######## block 1 ########
Block 1, gate families picked out:
Bar = 50 um.
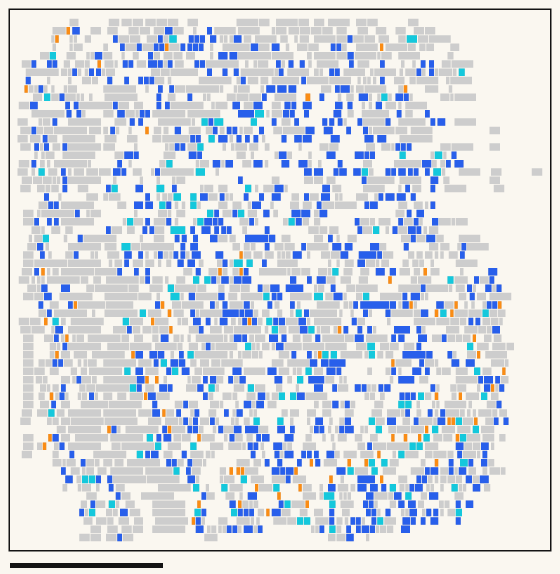

--- src/rtl/rv32i_types.sv ---
// Shared RV32 type definitions used across the EX-stage blocks.
package rv32i_types;

   typedef enum logic [2:0] {
      F3_MUL    = 3'b000,
      F3_MULH   = 3'b001,
      F3_MULHSU = 3'b010,
      F3_MULHU  = 3'b011,
      F3_DIV    = 3'b100,
      F3_DIVU   = 3'b101,
      F3_REM    = 3'b110,
      F3_REMU   = 3'b111
   } muldiv_funct3_t;

endpackage

--- src/rtl/ex_muldiv.sv ---
// Iterative RV32M multiply/divide unit: one shift-add or restoring-subtract step per cycle,
// signed ops run on magnitudes and the final value is negated from latched signs.
module ex_muldiv
   import rv32i_types::*;
#(
   parameter int width = 32
) (
   input  logic             clk,
   input  logic             rst,
   input  logic             start,
   input  logic [2:0]       funct3,
   input  logic [width-1:0] rs1,
   input  logic [width-1:0] rs2,
   input  logic             flush,
   output logic             stall,
   output logic             done,
   output logic [width-1:0] result
);

   localparam int CW = $clog2(width);

   typedef enum logic [1:0] {IDLE, CALC, DONE} state_t;

   state_t             state, state_nxt;
   muldiv_funct3_t     op_f3, op_in;
   logic [2*width-1:0] acc, acc_nxt;
   logic [width-1:0]   opnd;
   logic [CW-1:0]      cnt;
   logic               neg;

   logic               sgn_a, sgn_b, neg_in, div_zero, div_ovf, special, go, last;
   logic [width-1:0]   mag_a, mag_b, special_val;
   logic [width:0]     sum, trial;

   // Final sign fix-up and selection of the architecturally visible word.
   function automatic logic [width-1:0] finish(input muldiv_funct3_t f, input logic n,
                                               input logic [2*width-1:0] a);
      logic [2*width-1:0] p;
      logic [width-1:0]   q, r;
      p = n ? -a : a;
      q = n ? -a[width-1:0] : a[width-1:0];
      r = n ? -a[2*width-1:width] : a[2*width-1:width];
      case (f)
         F3_MUL:                      finish = a[width-1:0];
         F3_MULH, F3_MULHSU, F3_MULHU: finish = p[2*width-1:width];
         F3_DIV, F3_DIVU:             finish = q;
         default:                     finish = r;
      endcase
   endfunction

   always_comb begin
      op_in    = muldiv_funct3_t'(funct3);
      sgn_a    = rs1[width-1] & (op_in inside {F3_MULH, F3_MULHSU, F3_DIV, F3_REM});
      sgn_b    = rs2[width-1] & (op_in inside {F3_MULH, F3_DIV, F3_REM});
      mag_a    = sgn_a ? -rs1 : rs1;
      mag_b    = sgn_b ? -rs2 : rs2;
      neg_in   = 1'b0;
      if (op_in inside {F3_MULH, F3_MULHSU, F3_DIV}) neg_in = sgn_a ^ sgn_b;
      else if (op_in == F3_REM)                     neg_in = sgn_a;
      div_zero = funct3[2] && (rs2 == '0);
      div_ovf  = (op_in inside {F3_DIV, F3_REM}) && (rs1 == {1'b1, {(width-1){1'b0}}})
                 && (rs2 == '1);
      special  = div_zero || div_ovf;
      if (div_zero) special_val = (op_in inside {F3_DIV, F3_DIVU}) ? '1 : rs1;
      else          special_val = (op_in == F3_DIV) ? rs1 : '0;
      go       = (state == IDLE) && start && !flush;
      last     = (cnt == CW'(width-1));
   end

   // Datapath step: acc holds {hi,lo} product or {remainder,quotient}.
   always_comb begin
      acc_nxt = acc;
      sum     = '0;
      trial   = '0;
      if (op_f3[2]) begin
         trial = acc[2*width-1:width-1] - {1'b0, opnd};
         if (!trial[width]) acc_nxt = {trial[width-1:0], acc[width-2:0], 1'b1};
         else               acc_nxt = {acc[2*width-2:0], 1'b0};
      end else begin
         sum     = {1'b0, acc[2*width-1:width]} + (acc[0] ? {1'b0, opnd} : '0);
         acc_nxt = {sum, acc[width-1:1]};
      end
   end

   always_comb begin
      state_nxt = state;
      stall     = 1'b0;
      done      = 1'b0;
      case (state)
         IDLE: if (go) begin
            stall     = 1'b1;
            state_nxt = special ? DONE : CALC;
         end
         CALC: begin
            stall = 1'b1;
            if (flush)     state_nxt = IDLE;
            else if (last) state_nxt = DONE;
         end
         DONE: begin
            done      = !flush;
            state_nxt = IDLE;
         end
         default: state_nxt = IDLE;
      endcase
   end

   always_ff @(posedge clk) begin
      if (!rst) begin
         state  <= IDLE;
         cnt    <= '0;
         result <= '0;
      end else begin
         state <= state_nxt;
         if (go) begin
            cnt <= '0;
            if (special) result <= special_val;
         end else if (state == CALC && !flush) begin
            cnt <= cnt + 1'b1;
            if (last) result <= finish(op_f3, neg, acc_nxt);
         end
      end
   end

   always_ff @(posedge clk) begin
      if (go) begin
         op_f3 <= op_in;
         neg   <= neg_in;
         acc   <= {{width{1'b0}}, mag_a};
         opnd  <= mag_b;
      end else if (state == CALC) begin
         acc <= acc_nxt;
      end
   end

endmodule

--- config.mk ---
export PLATFORM = sky130hd
export DESIGN_NAME = ex_muldiv
export DESIGN_NICKNAME = d
export VERILOG_FILES = /design/src/rtl/rv32i_types.sv /design/src/rtl/ex_muldiv.sv
export SDC_FILE = /design/constraint.sdc
export NUM_CORES = 1
export LEC_CHECK = 0
export CORE_MARGIN = 2
export CORE_UTILIZATION = 51
export CTS_CLUSTER_SIZE = 24
export DETAILED_ROUTE_END_ITERATION = 16
export PLACE_DENSITY = 0.81
export SLEW_MARGIN = 25
export SYNTH_ARGS = -nofsm -noshare
export SYNTH_HDL_FRONTEND = slang
export SYNTH_SLANG_ARGS = --single-unit
--- constraint.sdc ---
create_clock -name clk -period 8.2 [get_ports clk]
set_clock_uncertainty 0.15 [all_clocks]
set_input_delay 1.64 -clock clk [delete_from_list [all_inputs] [get_ports clk]]
set_output_delay 1.64 -clock clk [all_outputs]
set_load 0.1 [all_outputs]
######## block 2 ########
### config.mk
export PLATFORM = sky130hd
export DESIGN_NAME = blink_multi_flat
export DESIGN_NICKNAME = d
export VERILOG_FILES = /design/src/rtl/blink_multi_if.sv /design/src/rtl/blink_multi.sv /design/src/flat_wrapper.sv
export SDC_FILE = /design/constraint.sdc
export NUM_CORES = 1
export LEC_CHECK = 0
export ABC_CLOCK_PERIOD_IN_PS = 4300
export CORE_AREA = 2 2 187 189
export CTS_BUF_LIST = sky130_fd_sc_hd__clkbuf_8
export DETAILED_ROUTE_END_ITERATION = 12
export DIE_AREA = 0 0 189 191
export HOLD_SLACK_MARGIN = 0.08
export SLEW_MARGIN = 25
export SYNTH_ARGS = -nofsm -noshare
export SYNTH_HDL_FRONTEND = slang
export SYNTH_SLANG_ARGS = --single-unit
### constraint.sdc
create_clock -name clk_i -period 4.3 [get_ports clk_i]
set_input_delay 0.86 -clock clk_i [delete_from_list [all_inputs] [get_ports clk_i]]
set_output_delay 0.86 -clock clk_i [all_outputs]
set_load 0.1 [all_outputs]
### src/rtl/blink_multi_if.sv
// Configuration and status bundle for blink_multi.
// The master side (register bank / control FSM) drives per-channel load
// strobes and config fields; the slave side (the driver) returns the
// channel outputs, one-shot completion pulses and the shared tick.
interface blink_multi_if #(
    parameter int CHANNELS = 4,
    parameter int PERIOD_W = 16
);
    logic [CHANNELS-1:0]          load_i;
    logic [2*CHANNELS-1:0]        mode_i;
    logic [PERIOD_W*CHANNELS-1:0] period_i;
    logic [PERIOD_W*CHANNELS-1:0] duty_i;
    logic [CHANNELS-1:0]          blink_o;
    logic [CHANNELS-1:0]          done_o;
    logic                         tick_o;

    modport master (
        output load_i, mode_i, period_i, duty_i,
        input  blink_o, done_o, tick_o
    );

    modport slave (
        input  load_i, mode_i, period_i, duty_i,
        output blink_o, done_o, tick_o
    );
endinterface

### src/rtl/blink_multi.sv
// Multi-channel LED/indicator driver with a shared tick prescaler.
// Optional macro BLINK_MULTI_SYNC_EN adds sync_i, which clears the
// prescaler and all channel counters to phase-align every channel.
//
// Channel modes:
//   mode       | meaning
//   MODE_OFF   | output held low, ticks ignored
//   MODE_ON    | output held high, ticks ignored
//   MODE_BLINK | cnt wraps 0..period-1, output high while cnt < duty
//   MODE_SHOT  | one pass 0..period-1 while active, done pulse at the end
module blink_multi #(
    parameter int FREQUENCY = 25000000,
    parameter int TICK_HZ   = 1000,
    parameter int CHANNELS  = 4,
    parameter int PERIOD_W  = 16
) (
    input  logic        clk_i,
    input  logic        rstn_i,
`ifdef BLINK_MULTI_SYNC_EN
    input  logic        sync_i,
`endif
    blink_multi_if.slave bus
);

    localparam int DIV   = FREQUENCY / TICK_HZ - 1;
    localparam int PRE_W = (DIV > 0) ? $clog2(DIV + 1) : 1;
    localparam logic [PRE_W-1:0] DIV_V = PRE_W'(DIV);

    typedef enum logic [1:0] {
        MODE_OFF   = 2'b00,
        MODE_ON    = 2'b01,
        MODE_BLINK = 2'b10,
        MODE_SHOT  = 2'b11
    } mode_e;

    logic sync;
`ifdef BLINK_MULTI_SYNC_EN
    assign sync = sync_i;
`else
    assign sync = 1'b0;
`endif

    logic [PRE_W-1:0]    pre_q, pre_d;
    logic                tick_q;

    mode_e               mode_q [CHANNELS];
    mode_e               mode_d [CHANNELS];
    logic [PERIOD_W-1:0] per_q  [CHANNELS];
    logic [PERIOD_W-1:0] per_d  [CHANNELS];
    logic [PERIOD_W-1:0] duty_q [CHANNELS];
    logic [PERIOD_W-1:0] duty_d [CHANNELS];
    logic [PERIOD_W-1:0] cnt_q  [CHANNELS];
    logic [PERIOD_W-1:0] cnt_d  [CHANNELS];
    logic [CHANNELS-1:0] act_q, act_d;
    logic [CHANNELS-1:0] blink_q, blink_d;
    logic [CHANNELS-1:0] done_q, done_d;

    // Prescaler next value; tick is registered so it is high exactly while pre_q == DIV.
    always_comb begin
        if (sync || (pre_q == DIV_V)) begin
            pre_d = '0;
        end else begin
            pre_d = pre_q + PRE_W'(1);
        end
    end

    // Per-channel next state: load beats sync beats tick; outputs decode the current state.
    always_comb begin
        for (int k = 0; k < CHANNELS; k++) begin
            mode_d[k] = mode_q[k];
            per_d[k]  = per_q[k];
            duty_d[k] = duty_q[k];
            cnt_d[k]  = cnt_q[k];
            act_d[k]  = act_q[k];
            done_d[k] = 1'b0;

            case (mode_q[k])
                MODE_ON:    blink_d[k] = 1'b1;
                MODE_BLINK: blink_d[k] = (cnt_q[k] < duty_q[k]);
                MODE_SHOT:  blink_d[k] = act_q[k] && (cnt_q[k] < duty_q[k]);
                default:    blink_d[k] = 1'b0;
            endcase

            if (bus.load_i[k]) begin
                mode_d[k] = mode_e'(bus.mode_i[2*k +: 2]);
                // A zero period would never wrap; treat it as a single-tick period.
                per_d[k]  = (bus.period_i[PERIOD_W*k +: PERIOD_W] == '0) ?
                            PERIOD_W'(1) : bus.period_i[PERIOD_W*k +: PERIOD_W];
                duty_d[k] = bus.duty_i[PERIOD_W*k +: PERIOD_W];
                cnt_d[k]  = '0;
                act_d[k]  = (bus.mode_i[2*k +: 2] == 2'(MODE_SHOT));
            end else if (sync) begin
                cnt_d[k]  = '0;
            end else if (tick_q && ((mode_q[k] == MODE_BLINK) ||
                                    ((mode_q[k] == MODE_SHOT) && act_q[k]))) begin
                if (cnt_q[k] == per_q[k] - PERIOD_W'(1)) begin
                    cnt_d[k] = '0;
                    if (mode_q[k] == MODE_SHOT) begin
                        act_d[k]  = 1'b0;
                        done_d[k] = 1'b1;
                    end
                end else begin
                    cnt_d[k] = cnt_q[k] + PERIOD_W'(1);
                end
            end
        end
    end

    // State and registered outputs, all cleared asynchronously.
    always_ff @(posedge clk_i or negedge rstn_i) begin
        if (!rstn_i) begin
            pre_q   <= '0;
            tick_q  <= 1'b0;
            act_q   <= '0;
            blink_q <= '0;
            done_q  <= '0;
            for (int k = 0; k < CHANNELS; k++) begin
                mode_q[k] <= MODE_OFF;
                per_q[k]  <= PERIOD_W'(1);
                duty_q[k] <= '0;
                cnt_q[k]  <= '0;
            end
        end else begin
            pre_q   <= pre_d;
            tick_q  <= (pre_d == DIV_V);
            act_q   <= act_d;
            blink_q <= blink_d;
            done_q  <= done_d;
            for (int k = 0; k < CHANNELS; k++) begin
                mode_q[k] <= mode_d[k];
                per_q[k]  <= per_d[k];
                duty_q[k] <= duty_d[k];
                cnt_q[k]  <= cnt_d[k];
            end
        end
    end

    assign bus.blink_o = blink_q;
    assign bus.done_o  = done_q;
    assign bus.tick_o  = tick_q;

endmodule

### src/flat_wrapper.sv
// flat-port wrapper written by rule: the top's interface ports become plain ports
module blink_multi_flat 
#(
    parameter int FREQUENCY = 25000000,
    parameter int TICK_HZ   = 1000,
    parameter int CHANNELS  = 4,
    parameter int PERIOD_W  = 16
)
  (clk_i, rstn_i, bus_load_i, bus_mode_i, bus_period_i, bus_duty_i, bus_blink_o, bus_done_o, bus_tick_o);
  blink_multi_if #(.CHANNELS(CHANNELS), .PERIOD_W(PERIOD_W)) bus_i ();
  input  logic clk_i;
  input  logic rstn_i;
  input wire logic [$bits(bus_i.load_i)-1:0] bus_load_i;
  input wire logic [$bits(bus_i.mode_i)-1:0] bus_mode_i;
  input wire logic [$bits(bus_i.period_i)-1:0] bus_period_i;
  input wire logic [$bits(bus_i.duty_i)-1:0] bus_duty_i;
  output wire logic [$bits(bus_i.blink_o)-1:0] bus_blink_o;
  output wire logic [$bits(bus_i.done_o)-1:0] bus_done_o;
  output wire logic [$bits(bus_i.tick_o)-1:0] bus_tick_o;
  assign bus_i.load_i = bus_load_i;
  assign bus_i.mode_i = bus_mode_i;
  assign bus_i.period_i = bus_period_i;
  assign bus_i.duty_i = bus_duty_i;
  assign bus_blink_o = bus_i.blink_o;
  assign bus_done_o = bus_i.done_o;
  assign bus_tick_o = bus_i.tick_o;
  blink_multi #(.FREQUENCY(FREQUENCY), .TICK_HZ(TICK_HZ), .CHANNELS(CHANNELS), .PERIOD_W(PERIOD_W)) u_core (.clk_i(clk_i), .rstn_i(rstn_i), .bus(bus_i));
endmodule
######## block 3 ########
`src/rtl/score_seg_driver.sv`:
```
// score_seg_driver
// ----------------
// Converts a WIDTH-bit binary score into DIGITS BCD digits with a sequential
// shift-add-3 (double-dabble) engine, one bit per clock, and drives DIGITS
// active-low seven-segment displays (bit order gfedcba).
//
// Features:
//   - leading-zero blanking (digit 0 is never blanked)
//   - overflow saturation: scores >= 10^DIGITS display as all 9s
//   - one-deep pending-update buffer: a strobe that arrives mid-conversion is
//     held and converted next; a later strobe overwrites an earlier one
//   - optional high-score tracking, enabled by defining HIGH_SCORE_EN
//
// Parameters:
//   WIDTH   binary score width
//   DIGITS  number of decimal digits / displays (1..9)
//
// Ports:
//   clock        system clock
//   reset        synchronous, active-high; aborts any conversion
//   score_in     binary score, sampled when score_valid=1
//   score_valid  single-cycle update strobe
//   blank_lz     1 = blank leading zero digits
//   show_high    1 = segments show the high score (HIGH_SCORE_EN only)
//   busy         conversion in progress (stays high across a pending restart)
//   done         one-cycle pulse; new outputs valid in this cycle
//   overflow     last committed score >= 10^DIGITS
//   new_high     one-cycle pulse with done when the high score was replaced
//   bcd_out      committed BCD, digit 0 (units) in [3:0]
//   seg          active-low segments, digit 0 in [6:0]
//
// Latency from the strobe edge to the done cycle is WIDTH+1 clocks.

module score_seg_driver #(
    parameter int WIDTH  = 32,
    parameter int DIGITS = 3
) (
    input  logic                  clock,
    input  logic                  reset,
    input  logic [WIDTH-1:0]      score_in,
    input  logic                  score_valid,
    input  logic                  blank_lz,
    input  logic                  show_high,
    output logic                  busy,
    output logic                  done,
    output logic                  overflow,
    output logic                  new_high,
    output logic [4*DIGITS-1:0]   bcd_out,
    output logic [7*DIGITS-1:0]   seg
);

    localparam int BW = 4 * DIGITS;
    localparam int CW = $clog2(WIDTH + 1);
    localparam logic [BW-1:0] NINES = {DIGITS{4'h9}};

    typedef enum logic [1:0] {
        IDLE,
        SHIFT,
        COMMIT
    } state_t;

    state_t           state_q;
    logic [WIDTH-1:0] bin_q;
    logic [BW-1:0]    acc_q;
    logic             ovf_q;
    logic [CW-1:0]    cnt_q;
    logic [WIDTH-1:0] pend_q;
    logic             pend_vld_q;
    logic             busy_q;
    logic             done_q;
    logic             overflow_q;
    logic [BW-1:0]    bcd_q;

    logic [BW-1:0]    acc_adj_d;
    logic [WIDTH-1:0] restart_val_d;
    logic             restart_d;

`ifdef HIGH_SCORE_EN
    logic [WIDTH-1:0] score_q;     // binary copy of the score being converted
    logic [WIDTH-1:0] high_q;
    logic [BW-1:0]    high_bcd_q;
    logic             new_high_q;
`endif

    // Add-3 correction on every digit that is 5 or more, ahead of the shift.
    generate
        for (genvar gi = 0; gi < DIGITS; gi++) begin : g_adj
            assign acc_adj_d[4*gi +: 4] = (acc_q[4*gi +: 4] >= 4'd5)
                                        ? acc_q[4*gi +: 4] + 4'd3
                                        : acc_q[4*gi +: 4];
        end
    endgenerate

    // At COMMIT a strobe arriving in that very cycle is the newest value, so
    // it takes precedence over whatever is already pending.
    always_comb begin
        restart_d     = score_valid | pend_vld_q;
        restart_val_d = score_valid ? score_in : pend_q;
    end

    always_ff @(posedge clock) begin
        if (reset) begin
            state_q    <= IDLE;
            bin_q      <= '0;
            acc_q      <= '0;
            ovf_q      <= 1'b0;
            cnt_q      <= '0;
            pend_q     <= '0;
            pend_vld_q <= 1'b0;
            busy_q     <= 1'b0;
            done_q     <= 1'b0;
            overflow_q <= 1'b0;
            bcd_q      <= '0;
`ifdef HIGH_SCORE_EN
            score_q    <= '0;
            high_q     <= '0;
            high_bcd_q <= '0;
            new_high_q <= 1'b0;
`endif
        end else begin
            done_q <= 1'b0;
`ifdef HIGH_SCORE_EN
            new_high_q <= 1'b0;
`endif
            case (state_q)
                IDLE: begin
                    if (score_valid) begin
                        bin_q   <= score_in;
                        acc_q   <= '0;
                        ovf_q   <= 1'b0;
                        cnt_q   <= CW'(WIDTH);
                        busy_q  <= 1'b1;
                        state_q <= SHIFT;
`ifdef HIGH_SCORE_EN
                        score_q <= score_in;
`endif
                    end
                end

                SHIFT: begin
                    // Shift {bcd, bin} left; a 1 leaving the top digit means
                    // the score does not fit in DIGITS decimal digits.
                    acc_q <= {acc_adj_d[BW-2:0], bin_q[WIDTH-1]};
                    bin_q <= bin_q << 1;
                    ovf_q <= ovf_q | acc_adj_d[BW-1];
                    cnt_q <= cnt_q - CW'(1);
                    if (cnt_q == CW'(1)) begin
                        state_q <= COMMIT;
                    end
                    if (score_valid) begin
                        pend_q     <= score_in;
                        pend_vld_q <= 1'b1;
                    end
                end

                COMMIT: begin
                    bcd_q      <= ovf_q ? NINES : acc_q;
                    overflow_q <= ovf_q;
                    done_q     <= 1'b1;
`ifdef HIGH_SCORE_EN
                    if (score_q > high_q) begin
                        high_q     <= score_q;
                        high_bcd_q <= ovf_q ? NINES : acc_q;
                        new_high_q <= 1'b1;
                    end
`endif
                    pend_vld_q <= 1'b0;
                    if (restart_d) begin
                        bin_q   <= restart_val_d;
                        acc_q   <= '0;
                        ovf_q   <= 1'b0;
                        cnt_q   <= CW'(WIDTH);
                        state_q <= SHIFT;
`ifdef HIGH_SCORE_EN
                        score_q <= restart_val_d;
`endif
                    end else begin
                        busy_q  <= 1'b0;
                        state_q <= IDLE;
                    end
                end

                default: begin
                    state_q <= IDLE;
                    busy_q  <= 1'b0;
                end
            endcase
        end
    end

    // Segment decode of whichever BCD value is on display.
    function automatic logic [6:0] seg7(input logic [3:0] d);
        case (d)
            4'd0:    seg7 = 7'h40;
            4'd1:    seg7 = 7'h79;
            4'd2:    seg7 = 7'h24;
            4'd3:    seg7 = 7'h30;
            4'd4:    seg7 = 7'h19;
            4'd5:    seg7 = 7'h12;
            4'd6:    seg7 = 7'h02;
            4'd7:    seg7 = 7'h78;
            4'd8:    seg7 = 7'h00;
            4'd9:    seg7 = 7'h10;
            default: seg7 = 7'h7F;
        endcase
    endfunction

    logic [BW-1:0] disp_bcd;

`ifdef HIGH_SCORE_EN
    assign disp_bcd = show_high ? high_bcd_q : bcd_q;
    assign new_high = new_high_q;
`else
    logic unused_show_high;
    assign unused_show_high = show_high;
    assign disp_bcd = bcd_q;
    assign new_high = 1'b0;
`endif

    generate
        for (genvar gi = 0; gi < DIGITS; gi++) begin : g_seg
            if (gi == 0) begin : g_units
                assign seg[6:0] = seg7(disp_bcd[3:0]);
            end else begin : g_upper
                // Blank when this digit and every digit above it is zero.
                assign seg[7*gi +: 7] = (blank_lz && (disp_bcd[BW-1:4*gi] == '0))
                                      ? 7'h7F
                                      : seg7(disp_bcd[4*gi +: 4]);
            end
        end
    endgenerate

    assign busy     = busy_q;
    assign done     = done_q;
    assign overflow = overflow_q;
    assign bcd_out  = bcd_q;

endmodule

```
`config.mk`:
```
export PLATFORM = sky130hd
export DESIGN_NAME = score_seg_driver
export DESIGN_NICKNAME = d
export VERILOG_FILES = /design/src/rtl/score_seg_driver.sv
export SDC_FILE = /design/constraint.sdc
export NUM_CORES = 1
export LEC_CHECK = 0
export ABC_AREA = 1
export CORE_MARGIN = 1.5
export CORE_UTILIZATION = 50
export DETAILED_ROUTE_END_ITERATION = 10
export PLACE_DENSITY = 0.75
export SETUP_SLACK_MARGIN = 0.5
export SLEW_MARGIN = 25
export SYNTH_ARGS = -nofsm -noshare
export SYNTH_HDL_FRONTEND = slang
export SYNTH_SLANG_ARGS = --single-unit
```
`constraint.sdc`:
```
create_clock -name clock -period 6.1 [get_ports clock]
set_clock_uncertainty 0.1 [all_clocks]
set_input_delay 0.61 -clock clock [delete_from_list [all_inputs] [get_ports clock]]
set_output_delay 0.61 -clock clock [all_outputs]
set_load 0.005 [all_outputs]
```
######## block 4 ########
$ cat config.mk
export PLATFORM = sky130hd
export DESIGN_NAME = filter_sched_flat
export DESIGN_NICKNAME = d
export VERILOG_FILES = /design/src/rtl/filter_sched_pkg.sv /design/src/rtl/filter_sched_if.sv /design/src/rtl/filter_sched_rr_arb.sv /design/src/rtl/filter_sched.sv /design/src/flat_wrapper.sv
export SDC_FILE = /design/constraint.sdc
export NUM_CORES = 1
export LEC_CHECK = 0
export CORE_MARGIN = 5
export CORE_UTILIZATION = 50
export CTS_CLUSTER_SIZE = 24
export DETAILED_ROUTE_END_ITERATION = 10
export GPL_TIMING_DRIVEN = 0
export PLACE_DENSITY = 0.79
export SETUP_SLACK_MARGIN = 0.1
export SLEW_MARGIN = 20
export SYNTH_ARGS = -nofsm -noshare
export SYNTH_HDL_FRONTEND = slang
export SYNTH_SLANG_ARGS = --single-unit
export TNS_END_PERCENT = 1
$ cat constraint.sdc
create_clock -name CLK -period 4.2 [get_ports CLK]
set_input_delay 0.84 -clock CLK [delete_from_list [all_inputs] [get_ports CLK]]
set_output_delay 0.84 -clock CLK [all_outputs]
set_load 0.05 [all_outputs]
$ cat src/rtl/filter_sched_pkg.sv
// Shared state encoding, watchdog length and channel-index width for the filter scheduler.
package filter_sched_pkg;

  typedef enum logic [1:0] {
    IDLE  = 2'd0,
    ISSUE = 2'd1,
    DUMP  = 2'd2
  } state_e;

  localparam int TIMEOUT_CYCLES = 256;

  function automatic int ch_w(input int n);
    return (n > 1) ? $clog2(n) : 1;
  endfunction

endpackage

$ cat src/rtl/filter_sched_if.sv
// Request/engine bus between the sampling channels, the scheduler and the averaging engine.
interface filter_sched_if #(
  parameter int NUM_CH = 4,
  parameter int DW     = 8
);
  localparam int CW = filter_sched_pkg::ch_w(NUM_CH);

  logic [NUM_CH-1:0]    req;
  logic [NUM_CH*DW-1:0] sample_in;
  logic [NUM_CH-1:0]    grant;
  logic                 eng_valid;
  logic [CW-1:0]        eng_ch;
  logic [DW-1:0]        eng_data;
  logic                 eng_ready;
  logic                 eng_dump;
  logic                 out_strobe;
  logic [CW-1:0]        out_ch;
  logic                 err;

  modport master (
    output req, sample_in, eng_ready,
    input  grant, eng_valid, eng_ch, eng_data, eng_dump, out_strobe, out_ch, err
  );

  modport slave (
    input  req, sample_in, eng_ready,
    output grant, eng_valid, eng_ch, eng_data, eng_dump, out_strobe, out_ch, err
  );

endinterface

$ cat src/rtl/filter_sched_rr_arb.sv
// Combinational round-robin select: first requester at or after ptr_i, wrapping.
module filter_rr_arb #(
  parameter int NUM_CH = 4,
  parameter int CW     = 2
) (
  input  logic [NUM_CH-1:0] req_i,
  input  logic [CW-1:0]     ptr_i,
  output logic [NUM_CH-1:0] gnt_o,
  output logic [CW-1:0]     idx_o,
  output logic              any_o
);

  always_comb begin
    gnt_o = '0;
    idx_o = '0;
    any_o = 1'b0;
    for (int i = 0; i < NUM_CH; i++) begin
      if (!any_o && req_i[(int'(ptr_i) + i) % NUM_CH]) begin
        any_o = 1'b1;
        idx_o = CW'((int'(ptr_i) + i) % NUM_CH);
      end
    end
    if (any_o) gnt_o[idx_o] = 1'b1;
  end

endmodule

$ cat src/rtl/filter_sched.sv
// Shares one averaging engine among NUM_CH channels; optional watchdog via FILTER_SCHED_TIMEOUT_EN.
// state | meaning
// IDLE  | arbitrate pending requests;  ISSUE | sample offered, waiting for eng_ready
// DUMP  | one-cycle average dump/strobe after DECIM samples of a channel
module filter_sched
  import filter_sched_pkg::*;
#(
  parameter int NUM_CH = 4,
  parameter int DW     = 8,
  parameter int DECIM  = 64
) (
  input logic           CLK,
  input logic           RST,
  filter_sched_if.slave bus
);

  localparam int         CW       = ch_w(NUM_CH);
  localparam logic [7:0] CNT_LAST = 8'(DECIM - 1);

  state_e            state_q;
  logic [CW-1:0]     ptr_q, ch_q, out_ch_q, ptr_nxt;
  logic [DW-1:0]     data_q;
  logic [NUM_CH-1:0] sel_q, grant_q;
  logic              valid_q, dump_q;
  logic [7:0]        cnt_q [NUM_CH];

  logic [NUM_CH-1:0] arb_gnt;
  logic [CW-1:0]     arb_idx;
  logic              arb_any;

  filter_rr_arb #(.NUM_CH(NUM_CH), .CW(CW)) u_arb (
    .req_i (bus.req),
    .ptr_i (ptr_q),
    .gnt_o (arb_gnt),
    .idx_o (arb_idx),
    .any_o (arb_any)
  );

  assign ptr_nxt = (ch_q == CW'(NUM_CH - 1)) ? '0 : ch_q + CW'(1);

`ifdef FILTER_SCHED_TIMEOUT_EN
  logic [7:0] wdog_q;
  logic       err_q;
`endif

  always_ff @(posedge CLK or negedge RST) begin
    if (!RST) begin
      state_q  <= IDLE;
      ptr_q    <= '0;
      ch_q     <= '0;
      data_q   <= '0;
      sel_q    <= '0;
      grant_q  <= '0;
      valid_q  <= 1'b0;
      dump_q   <= 1'b0;
      out_ch_q <= '0;
      for (int i = 0; i < NUM_CH; i++) cnt_q[i] <= '0;
`ifdef FILTER_SCHED_TIMEOUT_EN
      wdog_q   <= '0;
      err_q    <= 1'b0;
`endif
    end else begin
      grant_q <= '0;
      dump_q  <= 1'b0;
`ifdef FILTER_SCHED_TIMEOUT_EN
      err_q   <= 1'b0;
`endif
      case (state_q)
        IDLE: begin
          if (arb_any) begin
            ch_q    <= arb_idx;
            data_q  <= bus.sample_in[arb_idx*DW +: DW];
            sel_q   <= arb_gnt;
            valid_q <= 1'b1;
            state_q <= ISSUE;
`ifdef FILTER_SCHED_TIMEOUT_EN
            wdog_q  <= '0;
`endif
          end
        end
        ISSUE: begin
          if (bus.eng_ready) begin
            grant_q <= sel_q;
            valid_q <= 1'b0;
            ptr_q   <= ptr_nxt;
            if (cnt_q[ch_q] == CNT_LAST) begin
              cnt_q[ch_q] <= '0;
              dump_q      <= 1'b1;
              out_ch_q    <= ch_q;
              state_q     <= DUMP;
            end else begin
              cnt_q[ch_q] <= cnt_q[ch_q] + 8'd1;
              state_q     <= IDLE;
            end
          end
`ifdef FILTER_SCHED_TIMEOUT_EN
          // Stalled engine: drop the sample without grant and move past the channel.
          else if (wdog_q == 8'(TIMEOUT_CYCLES - 1)) begin
            err_q   <= 1'b1;
            valid_q <= 1'b0;
            ptr_q   <= ptr_nxt;
            state_q <= IDLE;
          end else begin
            wdog_q  <= wdog_q + 8'd1;
          end
`endif
        end
        DUMP:    state_q <= IDLE;
        default: state_q <= IDLE;
      endcase
    end
  end

  assign bus.grant      = grant_q;
  assign bus.eng_valid  = valid_q;
  assign bus.eng_ch     = ch_q;
  assign bus.eng_data   = data_q;
  assign bus.eng_dump   = dump_q;
  assign bus.out_strobe = dump_q;
  assign bus.out_ch     = out_ch_q;
`ifdef FILTER_SCHED_TIMEOUT_EN
  assign bus.err        = err_q;
`else
  assign bus.err        = 1'b0;
`endif

endmodule

$ cat src/flat_wrapper.sv
// flat-port wrapper written by rule: the top's interface ports become plain ports
module filter_sched_flat import filter_sched_pkg::*;
#(
  parameter int NUM_CH = 4,
  parameter int DW     = 8,
  parameter int DECIM  = 64
)
  (CLK, RST, bus_req, bus_sample_in, bus_eng_ready, bus_grant, bus_eng_valid, bus_eng_ch, bus_eng_data, bus_eng_dump, bus_out_strobe, bus_out_ch, bus_err);
  filter_sched_if #(.NUM_CH(NUM_CH), .DW(DW)) bus_i ();
  input logic CLK;
  input logic RST;
  input wire logic [$bits(bus_i.req)-1:0] bus_req;
  input wire logic [$bits(bus_i.sample_in)-1:0] bus_sample_in;
  input wire logic [$bits(bus_i.eng_ready)-1:0] bus_eng_ready;
  output wire logic [$bits(bus_i.grant)-1:0] bus_grant;
  output wire logic [$bits(bus_i.eng_valid)-1:0] bus_eng_valid;
  output wire logic [$bits(bus_i.eng_ch)-1:0] bus_eng_ch;
  output wire logic [$bits(bus_i.eng_data)-1:0] bus_eng_data;
  output wire logic [$bits(bus_i.eng_dump)-1:0] bus_eng_dump;
  output wire logic [$bits(bus_i.out_strobe)-1:0] bus_out_strobe;
  output wire logic [$bits(bus_i.out_ch)-1:0] bus_out_ch;
  output wire logic [$bits(bus_i.err)-1:0] bus_err;
  assign bus_i.req = bus_req;
  assign bus_i.sample_in = bus_sample_in;
  assign bus_i.eng_ready = bus_eng_ready;
  assign bus_grant = bus_i.grant;
  assign bus_eng_valid = bus_i.eng_valid;
  assign bus_eng_ch = bus_i.eng_ch;
  assign bus_eng_data = bus_i.eng_data;
  assign bus_eng_dump = bus_i.eng_dump;
  assign bus_out_strobe = bus_i.out_strobe;
  assign bus_out_ch = bus_i.out_ch;
  assign bus_err = bus_i.err;
  filter_sched #(.NUM_CH(NUM_CH), .DW(DW), .DECIM(DECIM)) u_core (.CLK(CLK), .RST(RST), .bus(bus_i));
endmodule

==> notes/layouts.md <==
Pictures saved along the way, in no particular order.

Ports around the boundary.
Pins as bars across the die edge, other pins in grey.
shot_01.png
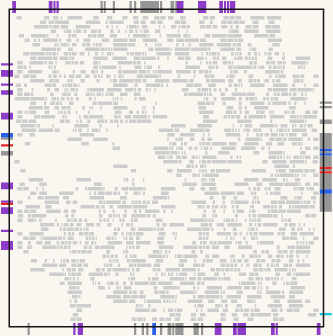
shot_02.png
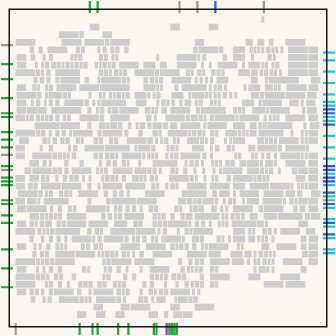
shot_03.png
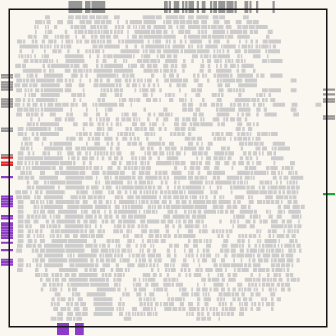
shot_04.png
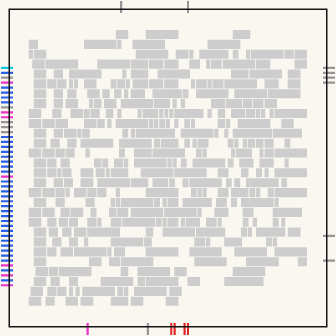
For block 2, see shot_01.png.
For block 1, see shot_03.png.
For block 3, see shot_02.png.
For block 4, see shot_04.png.
Of these, fewest pins: shot_04.png

Key to shot_01.png:
[cyan] rstn_i | pins: 1 | direction: input | edge: right
[red] bus_done_o | pins: 4 | direction: output | edge: 2 left, 2 right
[blue] bus_mode_i | pins: 8 | direction: input | edge: 4 right, 2 left, 2 bottom
[purple] bus_period_i | pins: 64 | direction: input | edge: 22 top, 22 left, 20 bottom
all pins by edge: 43 top, 40 right, 39 bottom, 29 left

Block 3, sequential cells coloured by netlist name:
Other sequential cells in the stronger grey, the rest of the logic in the fainter grey.
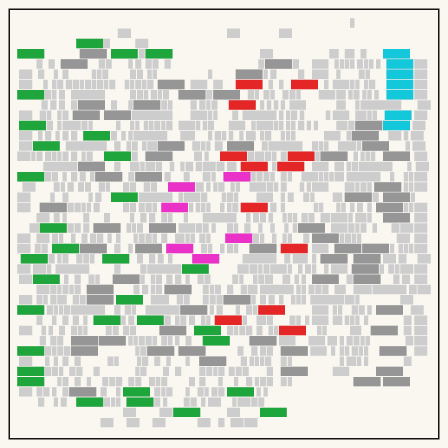
[green] pend_q | flops: 32
[red] acc_q | flops: 12
[cyan] seg | flops: 7 | where: upper right
[magenta] cnt_q | flops: 6 | where: centre
Finished Core Util: 0.6225
flip-flop and latch area: 2442 um^2
Seq/total area: 0.3280
sequential group power: 1.09 mW

==> impl_metrics.tcl, block 3 <==
# place-and-route summary
set metrics [dict create \
    comb_area_um2 3070 \
    fin_area_um2 7446 \
    power.density_nw_per_um2 440.8 \
    clk_share 0.08368 \
    setup_violations 0 \
    finalHoldViolations 0 \
    clock_buffers 21 \
    p_seq_frac 0.333 \
    synthCells 877 \
    power.group.top "combinational cells" \
    synth.net_count 941 \
    clk_path_buf_depth 2 \
    status "finished, final reports clean" \
    synth-edff-count 0 \
    xor_share 0.001431 \
    cts_resized 0 \
]
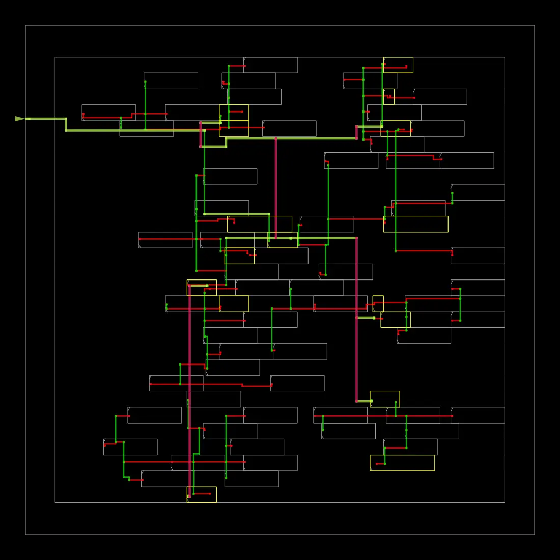
Block 4: clock routing
CTS sink count: 58
Clk. pwr: 0.647 mW
clk latency of the worst-skew pair: 0.35 ns
# clk buffers: 11
Final Skew: 0.01461 ns

==> impl_metrics.tcl, block 4 <==
# place-and-route summary
set metrics [dict create \
    status "finished, final reports clean" \
    layout_setup_ws_ns 1.490 \
    drc 0 \
    critical_path_class "reg2reg" \
    die_area_um2 7566 \
    pin_count 59 \
    ant_nets 0 \
    postSynthAreaPerCell_um2 10.62 \
    top_area_cell "dfrtp_1" \
    grt_util_met1 0.2205 \
    crit_path_max_incr_delay_ns 0.57 \
    dp_hpwl_um 4939 \
    leakage_nw 1.685 \
    crit_family "multiplexers" \
    cp_max_fo 10 \
    p_switching_mw 0.8526 \
]
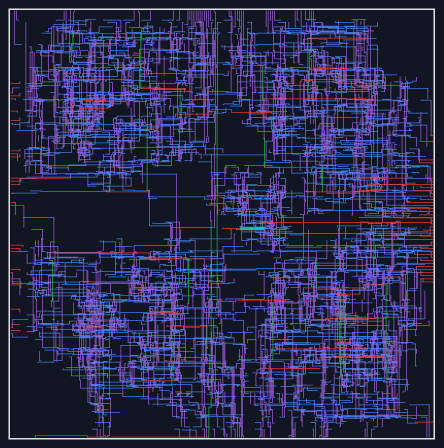
Block 2: wiring by layer
[green] met4 | wire length: 604 um
[blue] met1 | wire length: 15,600 um
[cyan] met5 | wire length: 9.20 um
[red] met3 | wire length: 1,630 um
[purple] met2 | wire length: 14,700 um

==> impl_metrics.tcl, block 2 <==
# place-and-route summary
set metrics [dict create \
    status "finished, final reports clean" \
    layout_setup_ws_ns 1.032 \
    final-nonclk-buf-share 0.09805 \
    maxCapViolations 0 \
    grt_use_met3 0.03451 \
    largest_cell_class "multi-input combinational cells" \
    gr-usage-met2 0.2854 \
    portBuffers 150 \
    signal_buffers 161 \
    wl_per_cell_um 15.68 \
    skew_ns 0.01122 \
    grt_pass1_wl_um 54370 \
    area_leaders "dfrtp_1 41%, ha_1 6.4%, mux2_2 4.9%" \
    logic_family "simple AND/OR/NAND/NOR gates" \
    tightest_slew_ns 1.088 \
    top_area_cell "dfrtp_1" \
    highest_layer "met5" \
    logic_gate_count 1071 \
    wl_met2_um 14660 \
    postSynthAreaPerCell_um2 9.370 \
    fp_util 0.3966 \
]
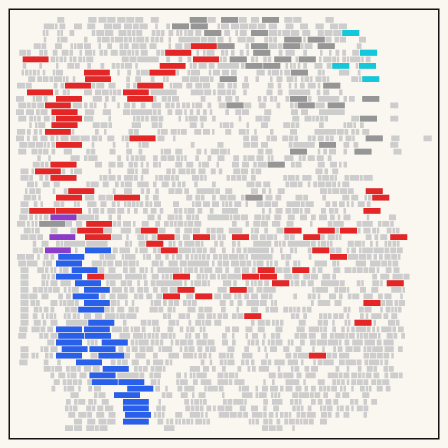
Block 1: sequential cells coloured by netlist name
Other sequential cells in the stronger grey, the rest of the logic in the fainter grey.
[purple] op_f3 | flops: 3
[blue] opnd | flops: 32 | where: lower left
[red] acc | flops: 64
[cyan] cnt | flops: 5 | where: upper right
not coloured: 35
Finished Core Util: 0.5777
flip-flop and latch area: 3463 um^2
sequential group power: 0.917 mW
Seq/total area: 0.2034

## Picture notes: 'gate families picked out' of block 1
[blue] inverting AOI/OAI gates | cells: 620 | most used: a21oi_1 | where: all over the die
[orange] inverters | cells: 76 | most used: inv_1 | where: all over the die
[cyan] AND and OR gates | cells: 121 | most used: and2_1
Layout Cells excl Fill: 2,447
Comb area share: 0.6436
Commonest Layout Cell: a21oi_1

==> impl_metrics.tcl, block 1 <==
# place-and-route summary
set metrics [dict create \
    ys_sh_adder 0.06097 \
    grt_util_met1 0.4942 \
    grt_pass1_wl_um 86690 \
    relSlewSlack 0.2324 \
    syn_to_final_growth_pct 11.86 \
    top_regs "acc (64), opnd (32), result (32)" \
    syn_area_um2 15230 \
    crit_path_max_incr_delay_ns 0.63 \
    holdWs_ns 0.3101 \
    synthCells 2009 \
    n_antenna_cell 1 \
    top_register "acc" \
    status "finished, final reports clean" \
    ys.flop_type "dfxtp_1" \
    hold_buffers 0 \
    drv_slew 0 \
    worstSkewPairLatency_ns 0.45 \
    top_area_cell "edfxtp_1" \
]

######## block 5 ########
Block 5, clock routing:
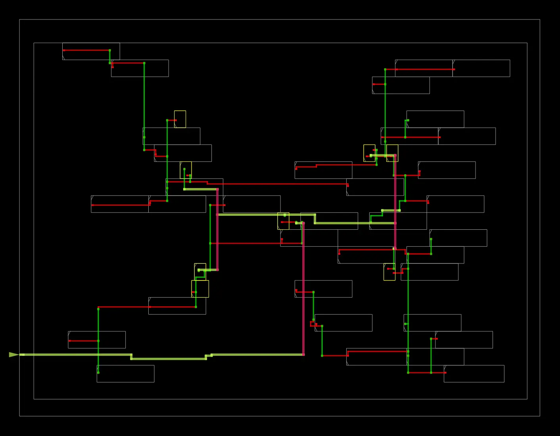

--- config.mk ---
export PLATFORM = sky130hd
export DESIGN_NAME = reg_load_arbiter
export DESIGN_NICKNAME = d
export VERILOG_FILES = /design/src/rtl/reg_arb_pkg.sv /design/src/rtl/rr_picker.sv /design/src/rtl/reg_load_arbiter.sv
export SDC_FILE = /design/constraint.sdc
export NUM_CORES = 1
export LEC_CHECK = 0
export ABC_AREA = 1
export CAP_MARGIN = 20
export CORE_ASPECT_RATIO = 0.75
export CORE_MARGIN = 2
export CORE_UTILIZATION = 46
export CTS_BUF_LIST = sky130_fd_sc_hd__clkbuf_2
export DETAILED_ROUTE_END_ITERATION = 7
export HOLD_SLACK_MARGIN = 0.12
export PLACE_DENSITY = 0.92
export REMOVE_ABC_BUFFERS = 1
export SETUP_SLACK_MARGIN = 0.15
export SLEW_MARGIN = 20
export SYNTH_ARGS = -nofsm -noshare
export SYNTH_HDL_FRONTEND = slang
export SYNTH_SLANG_ARGS = --single-unit
--- constraint.sdc ---
create_clock -name clk_i -period 4.48 [get_ports clk_i]
set_input_delay 0.448 -clock clk_i [delete_from_list [all_inputs] [get_ports clk_i]]
set_output_delay 0.448 -clock clk_i [all_outputs]
set_load 0.1 [all_outputs]
--- src/rtl/reg_arb_pkg.sv ---
// rtl/reg_arb_pkg.sv - shared types and helpers for the register load arbiter
package reg_arb_pkg;

  typedef enum logic [2:0] {
    IDLE  = 3'd0,
    GRANT = 3'd1,
    LOAD  = 3'd2,
    CLEAR = 3'd3,
    ACK   = 3'd4
  } state_t;

  localparam logic STROBE_ACTIVE = 1'b0;

  function automatic int idx_width(input int num_req);
    return (num_req <= 1) ? 1 : $clog2(num_req);
  endfunction

endpackage

--- src/rtl/rr_picker.sv ---
// rtl/rr_picker.sv - combinational round-robin picker: first set request at or after ptr
module rr_picker #(
  parameter int NUM_REQ = 4,
  parameter int IDX_W   = 2
) (
  input  logic [NUM_REQ-1:0] req,
  input  logic [IDX_W-1:0]   ptr,
  output logic               valid,
  output logic [IDX_W-1:0]   idx
);

  // Scan from the farthest offset down so the nearest hit to ptr is the last write.
  always_comb begin
    valid = 1'b0;
    idx   = '0;
    for (int off = NUM_REQ - 1; off >= 0; off--) begin
      int cand;
      cand = int'(ptr) + off;
      if (cand >= NUM_REQ) cand = cand - NUM_REQ;
      if (req[cand]) begin
        valid = 1'b1;
        idx   = IDX_W'(cand);
      end
    end
  end

endmodule

--- src/rtl/reg_load_arbiter.sv ---
// rtl/reg_load_arbiter.sv - round-robin sharing of one load-strobed register between requesters
module reg_load_arbiter
  import reg_arb_pkg::*;
#(
  parameter int NUM_REQ    = 4,
  parameter int DATA_WIDTH = 16
) (
  input  logic                          clk_i,
  input  logic                          reset_ni,
  input  logic [NUM_REQ-1:0]            req_i,
  input  logic [NUM_REQ*DATA_WIDTH-1:0] data_i,
  input  logic                          clr_i,
  output logic [NUM_REQ-1:0]            gnt_o,
  output logic [NUM_REQ-1:0]            ack_o,
  output logic                          clr_ack_o,
  output logic                          busy_o,
  output logic                          ld_no,
  output logic                          rst_no,
  output logic [DATA_WIDTH-1:0]         reg_data_o
);

  localparam int IDX_W = idx_width(NUM_REQ);

  state_t              state;
  logic [IDX_W-1:0]    ptr;
  logic [IDX_W-1:0]    win;
  logic                pick_valid;
  logic [IDX_W-1:0]    pick_idx;
  logic [DATA_WIDTH-1:0] pick_data;
  logic [NUM_REQ-1:0]  pick_onehot;
  logic [IDX_W-1:0]    ptr_next;

  rr_picker #(
    .NUM_REQ (NUM_REQ),
    .IDX_W   (IDX_W)
  ) u_picker (
    .req   (req_i),
    .ptr   (ptr),
    .valid (pick_valid),
    .idx   (pick_idx)
  );

  always_comb begin
    pick_data   = '0;
    pick_onehot = '0;
    for (int k = 0; k < NUM_REQ; k++) begin
      if (pick_idx == IDX_W'(k)) begin
        pick_data      = data_i[k*DATA_WIDTH +: DATA_WIDTH];
        pick_onehot[k] = 1'b1;
      end
    end
  end

  assign ptr_next = (win == IDX_W'(NUM_REQ - 1)) ? '0 : win + 1'b1;

  always_ff @(posedge clk_i or negedge reset_ni) begin
    if (!reset_ni) begin
      state      <= IDLE;
      ptr        <= '0;
      win        <= '0;
      gnt_o      <= '0;
      ack_o      <= '0;
      clr_ack_o  <= 1'b0;
      busy_o     <= 1'b0;
      ld_no      <= ~STROBE_ACTIVE;
      rst_no     <= ~STROBE_ACTIVE;
      reg_data_o <= '0;
    end else begin
      ack_o     <= '0;
      clr_ack_o <= 1'b0;
      case (state)
        IDLE: begin
          // The clr_ack cycle is the clear handshake: clr_i is still seen high
          // there, so it must not start a second clear.
          if (clr_i && !clr_ack_o) begin
            rst_no <= STROBE_ACTIVE;
            busy_o <= 1'b1;
            state  <= CLEAR;
          end else if (pick_valid) begin
            win        <= pick_idx;
            gnt_o      <= pick_onehot;
            reg_data_o <= pick_data;
            busy_o     <= 1'b1;
            state      <= GRANT;
          end
        end
        GRANT: begin
          ld_no <= STROBE_ACTIVE;
          state <= LOAD;
        end
        LOAD: begin
          ld_no <= ~STROBE_ACTIVE;
          ack_o <= gnt_o;
          state <= ACK;
        end
        ACK: begin
          gnt_o  <= '0;
          ptr    <= ptr_next;
          busy_o <= 1'b0;
          state  <= IDLE;
        end
        CLEAR: begin
          rst_no    <= ~STROBE_ACTIVE;
          clr_ack_o <= 1'b1;
          busy_o    <= 1'b0;
          state     <= IDLE;
        end
        default: begin
          gnt_o  <= '0;
          ld_no  <= ~STROBE_ACTIVE;
          rst_no <= ~STROBE_ACTIVE;
          busy_o <= 1'b0;
          state  <= IDLE;
        end
      endcase
    end
  end

endmodule

######## block 6 ########
**config.mk**
```make
export PLATFORM = sky130hd
export DESIGN_NAME = fms_sequencer_flat
export DESIGN_NICKNAME = d
export VERILOG_FILES = /design/src/rtl/fms_pkg.sv /design/src/rtl/fms_sequencer_if.sv /design/src/rtl/fms_dwell_timer.sv /design/src/rtl/fms_sequencer.sv /design/src/flat_wrapper.sv
export SDC_FILE = /design/constraint.sdc
export NUM_CORES = 1
export LEC_CHECK = 0
export ABC_AREA = 1
export CORE_MARGIN = 5
export CORE_UTILIZATION = 50
export DETAILED_ROUTE_END_ITERATION = 8
export HOLD_SLACK_MARGIN = 0.08
export PLACE_DENSITY = 0.8
export SYNTH_ARGS = -nofsm -noshare
export SYNTH_HDL_FRONTEND = slang
export SYNTH_SLANG_ARGS = --single-unit
```
**constraint.sdc**
```tcl
create_clock -name clk -period 2 [get_ports clk]
set_clock_uncertainty 0.1 [all_clocks]
set_input_delay 0.3 -clock clk [delete_from_list [all_inputs] [get_ports clk]]
set_output_delay 0.3 -clock clk [all_outputs]
set_load 0.02 [all_outputs]
```
**src/rtl/fms_pkg.sv**
```systemverilog
// Shared constants and helpers for the phase sequencer slice.
package fms_pkg;

  // Default parameter values used by the sequencer, its interface and the timer.
  localparam int DEF_NUM_PHASES = 4;
  localparam int DEF_IN_PHASE   = 1;
  localparam int DEF_OUT_PHASE  = 3;
  localparam int DEF_HOLD_W     = 4;
  localparam int DEF_CNT_W      = 8;

  // Phase 0 is the idle phase; every other phase belongs to a sweep.
  localparam int PHASE_IDLE = 0;

  // Width of the phase number for a given phase count (never below one bit).
  function automatic int phase_w(input int num_phases);
    return (num_phases <= 2) ? 1 : $clog2(num_phases);
  endfunction

endpackage : fms_pkg

```
**src/rtl/fms_sequencer_if.sv**
```systemverilog
// Control/status bundle of the phase sequencer.
// The master side requests sweeps; the slave side (the sequencer) reports phase state.
interface fms_sequencer_if
  import fms_pkg::*;
#(
  parameter int NUM_PHASES = DEF_NUM_PHASES,
  parameter int HOLD_W     = DEF_HOLD_W,
  parameter int CNT_W      = DEF_CNT_W
);

  localparam int PW = phase_w(NUM_PHASES);

  logic              act;
  logic              stop;
  logic              single;
  logic [HOLD_W-1:0] hold;
  logic              EN_in;
  logic              EN_out;
  logic [PW-1:0]     Est;
  logic              busy;
  logic              done;
  logic [CNT_W-1:0]  sweeps;

  modport master (
    output act, stop, single, hold,
    input  EN_in, EN_out, Est, busy, done, sweeps
  );

  modport slave (
    input  act, stop, single, hold,
    output EN_in, EN_out, Est, busy, done, sweeps
  );

endinterface : fms_sequencer_if

```
**src/rtl/fms_dwell_timer.sv**
```systemverilog
// Dwell timer: loads a count, counts down to zero and flags expiry while enabled.
// A loaded value of N keeps expire low for N cycles, so the phase lasts N+1 cycles.
module fms_dwell_timer
  import fms_pkg::*;
#(
  parameter int HOLD_W = DEF_HOLD_W
) (
  input  logic              clk,
  input  logic              rst,
  input  logic              load,
  input  logic [HOLD_W-1:0] load_val,
  input  logic              en,
  output logic              expire
);

  logic [HOLD_W-1:0] cnt_q;

  // Count register: a load wins over counting, and the count parks at zero.
  always_ff @(posedge clk) begin
    if (!rst) begin
      cnt_q <= '0;
    end else if (load) begin
      cnt_q <= load_val;
    end else if (cnt_q != '0) begin
      cnt_q <= cnt_q - 1'b1;
    end
  end

  assign expire = en && (cnt_q == '0);

endmodule : fms_dwell_timer

```
**src/rtl/fms_sequencer.sv**
```systemverilog
// Phase sequencer: steps through phases 1..NUM_PHASES-1 with a programmable
// dwell per phase, in single-sweep or continuous mode, with a deferred stop.
module fms_sequencer
  import fms_pkg::*;
#(
  parameter int NUM_PHASES = DEF_NUM_PHASES,
  parameter int IN_PHASE   = DEF_IN_PHASE,
  parameter int OUT_PHASE  = DEF_OUT_PHASE,
  parameter int HOLD_W     = DEF_HOLD_W,
  parameter int CNT_W      = DEF_CNT_W
) (
  input logic            clk,
  input logic            rst,
  fms_sequencer_if.slave bus
);

  localparam int PW = phase_w(NUM_PHASES);

  // Parameter legality is enforced while elaborating.
  if (NUM_PHASES < 3 || NUM_PHASES > 16) begin : g_bad_num_phases
    $error("fms_sequencer: NUM_PHASES=%0d outside 3..16", NUM_PHASES);
  end
  if (IN_PHASE < 1 || IN_PHASE > NUM_PHASES - 1) begin : g_bad_in_phase
    $error("fms_sequencer: IN_PHASE=%0d outside 1..%0d", IN_PHASE, NUM_PHASES - 1);
  end
  if (OUT_PHASE < 1 || OUT_PHASE > NUM_PHASES - 1) begin : g_bad_out_phase
    $error("fms_sequencer: OUT_PHASE=%0d outside 1..%0d", OUT_PHASE, NUM_PHASES - 1);
  end
  if (OUT_PHASE == IN_PHASE) begin : g_bad_phase_pair
    $error("fms_sequencer: OUT_PHASE must differ from IN_PHASE (%0d)", IN_PHASE);
  end

  // Registered state.
  logic [PW-1:0]     state_q,  state_d;
  logic [HOLD_W-1:0] hold_q,   hold_d;
  logic              single_q, single_d;
  logic              pend_q,   pend_d;
  logic [CNT_W-1:0]  sweeps_q, sweeps_d;
  logic              done_q,   done_d;
  logic              first_q,  first_d;

  // Dwell timer handshake.
  logic              tmr_load;
  logic [HOLD_W-1:0] tmr_val;
  logic              tmr_expire;
  logic              is_busy;

  assign is_busy = (state_q != PW'(PHASE_IDLE));

  fms_dwell_timer #(
    .HOLD_W (HOLD_W)
  ) u_dwell (
    .clk      (clk),
    .rst      (rst),
    .load     (tmr_load),
    .load_val (tmr_val),
    .en       (is_busy),
    .expire   (tmr_expire)
  );

  // State register: phase, latched settings, pending stop, counters and flags.
  // NOTE: all registers are cleared on reset, including the latched settings,
  // so an aborted sweep leaves nothing behind that could leak into the next one.
  always_ff @(posedge clk) begin
    if (!rst) begin
      state_q  <= PW'(PHASE_IDLE);
      hold_q   <= '0;
      single_q <= 1'b0;
      pend_q   <= 1'b0;
      sweeps_q <= '0;
      done_q   <= 1'b0;
      first_q  <= 1'b0;
    end else begin
      // NOTE: non-blocking assignments so every register sees pre-edge values.
      state_q  <= state_d;
      hold_q   <= hold_d;
      single_q <= single_d;
      pend_q   <= pend_d;
      sweeps_q <= sweeps_d;
      done_q   <= done_d;
      first_q  <= first_d;
    end
  end

  // Next-state logic: start, dwell-driven advance, sweep wrap or return to idle.
  always_comb begin
    // NOTE: every output of this block gets a default first, so no path infers a latch.
    state_d  = state_q;
    hold_d   = hold_q;
    single_d = single_q;
    pend_d   = pend_q;
    sweeps_d = sweeps_q;
    done_d   = 1'b0;
    tmr_load = 1'b0;
    tmr_val  = hold_q;

    if (int'(state_q) >= NUM_PHASES) begin
      // Unreachable encoding: recover to idle without counting or signalling.
      state_d = PW'(PHASE_IDLE);
      pend_d  = 1'b0;
    end else if (!is_busy) begin
      // Idle: act starts a sweep and latches hold/single; stop alone is ignored.
      if (bus.act) begin
        state_d  = PW'(1);
        hold_d   = bus.hold;
        single_d = bus.single;
        pend_d   = bus.stop;
        tmr_load = 1'b1;
        tmr_val  = bus.hold;
      end
    end else begin
      if (bus.stop) begin
        pend_d = 1'b1;
      end
      if (tmr_expire) begin
        if (int'(state_q) == NUM_PHASES - 1) begin
          sweeps_d = sweeps_q + 1'b1;
          if (single_q || pend_q || bus.stop) begin
            state_d = PW'(PHASE_IDLE);
            pend_d  = 1'b0;
            done_d  = 1'b1;
          end else begin
            // Continuous mode: start the next sweep with a freshly latched hold.
            state_d  = PW'(1);
            hold_d   = bus.hold;
            tmr_load = 1'b1;
            tmr_val  = bus.hold;
          end
        end else begin
          state_d  = state_q + 1'b1;
          tmr_load = 1'b1;
        end
      end
    end

    // Marks the first cycle of any newly entered active phase.
    first_d = (state_d != state_q) && (state_d != PW'(PHASE_IDLE));
  end

  // Output decode: Moore outputs from registered state only.
  always_comb begin
    bus.Est    = state_q;
    bus.busy   = is_busy;
    bus.EN_in  = first_q && (int'(state_q) == IN_PHASE);
    bus.EN_out = first_q && (int'(state_q) == OUT_PHASE);
    bus.done   = done_q;
    bus.sweeps = sweeps_q;
  end

endmodule : fms_sequencer

```
**src/flat_wrapper.sv**
```systemverilog
// flat-port wrapper written by rule: the top's interface ports become plain ports
module fms_sequencer_flat import fms_pkg::*;
#(
  parameter int NUM_PHASES = DEF_NUM_PHASES,
  parameter int IN_PHASE   = DEF_IN_PHASE,
  parameter int OUT_PHASE  = DEF_OUT_PHASE,
  parameter int HOLD_W     = DEF_HOLD_W,
  parameter int CNT_W      = DEF_CNT_W
)
  (clk, rst, bus_act, bus_stop, bus_single, bus_hold, bus_EN_in, bus_EN_out, bus_Est, bus_busy, bus_done, bus_sweeps);
  fms_sequencer_if #(.NUM_PHASES(NUM_PHASES), .HOLD_W(HOLD_W), .CNT_W(CNT_W)) bus_i ();
  input logic clk;
  input logic rst;
  input wire logic [$bits(bus_i.act)-1:0] bus_act;
  input wire logic [$bits(bus_i.stop)-1:0] bus_stop;
  input wire logic [$bits(bus_i.single)-1:0] bus_single;
  input wire logic [$bits(bus_i.hold)-1:0] bus_hold;
  output wire logic [$bits(bus_i.EN_in)-1:0] bus_EN_in;
  output wire logic [$bits(bus_i.EN_out)-1:0] bus_EN_out;
  output wire logic [$bits(bus_i.Est)-1:0] bus_Est;
  output wire logic [$bits(bus_i.busy)-1:0] bus_busy;
  output wire logic [$bits(bus_i.done)-1:0] bus_done;
  output wire logic [$bits(bus_i.sweeps)-1:0] bus_sweeps;
  assign bus_i.act = bus_act;
  assign bus_i.stop = bus_stop;
  assign bus_i.single = bus_single;
  assign bus_i.hold = bus_hold;
  assign bus_EN_in = bus_i.EN_in;
  assign bus_EN_out = bus_i.EN_out;
  assign bus_Est = bus_i.Est;
  assign bus_busy = bus_i.busy;
  assign bus_done = bus_i.done;
  assign bus_sweeps = bus_i.sweeps;
  fms_sequencer #(.NUM_PHASES(NUM_PHASES), .IN_PHASE(IN_PHASE), .OUT_PHASE(OUT_PHASE), .HOLD_W(HOLD_W), .CNT_W(CNT_W)) u_core (.clk(clk), .rst(rst), .bus(bus_i));
endmodule
```
######## block 7 ########
==> src/rtl/uart_rx_fifo.sv <==
// 8N1 UART receiver feeding a 4-entry first-word-fall-through byte FIFO.
// Framing errors and FIFO overruns are reported as single-cycle pulses.
module uart_rx_fifo #(
    parameter int CLKS_PER_BIT = 434,
    parameter int FIFO_DEPTH   = 4
) (
    input  logic       Clk,
    input  logic       ResetN,
    input  logic       UartRxWire,
    output logic [7:0] RxData,
    output logic       RxValid,
    input  logic       RxReady,
    output logic       FrameError,
    output logic       Overrun,
    output logic [2:0] Count
);

    localparam int              TW       = (CLKS_PER_BIT > 1) ? $clog2(CLKS_PER_BIT) : 1;
    localparam logic [TW-1:0]   BIT_END  = TW'(CLKS_PER_BIT - 1);
    localparam logic [TW-1:0]   HALF_END = TW'(CLKS_PER_BIT / 2 - 1);
    localparam logic [2:0]      FULL     = 3'(FIFO_DEPTH);

    typedef enum logic [1:0] {IDLE, START, DATA, STOP} state_t;

    state_t        state_q, state_d;
    logic [TW-1:0] timer_q, timer_d;
    logic [2:0]    bit_idx_q, bit_idx_d;
    logic [7:0]    shift_q, shift_d;
    logic          sync1_q, sync2_q;
    logic          frame_err_q, frame_err_d;
    logic          overrun_q, overrun_d;
    logic [1:0]    wr_ptr_q, wr_ptr_d;
    logic [1:0]    rd_ptr_q, rd_ptr_d;
    logic [2:0]    count_q, count_d;
    logic [7:0]    mem_q [4];
    logic          push, pop, full, wr_en;
    logic          rx_s;

    assign rx_s = sync2_q;

    always_comb begin
        state_d     = state_q;
        timer_d     = timer_q;
        bit_idx_d   = bit_idx_q;
        shift_d     = shift_q;
        push        = 1'b0;
        frame_err_d = 1'b0;
        case (state_q)
            IDLE: begin
                if (!rx_s) begin
                    state_d = START;
                    timer_d = '0;
                end
            end
            START: begin
                // Re-check the line half a bit in so short glitches are ignored.
                if (timer_q == HALF_END) begin
                    timer_d   = '0;
                    bit_idx_d = '0;
                    state_d   = rx_s ? IDLE : DATA;
                end else begin
                    timer_d = timer_q + 1'b1;
                end
            end
            DATA: begin
                if (timer_q == BIT_END) begin
                    shift_d[bit_idx_q] = rx_s;
                    timer_d            = '0;
                    bit_idx_d          = bit_idx_q + 1'b1;
                    if (bit_idx_q == 3'd7) state_d = STOP;
                end else begin
                    timer_d = timer_q + 1'b1;
                end
            end
            STOP: begin
                if (timer_q == BIT_END) begin
                    push        = rx_s;
                    frame_err_d = !rx_s;
                    timer_d     = '0;
                    state_d     = IDLE;
                end else begin
                    timer_d = timer_q + 1'b1;
                end
            end
            default: state_d = IDLE;
        endcase
    end

    // A full FIFO still accepts a byte when the head leaves in the same cycle.
    always_comb begin
        pop       = (count_q != 3'd0) && RxReady;
        full      = (count_q == FULL);
        wr_en     = push && (!full || pop);
        overrun_d = push && full && !pop;
        count_d   = count_q + 3'(wr_en) - 3'(pop);
        wr_ptr_d  = wr_ptr_q + 2'(wr_en);
        rd_ptr_d  = rd_ptr_q + 2'(pop);
    end

    always_ff @(posedge Clk) begin
        if (!ResetN) begin
            sync1_q     <= 1'b1;
            sync2_q     <= 1'b1;
            state_q     <= IDLE;
            timer_q     <= '0;
            bit_idx_q   <= '0;
            shift_q     <= '0;
            frame_err_q <= 1'b0;
            overrun_q   <= 1'b0;
            wr_ptr_q    <= '0;
            rd_ptr_q    <= '0;
            count_q     <= '0;
        end else begin
            sync1_q     <= UartRxWire;
            sync2_q     <= sync1_q;
            state_q     <= state_d;
            timer_q     <= timer_d;
            bit_idx_q   <= bit_idx_d;
            shift_q     <= shift_d;
            frame_err_q <= frame_err_d;
            overrun_q   <= overrun_d;
            wr_ptr_q    <= wr_ptr_d;
            rd_ptr_q    <= rd_ptr_d;
            count_q     <= count_d;
        end
    end

    for (genvar gi = 0; gi < 4; gi++) begin : g_mem
        always_ff @(posedge Clk) begin
            if (!ResetN) begin
                mem_q[gi] <= 8'h00;
            end else if (wr_en && (wr_ptr_q == 2'(gi))) begin
                mem_q[gi] <= shift_q;
            end
        end
    end

    assign RxData     = mem_q[rd_ptr_q];
    assign RxValid    = (count_q != 3'd0);
    assign Count      = count_q;
    assign FrameError = frame_err_q;
    assign Overrun    = overrun_q;

endmodule
==> config.mk <==
export PLATFORM = sky130hd
export DESIGN_NAME = uart_rx_fifo
export DESIGN_NICKNAME = d
export VERILOG_FILES = /design/src/rtl/uart_rx_fifo.sv
export SDC_FILE = /design/constraint.sdc
export NUM_CORES = 1
export LEC_CHECK = 0
export ABC_AREA = 1
export CORE_UTILIZATION = 55
export CTS_CLUSTER_SIZE = 24
export DETAILED_ROUTE_END_ITERATION = 6
export PLACE_DENSITY = 0.78
export SETUP_SLACK_MARGIN = 0.5
export SLEW_MARGIN = 10
export SYNTH_ARGS = -nofsm -noshare
export SYNTH_HDL_FRONTEND = slang
export SYNTH_SLANG_ARGS = --single-unit
==> constraint.sdc <==
create_clock -name Clk -period 3.27 [get_ports Clk]
set_input_delay 0.654 -clock Clk [delete_from_list [all_inputs] [get_ports Clk]]
set_output_delay 0.654 -clock Clk [all_outputs]
set_load 0.005 [all_outputs]
######## block 8 ########
--- src/rtl/pipe_ctrl_pkg.sv ---
// Shared definitions for the pipeline sequencing controller.
package pipe_ctrl_pkg;

    // Default register-index width (32 architectural registers)
    localparam int REG_AW_DEF = 5;

    // Width of the internal memory-wait timer
    localparam int TIMER_W = 8;

    // Controller states
    typedef enum logic [1:0] {
        RUN      = 2'd0,
        MEM_WAIT = 2'd1,
        ERROR    = 2'd2
    } ctrl_state_e;

endpackage : pipe_ctrl_pkg

--- src/rtl/pipeline_ctrl_hazard_detect.sv ---
// Load-use hazard comparator: flags an ID instruction that reads the
// destination of a load currently sitting in EX. Register 0 is hardwired
// to zero, so it can never carry a dependency.
module hazard_detect
    import pipe_ctrl_pkg::*;
#(
    parameter int REG_AW = REG_AW_DEF
) (
    input  logic [REG_AW-1:0] id_rs1,
    input  logic [REG_AW-1:0] id_rs2,
    input  logic              id_uses_rs2,
    input  logic [REG_AW-1:0] ex_rd,
    input  logic              ex_mem_read,
    output logic              lu_hazard
);

    logic rdNonZero;
    logic rs1Match;
    logic rs2Match;

    // Compare the EX load destination against both ID sources
    always_comb begin
        rdNonZero = (ex_rd != '0);
        rs1Match  = (ex_rd == id_rs1);
        rs2Match  = id_uses_rs2 && (ex_rd == id_rs2);
        lu_hazard = ex_mem_read && rdNonZero && (rs1Match || rs2Match);
    end

endmodule : hazard_detect

--- src/rtl/pipeline_ctrl.sv ---
// Central sequencing controller for the 5-stage pipeline. Produces the
// per-stage enable/flush controls, tracks multi-cycle memory waits with a
// timeout, and counts cycles in which the PC was held.
module pipeline_ctrl
    import pipe_ctrl_pkg::*;
#(
    parameter int REG_AW       = REG_AW_DEF,
    parameter int CNT_W        = 16,
    parameter int MEM_WAIT_MAX = 15
) (
    input  logic              clk,
    input  logic              rst,
    input  logic [REG_AW-1:0] id_rs1,
    input  logic [REG_AW-1:0] id_rs2,
    input  logic              id_uses_rs2,
    input  logic [REG_AW-1:0] ex_rd,
    input  logic              ex_mem_read,
    input  logic              ex_branch_taken,
    input  logic              mem_req,
    input  logic              mem_ready,
    output logic              pc_en,
    output logic              if_id_en,
    output logic              id_ex_en,
    output logic              ex_mem_en,
    output logic              mem_wb_en,
    output logic              if_id_flush,
    output logic              id_ex_flush,
    output logic              ex_mem_flush,
    output logic              mem_wb_flush,
    output logic [CNT_W-1:0]  stall_cnt,
    output logic              err
);

    localparam logic [TIMER_W-1:0] WAIT_MAX = TIMER_W'(MEM_WAIT_MAX);

    ctrl_state_e        state_q, state_d;
    logic [TIMER_W-1:0] timer_q, timer_d;
    logic               err_q, err_d;
    logic [CNT_W-1:0]   stallCnt_q;
    logic               luHazard;
    logic               memStall;

    hazard_detect #(
        .REG_AW (REG_AW)
    ) u_hazard (
        .id_rs1      (id_rs1),
        .id_rs2      (id_rs2),
        .id_uses_rs2 (id_uses_rs2),
        .ex_rd       (ex_rd),
        .ex_mem_read (ex_mem_read),
        .lu_hazard   (luHazard)
    );

    // A new miss stalls from RUN; once waiting, only mem_ready releases it
    always_comb begin
        memStall = 1'b0;
        if (state_q == RUN) begin
            memStall = mem_req && !mem_ready;
        end else if (state_q == MEM_WAIT) begin
            memStall = !mem_ready;
        end
    end

    // Stage controls and next state; reset clears every register to NOP,
    // then memory stall beats branch flush, which beats load-use
    always_comb begin
        pc_en        = 1'b1;
        if_id_en     = 1'b1;
        id_ex_en     = 1'b1;
        ex_mem_en    = 1'b1;
        mem_wb_en    = 1'b1;
        if_id_flush  = 1'b0;
        id_ex_flush  = 1'b0;
        ex_mem_flush = 1'b0;
        mem_wb_flush = 1'b0;
        state_d      = state_q;
        timer_d      = timer_q;
        err_d        = err_q;

        if (rst) begin
            pc_en        = 1'b0;
            if_id_flush  = 1'b1;
            id_ex_flush  = 1'b1;
            ex_mem_flush = 1'b1;
            mem_wb_flush = 1'b1;
            state_d      = RUN;
            timer_d      = '0;
            err_d        = 1'b0;
        end else if (state_q != RUN && state_q != MEM_WAIT) begin
            pc_en     = 1'b0;
            if_id_en  = 1'b0;
            id_ex_en  = 1'b0;
            ex_mem_en = 1'b0;
            mem_wb_en = 1'b0;
            state_d   = ERROR;
            err_d     = 1'b1;
        end else if (memStall) begin
            pc_en        = 1'b0;
            if_id_en     = 1'b0;
            id_ex_en     = 1'b0;
            ex_mem_en    = 1'b0;
            mem_wb_flush = 1'b1;
            if (state_q == RUN) begin
                state_d = MEM_WAIT;
                timer_d = TIMER_W'(1);
            end else if (timer_q == WAIT_MAX) begin
                state_d = ERROR;
                err_d   = 1'b1;
            end else begin
                timer_d = timer_q + 1'b1;
            end
        end else begin
            state_d = RUN;
            timer_d = '0;
            if (ex_branch_taken) begin
                if_id_flush = 1'b1;
                id_ex_flush = 1'b1;
            end else if (luHazard) begin
                pc_en       = 1'b0;
                if_id_en    = 1'b0;
                id_ex_flush = 1'b1;
            end
        end
    end

    // State, wait timer, sticky error and saturating stall counter
    always_ff @(posedge clk) begin
        state_q <= state_d;
        timer_q <= timer_d;
        err_q   <= err_d;
        if (rst) begin
            stallCnt_q <= '0;
        end else if (!pc_en && !(&stallCnt_q)) begin
            stallCnt_q <= stallCnt_q + 1'b1;
        end
    end

    assign stall_cnt = stallCnt_q;
    assign err       = err_q;

endmodule : pipeline_ctrl
--- config.mk ---
export PLATFORM = sky130hd
export DESIGN_NAME = pipeline_ctrl
export DESIGN_NICKNAME = d
export VERILOG_FILES = /design/src/rtl/pipe_ctrl_pkg.sv /design/src/rtl/pipeline_ctrl_hazard_detect.sv /design/src/rtl/pipeline_ctrl.sv
export SDC_FILE = /design/constraint.sdc
export NUM_CORES = 1
export LEC_CHECK = 0
export CAP_MARGIN = 20
export CORE_MARGIN = 5
export CORE_UTILIZATION = 45
export DETAILED_ROUTE_END_ITERATION = 8
export GPL_TIMING_DRIVEN = 0
export HOLD_SLACK_MARGIN = 0.15
export PLACE_DENSITY = 0.84
export SYNTH_ARGS = -nofsm -noshare
export SYNTH_HDL_FRONTEND = slang
export SYNTH_SLANG_ARGS = --single-unit
export TNS_END_PERCENT = 50
--- constraint.sdc ---
create_clock -name clk -period 2.5 [get_ports clk]
set_clock_uncertainty 0.1 [all_clocks]
set_input_delay 0.5 -clock clk [delete_from_list [all_inputs] [get_ports clk]]
set_output_delay 0.5 -clock clk [all_outputs]
set_load 0.005 [all_outputs]
Block 7, gate families picked out:
Bar = 20 um.
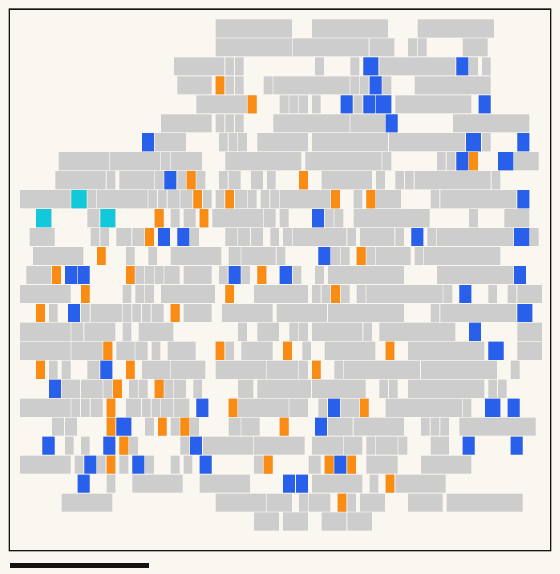
[orange] inverters | cells: 45 | most used: inv_1
[cyan] AND and OR gates | cells: 3 | most used: or2_2
[blue] inverting AOI/OAI gates | cells: 51 | most used: o21ai_0 | where: all over the die
Comb area share: 0.3659
Commonest Layout Cell: nor2_1
Layout Cells excl Fill: 468

==> impl_metrics.tcl, block 7 <==
# place-and-route summary
set metrics [dict create \
    antenna_found_initial 0 \
    core-area_um2 5507 \
    tap_cells 72 \
    sh_seq_area 0.4533 \
    wl_met2_um 3271 \
    tns_ns 0 \
    r2r_cells 13 \
    crit_path_end_kind "primary output" \
    ant_nets 0 \
    fin_crit_ns 2.539 \
    syn_area_um2 3131 \
    die_area_um2 5998 \
    ys_seq_frac 0.5180 \
    synth_chip_area_um2 3131 \
    ys_cells 366 \
    synth.distinct_cells 29 \
    grt_usage 0.2357 \
    drtIter0Drc 213 \
    portBuffers 17 \
    critical_path_class "reg2out" \
    largest_register_ffs 32 \
    clk_share 0.05037 \
    status "finished, final reports clean" \
    hold-path-cell-count 1 \
    setup_violations 0 \
    synthArstFlopShare 0 \
    pin_count 18 \
]
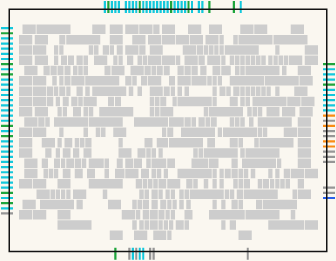
Block 5: ports around the boundary
Pins as bars across the die edge, other pins in grey.
[cyan] data_i | pins: 64 | direction: input | edge: 29 left, 24 top, 8 right, 3 bottom
[blue] clr_i | pins: 1 | direction: input | edge: right
[green] reg_data_o | pins: 16 | direction: output | edge: 7 left, 6 top, 2 right, 1 bottom
[orange] gnt_o | pins: 4 | direction: output | edge: right

## Picture notes: 'clock routing' of block 5
CTS sink count: 35
Final Skew: 0.009252 ns

==> impl_metrics.tcl, block 5 <==
# place-and-route summary
set metrics [dict create \
    worstSkewPairLatency_ns 0.38 \
    highest_layer "met4" \
    stdcell_count 469 \
    die_h_um 63.60 \
    ys_sh_adder 0.005744 \
    crit_family "simple AND/OR/NAND/NOR gates" \
    tns_ns 0 \
    grt_use_met3 0.06946 \
    syn_to_final_growth_pct 45.66 \
    clk_share 0.01341 \
    comb_area_um2 1026 \
    cts_setup_buffers 0 \
    max_freq_mhz 339.7 \
    synthSimpleGateAreaFrac 0.3848 \
    status "finished, final reports clean" \
]
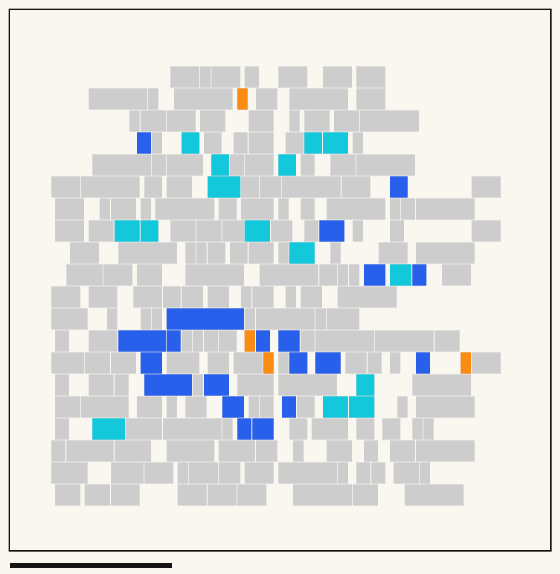
Block 8: gate families picked out
Bar = 20 um.
[blue] inverting AOI/OAI gates | cells: 20 | most used: a21oi_1
[orange] inverters | cells: 4 | most used: inv_1
[cyan] AND and OR gates | cells: 15
Comb area share: 0.4363
Layout Cells excl Fill: 271

==> impl_metrics.tcl, block 8 <==
# place-and-route summary
set metrics [dict create \
    status "finished, final reports clean" \
    lay_top_cells "27 x nor2_1, 27 x dfxtp_1, 27 x clkdlybuf4s50_1" \
    top_area_cell "dfxtp_1" \
    cts_buffers 3 \
    fin_crit_ns 2.482 \
    layout_setup_ws_ns 0.01832 \
    setup_violations 0 \
    cts_root_buffer "clkbuf_4" \
    logic_gate_count 132 \
    gr-usage-met2 0.2587 \
    holdWs_ns 0.3562 \
    pre_cts_slack_ns -0.9413 \
    firstDrtPassIters 4 \
    drive_gt1_frac 0.1762 \
    ys_cells 171 \
    core-area_um2 3078 \
    nNetsFinal 252 \
    fp.dieW_um 66.77 \
    logic_family "simple AND/OR/NAND/NOR gates" \
    mux_share 0.01467 \
    xor_share 0.1570 \
    grt_usage 0.1585 \
    fin_area_um2 2093 \
]
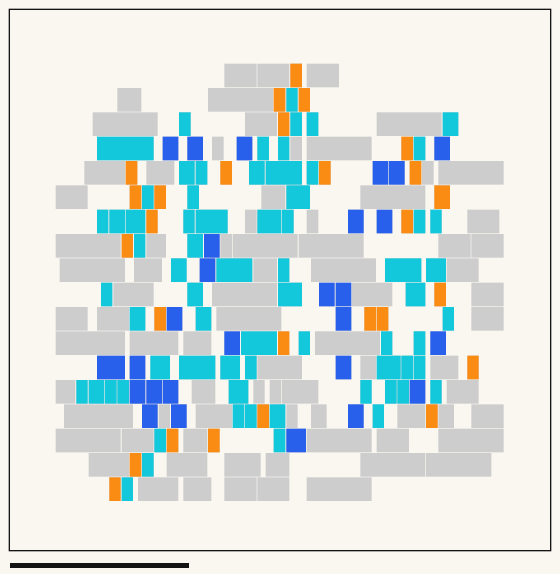
Block 6: gate families picked out
Bar = 20 um.
[blue] inverting AOI/OAI gates | cells: 27 | most used: a21oi_1
[cyan] NAND gates | cells: 68 | most used: nand2_1
[orange] inverters | cells: 27 | most used: inv_1
Layout Cells excl Fill: 231
Comb area share: 0.4510

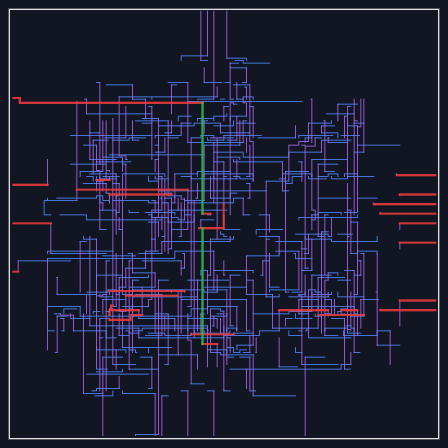
Block 6: wiring by layer
[red] met3 | wire length: 174 um
[purple] met2 | wire length: 1,330 um
[blue] met1 | wire length: 1,180 um
[green] met4 | wire length: 32.0 um

==> impl_metrics.tcl, block 6 <==
# place-and-route summary
set metrics [dict create \
    status "finished, final reports clean" \
    mux_share 0 \
    tritoncts "built" \
    synth_chip_area_um2 1267 \
    clk_share 0.02311 \
    synthSimpleGateAreaFrac 0.3593 \
    grt_remaining_overflow 0 \
    ys_sh_adder 0.05923 \
    gp_congestion 0.8866 \
    die_area_um2 3642 \
    hold_path.class "reg2reg" \
    wl_met1_um 1184 \
    ys_seq_frac 0.3475 \
    pin_count 23 \
    finalHoldViolations 0 \
    r2r_setup_slack_ns 0.23 \
    final-nonclk-buf-share 0.1546 \
    synth-edff-count 0 \
    worstPathArrival_ns 1.46 \
]

==> layout pictures side by side <==
Sequential cells coloured by netlist name.
Other sequential cells in the stronger grey, the rest of the logic in the fainter grey.
image #1
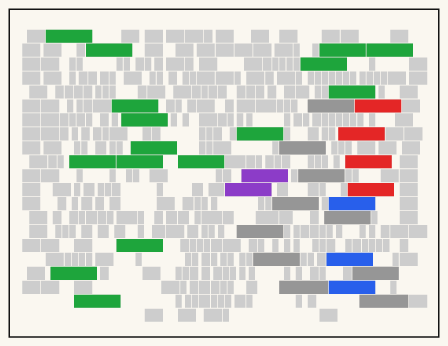
image #2
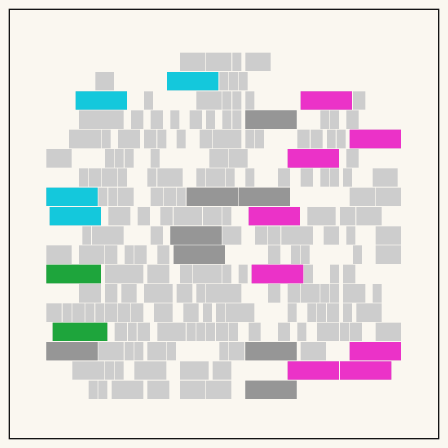
image #3
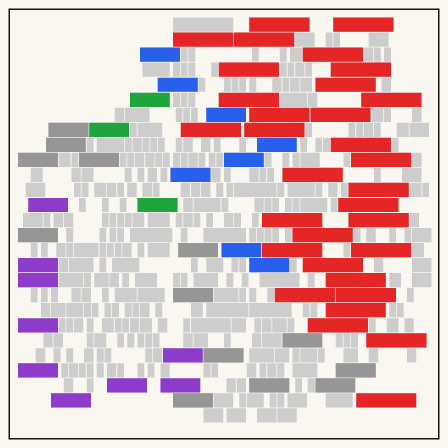
image #4
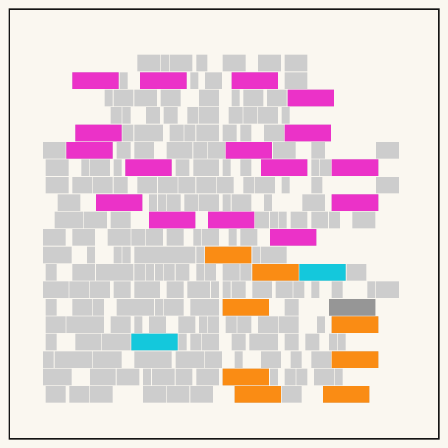
block 7 -> image #3
block 8 -> image #4
block 5 -> image #1
block 6 -> image #2
Of these, most sequential cells: image #3
Of these, fewest cells: image #2

Key to image #2:
[magenta] u_core.bus.sweeps | flops: 8
[cyan] u_core.u_dwell.cnt_q | flops: 4
[green] u_core.bus.Est | flops: 2



## Gallery

Ports around the boundary.
Pins as bars across the die edge, other pins in grey.
Plate I
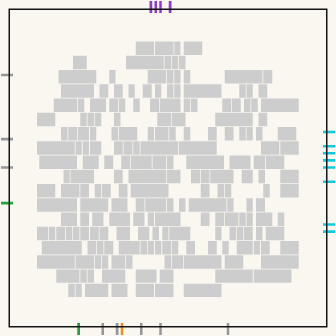
Plate II
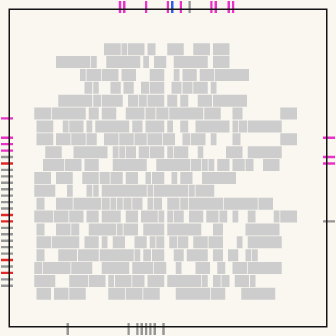
Plate III
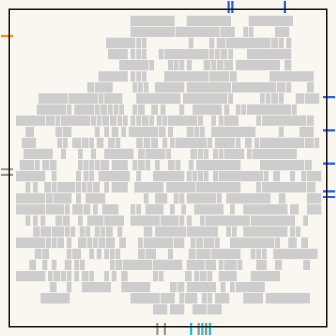
For block 6, see Plate I.
For block 7, see Plate III.
For block 8, see Plate II.
The one with the most pins is Plate II.
The one with the fewest pins is Plate III.


==> screenshots <==
Wiring by layer.
panel A
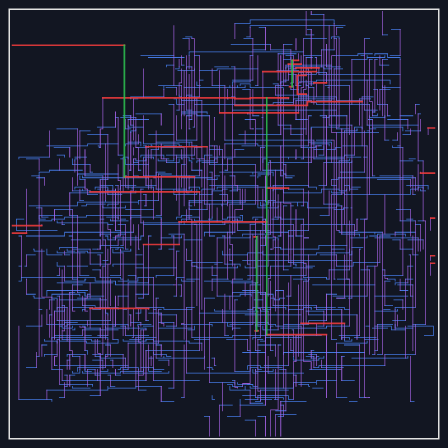
panel B
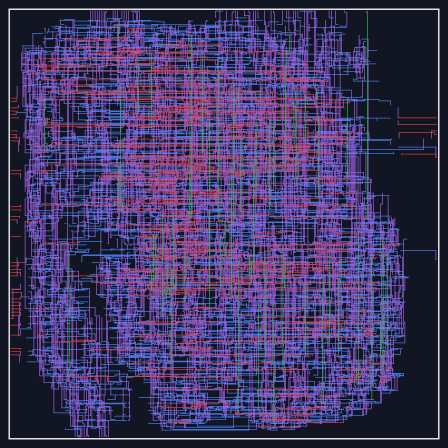
panel C
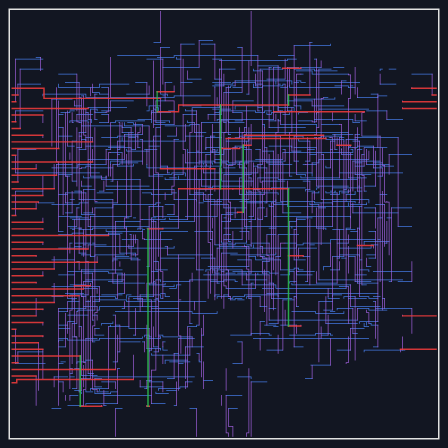
panel D
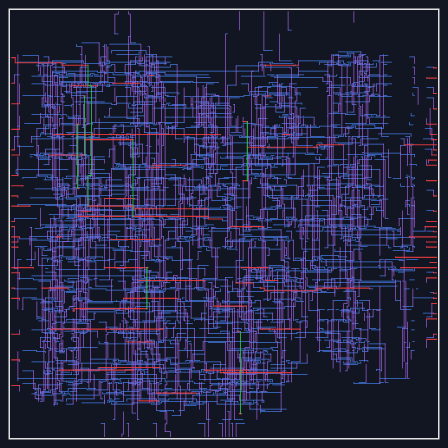
panel E
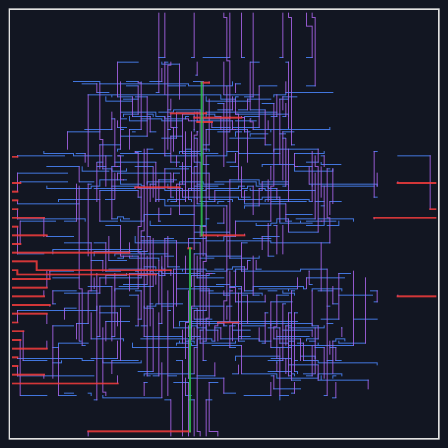
panel F
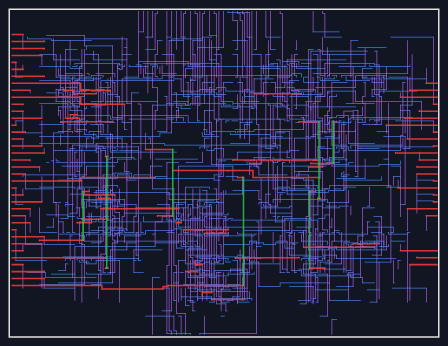
panel C: block 4
panel E: block 8
panel A: block 7
panel F: block 5
panel D: block 3
panel B: block 1
Of these, least wire: panel E

Key to panel A:
[green] met4 | wire length: 88.4 um
[red] met3 | wire length: 231 um
[purple] met2 | wire length: 3,270 um
[blue] met1 | wire length: 2,780 um

No activity file was given, so power comes from the tool's default toggle rates.
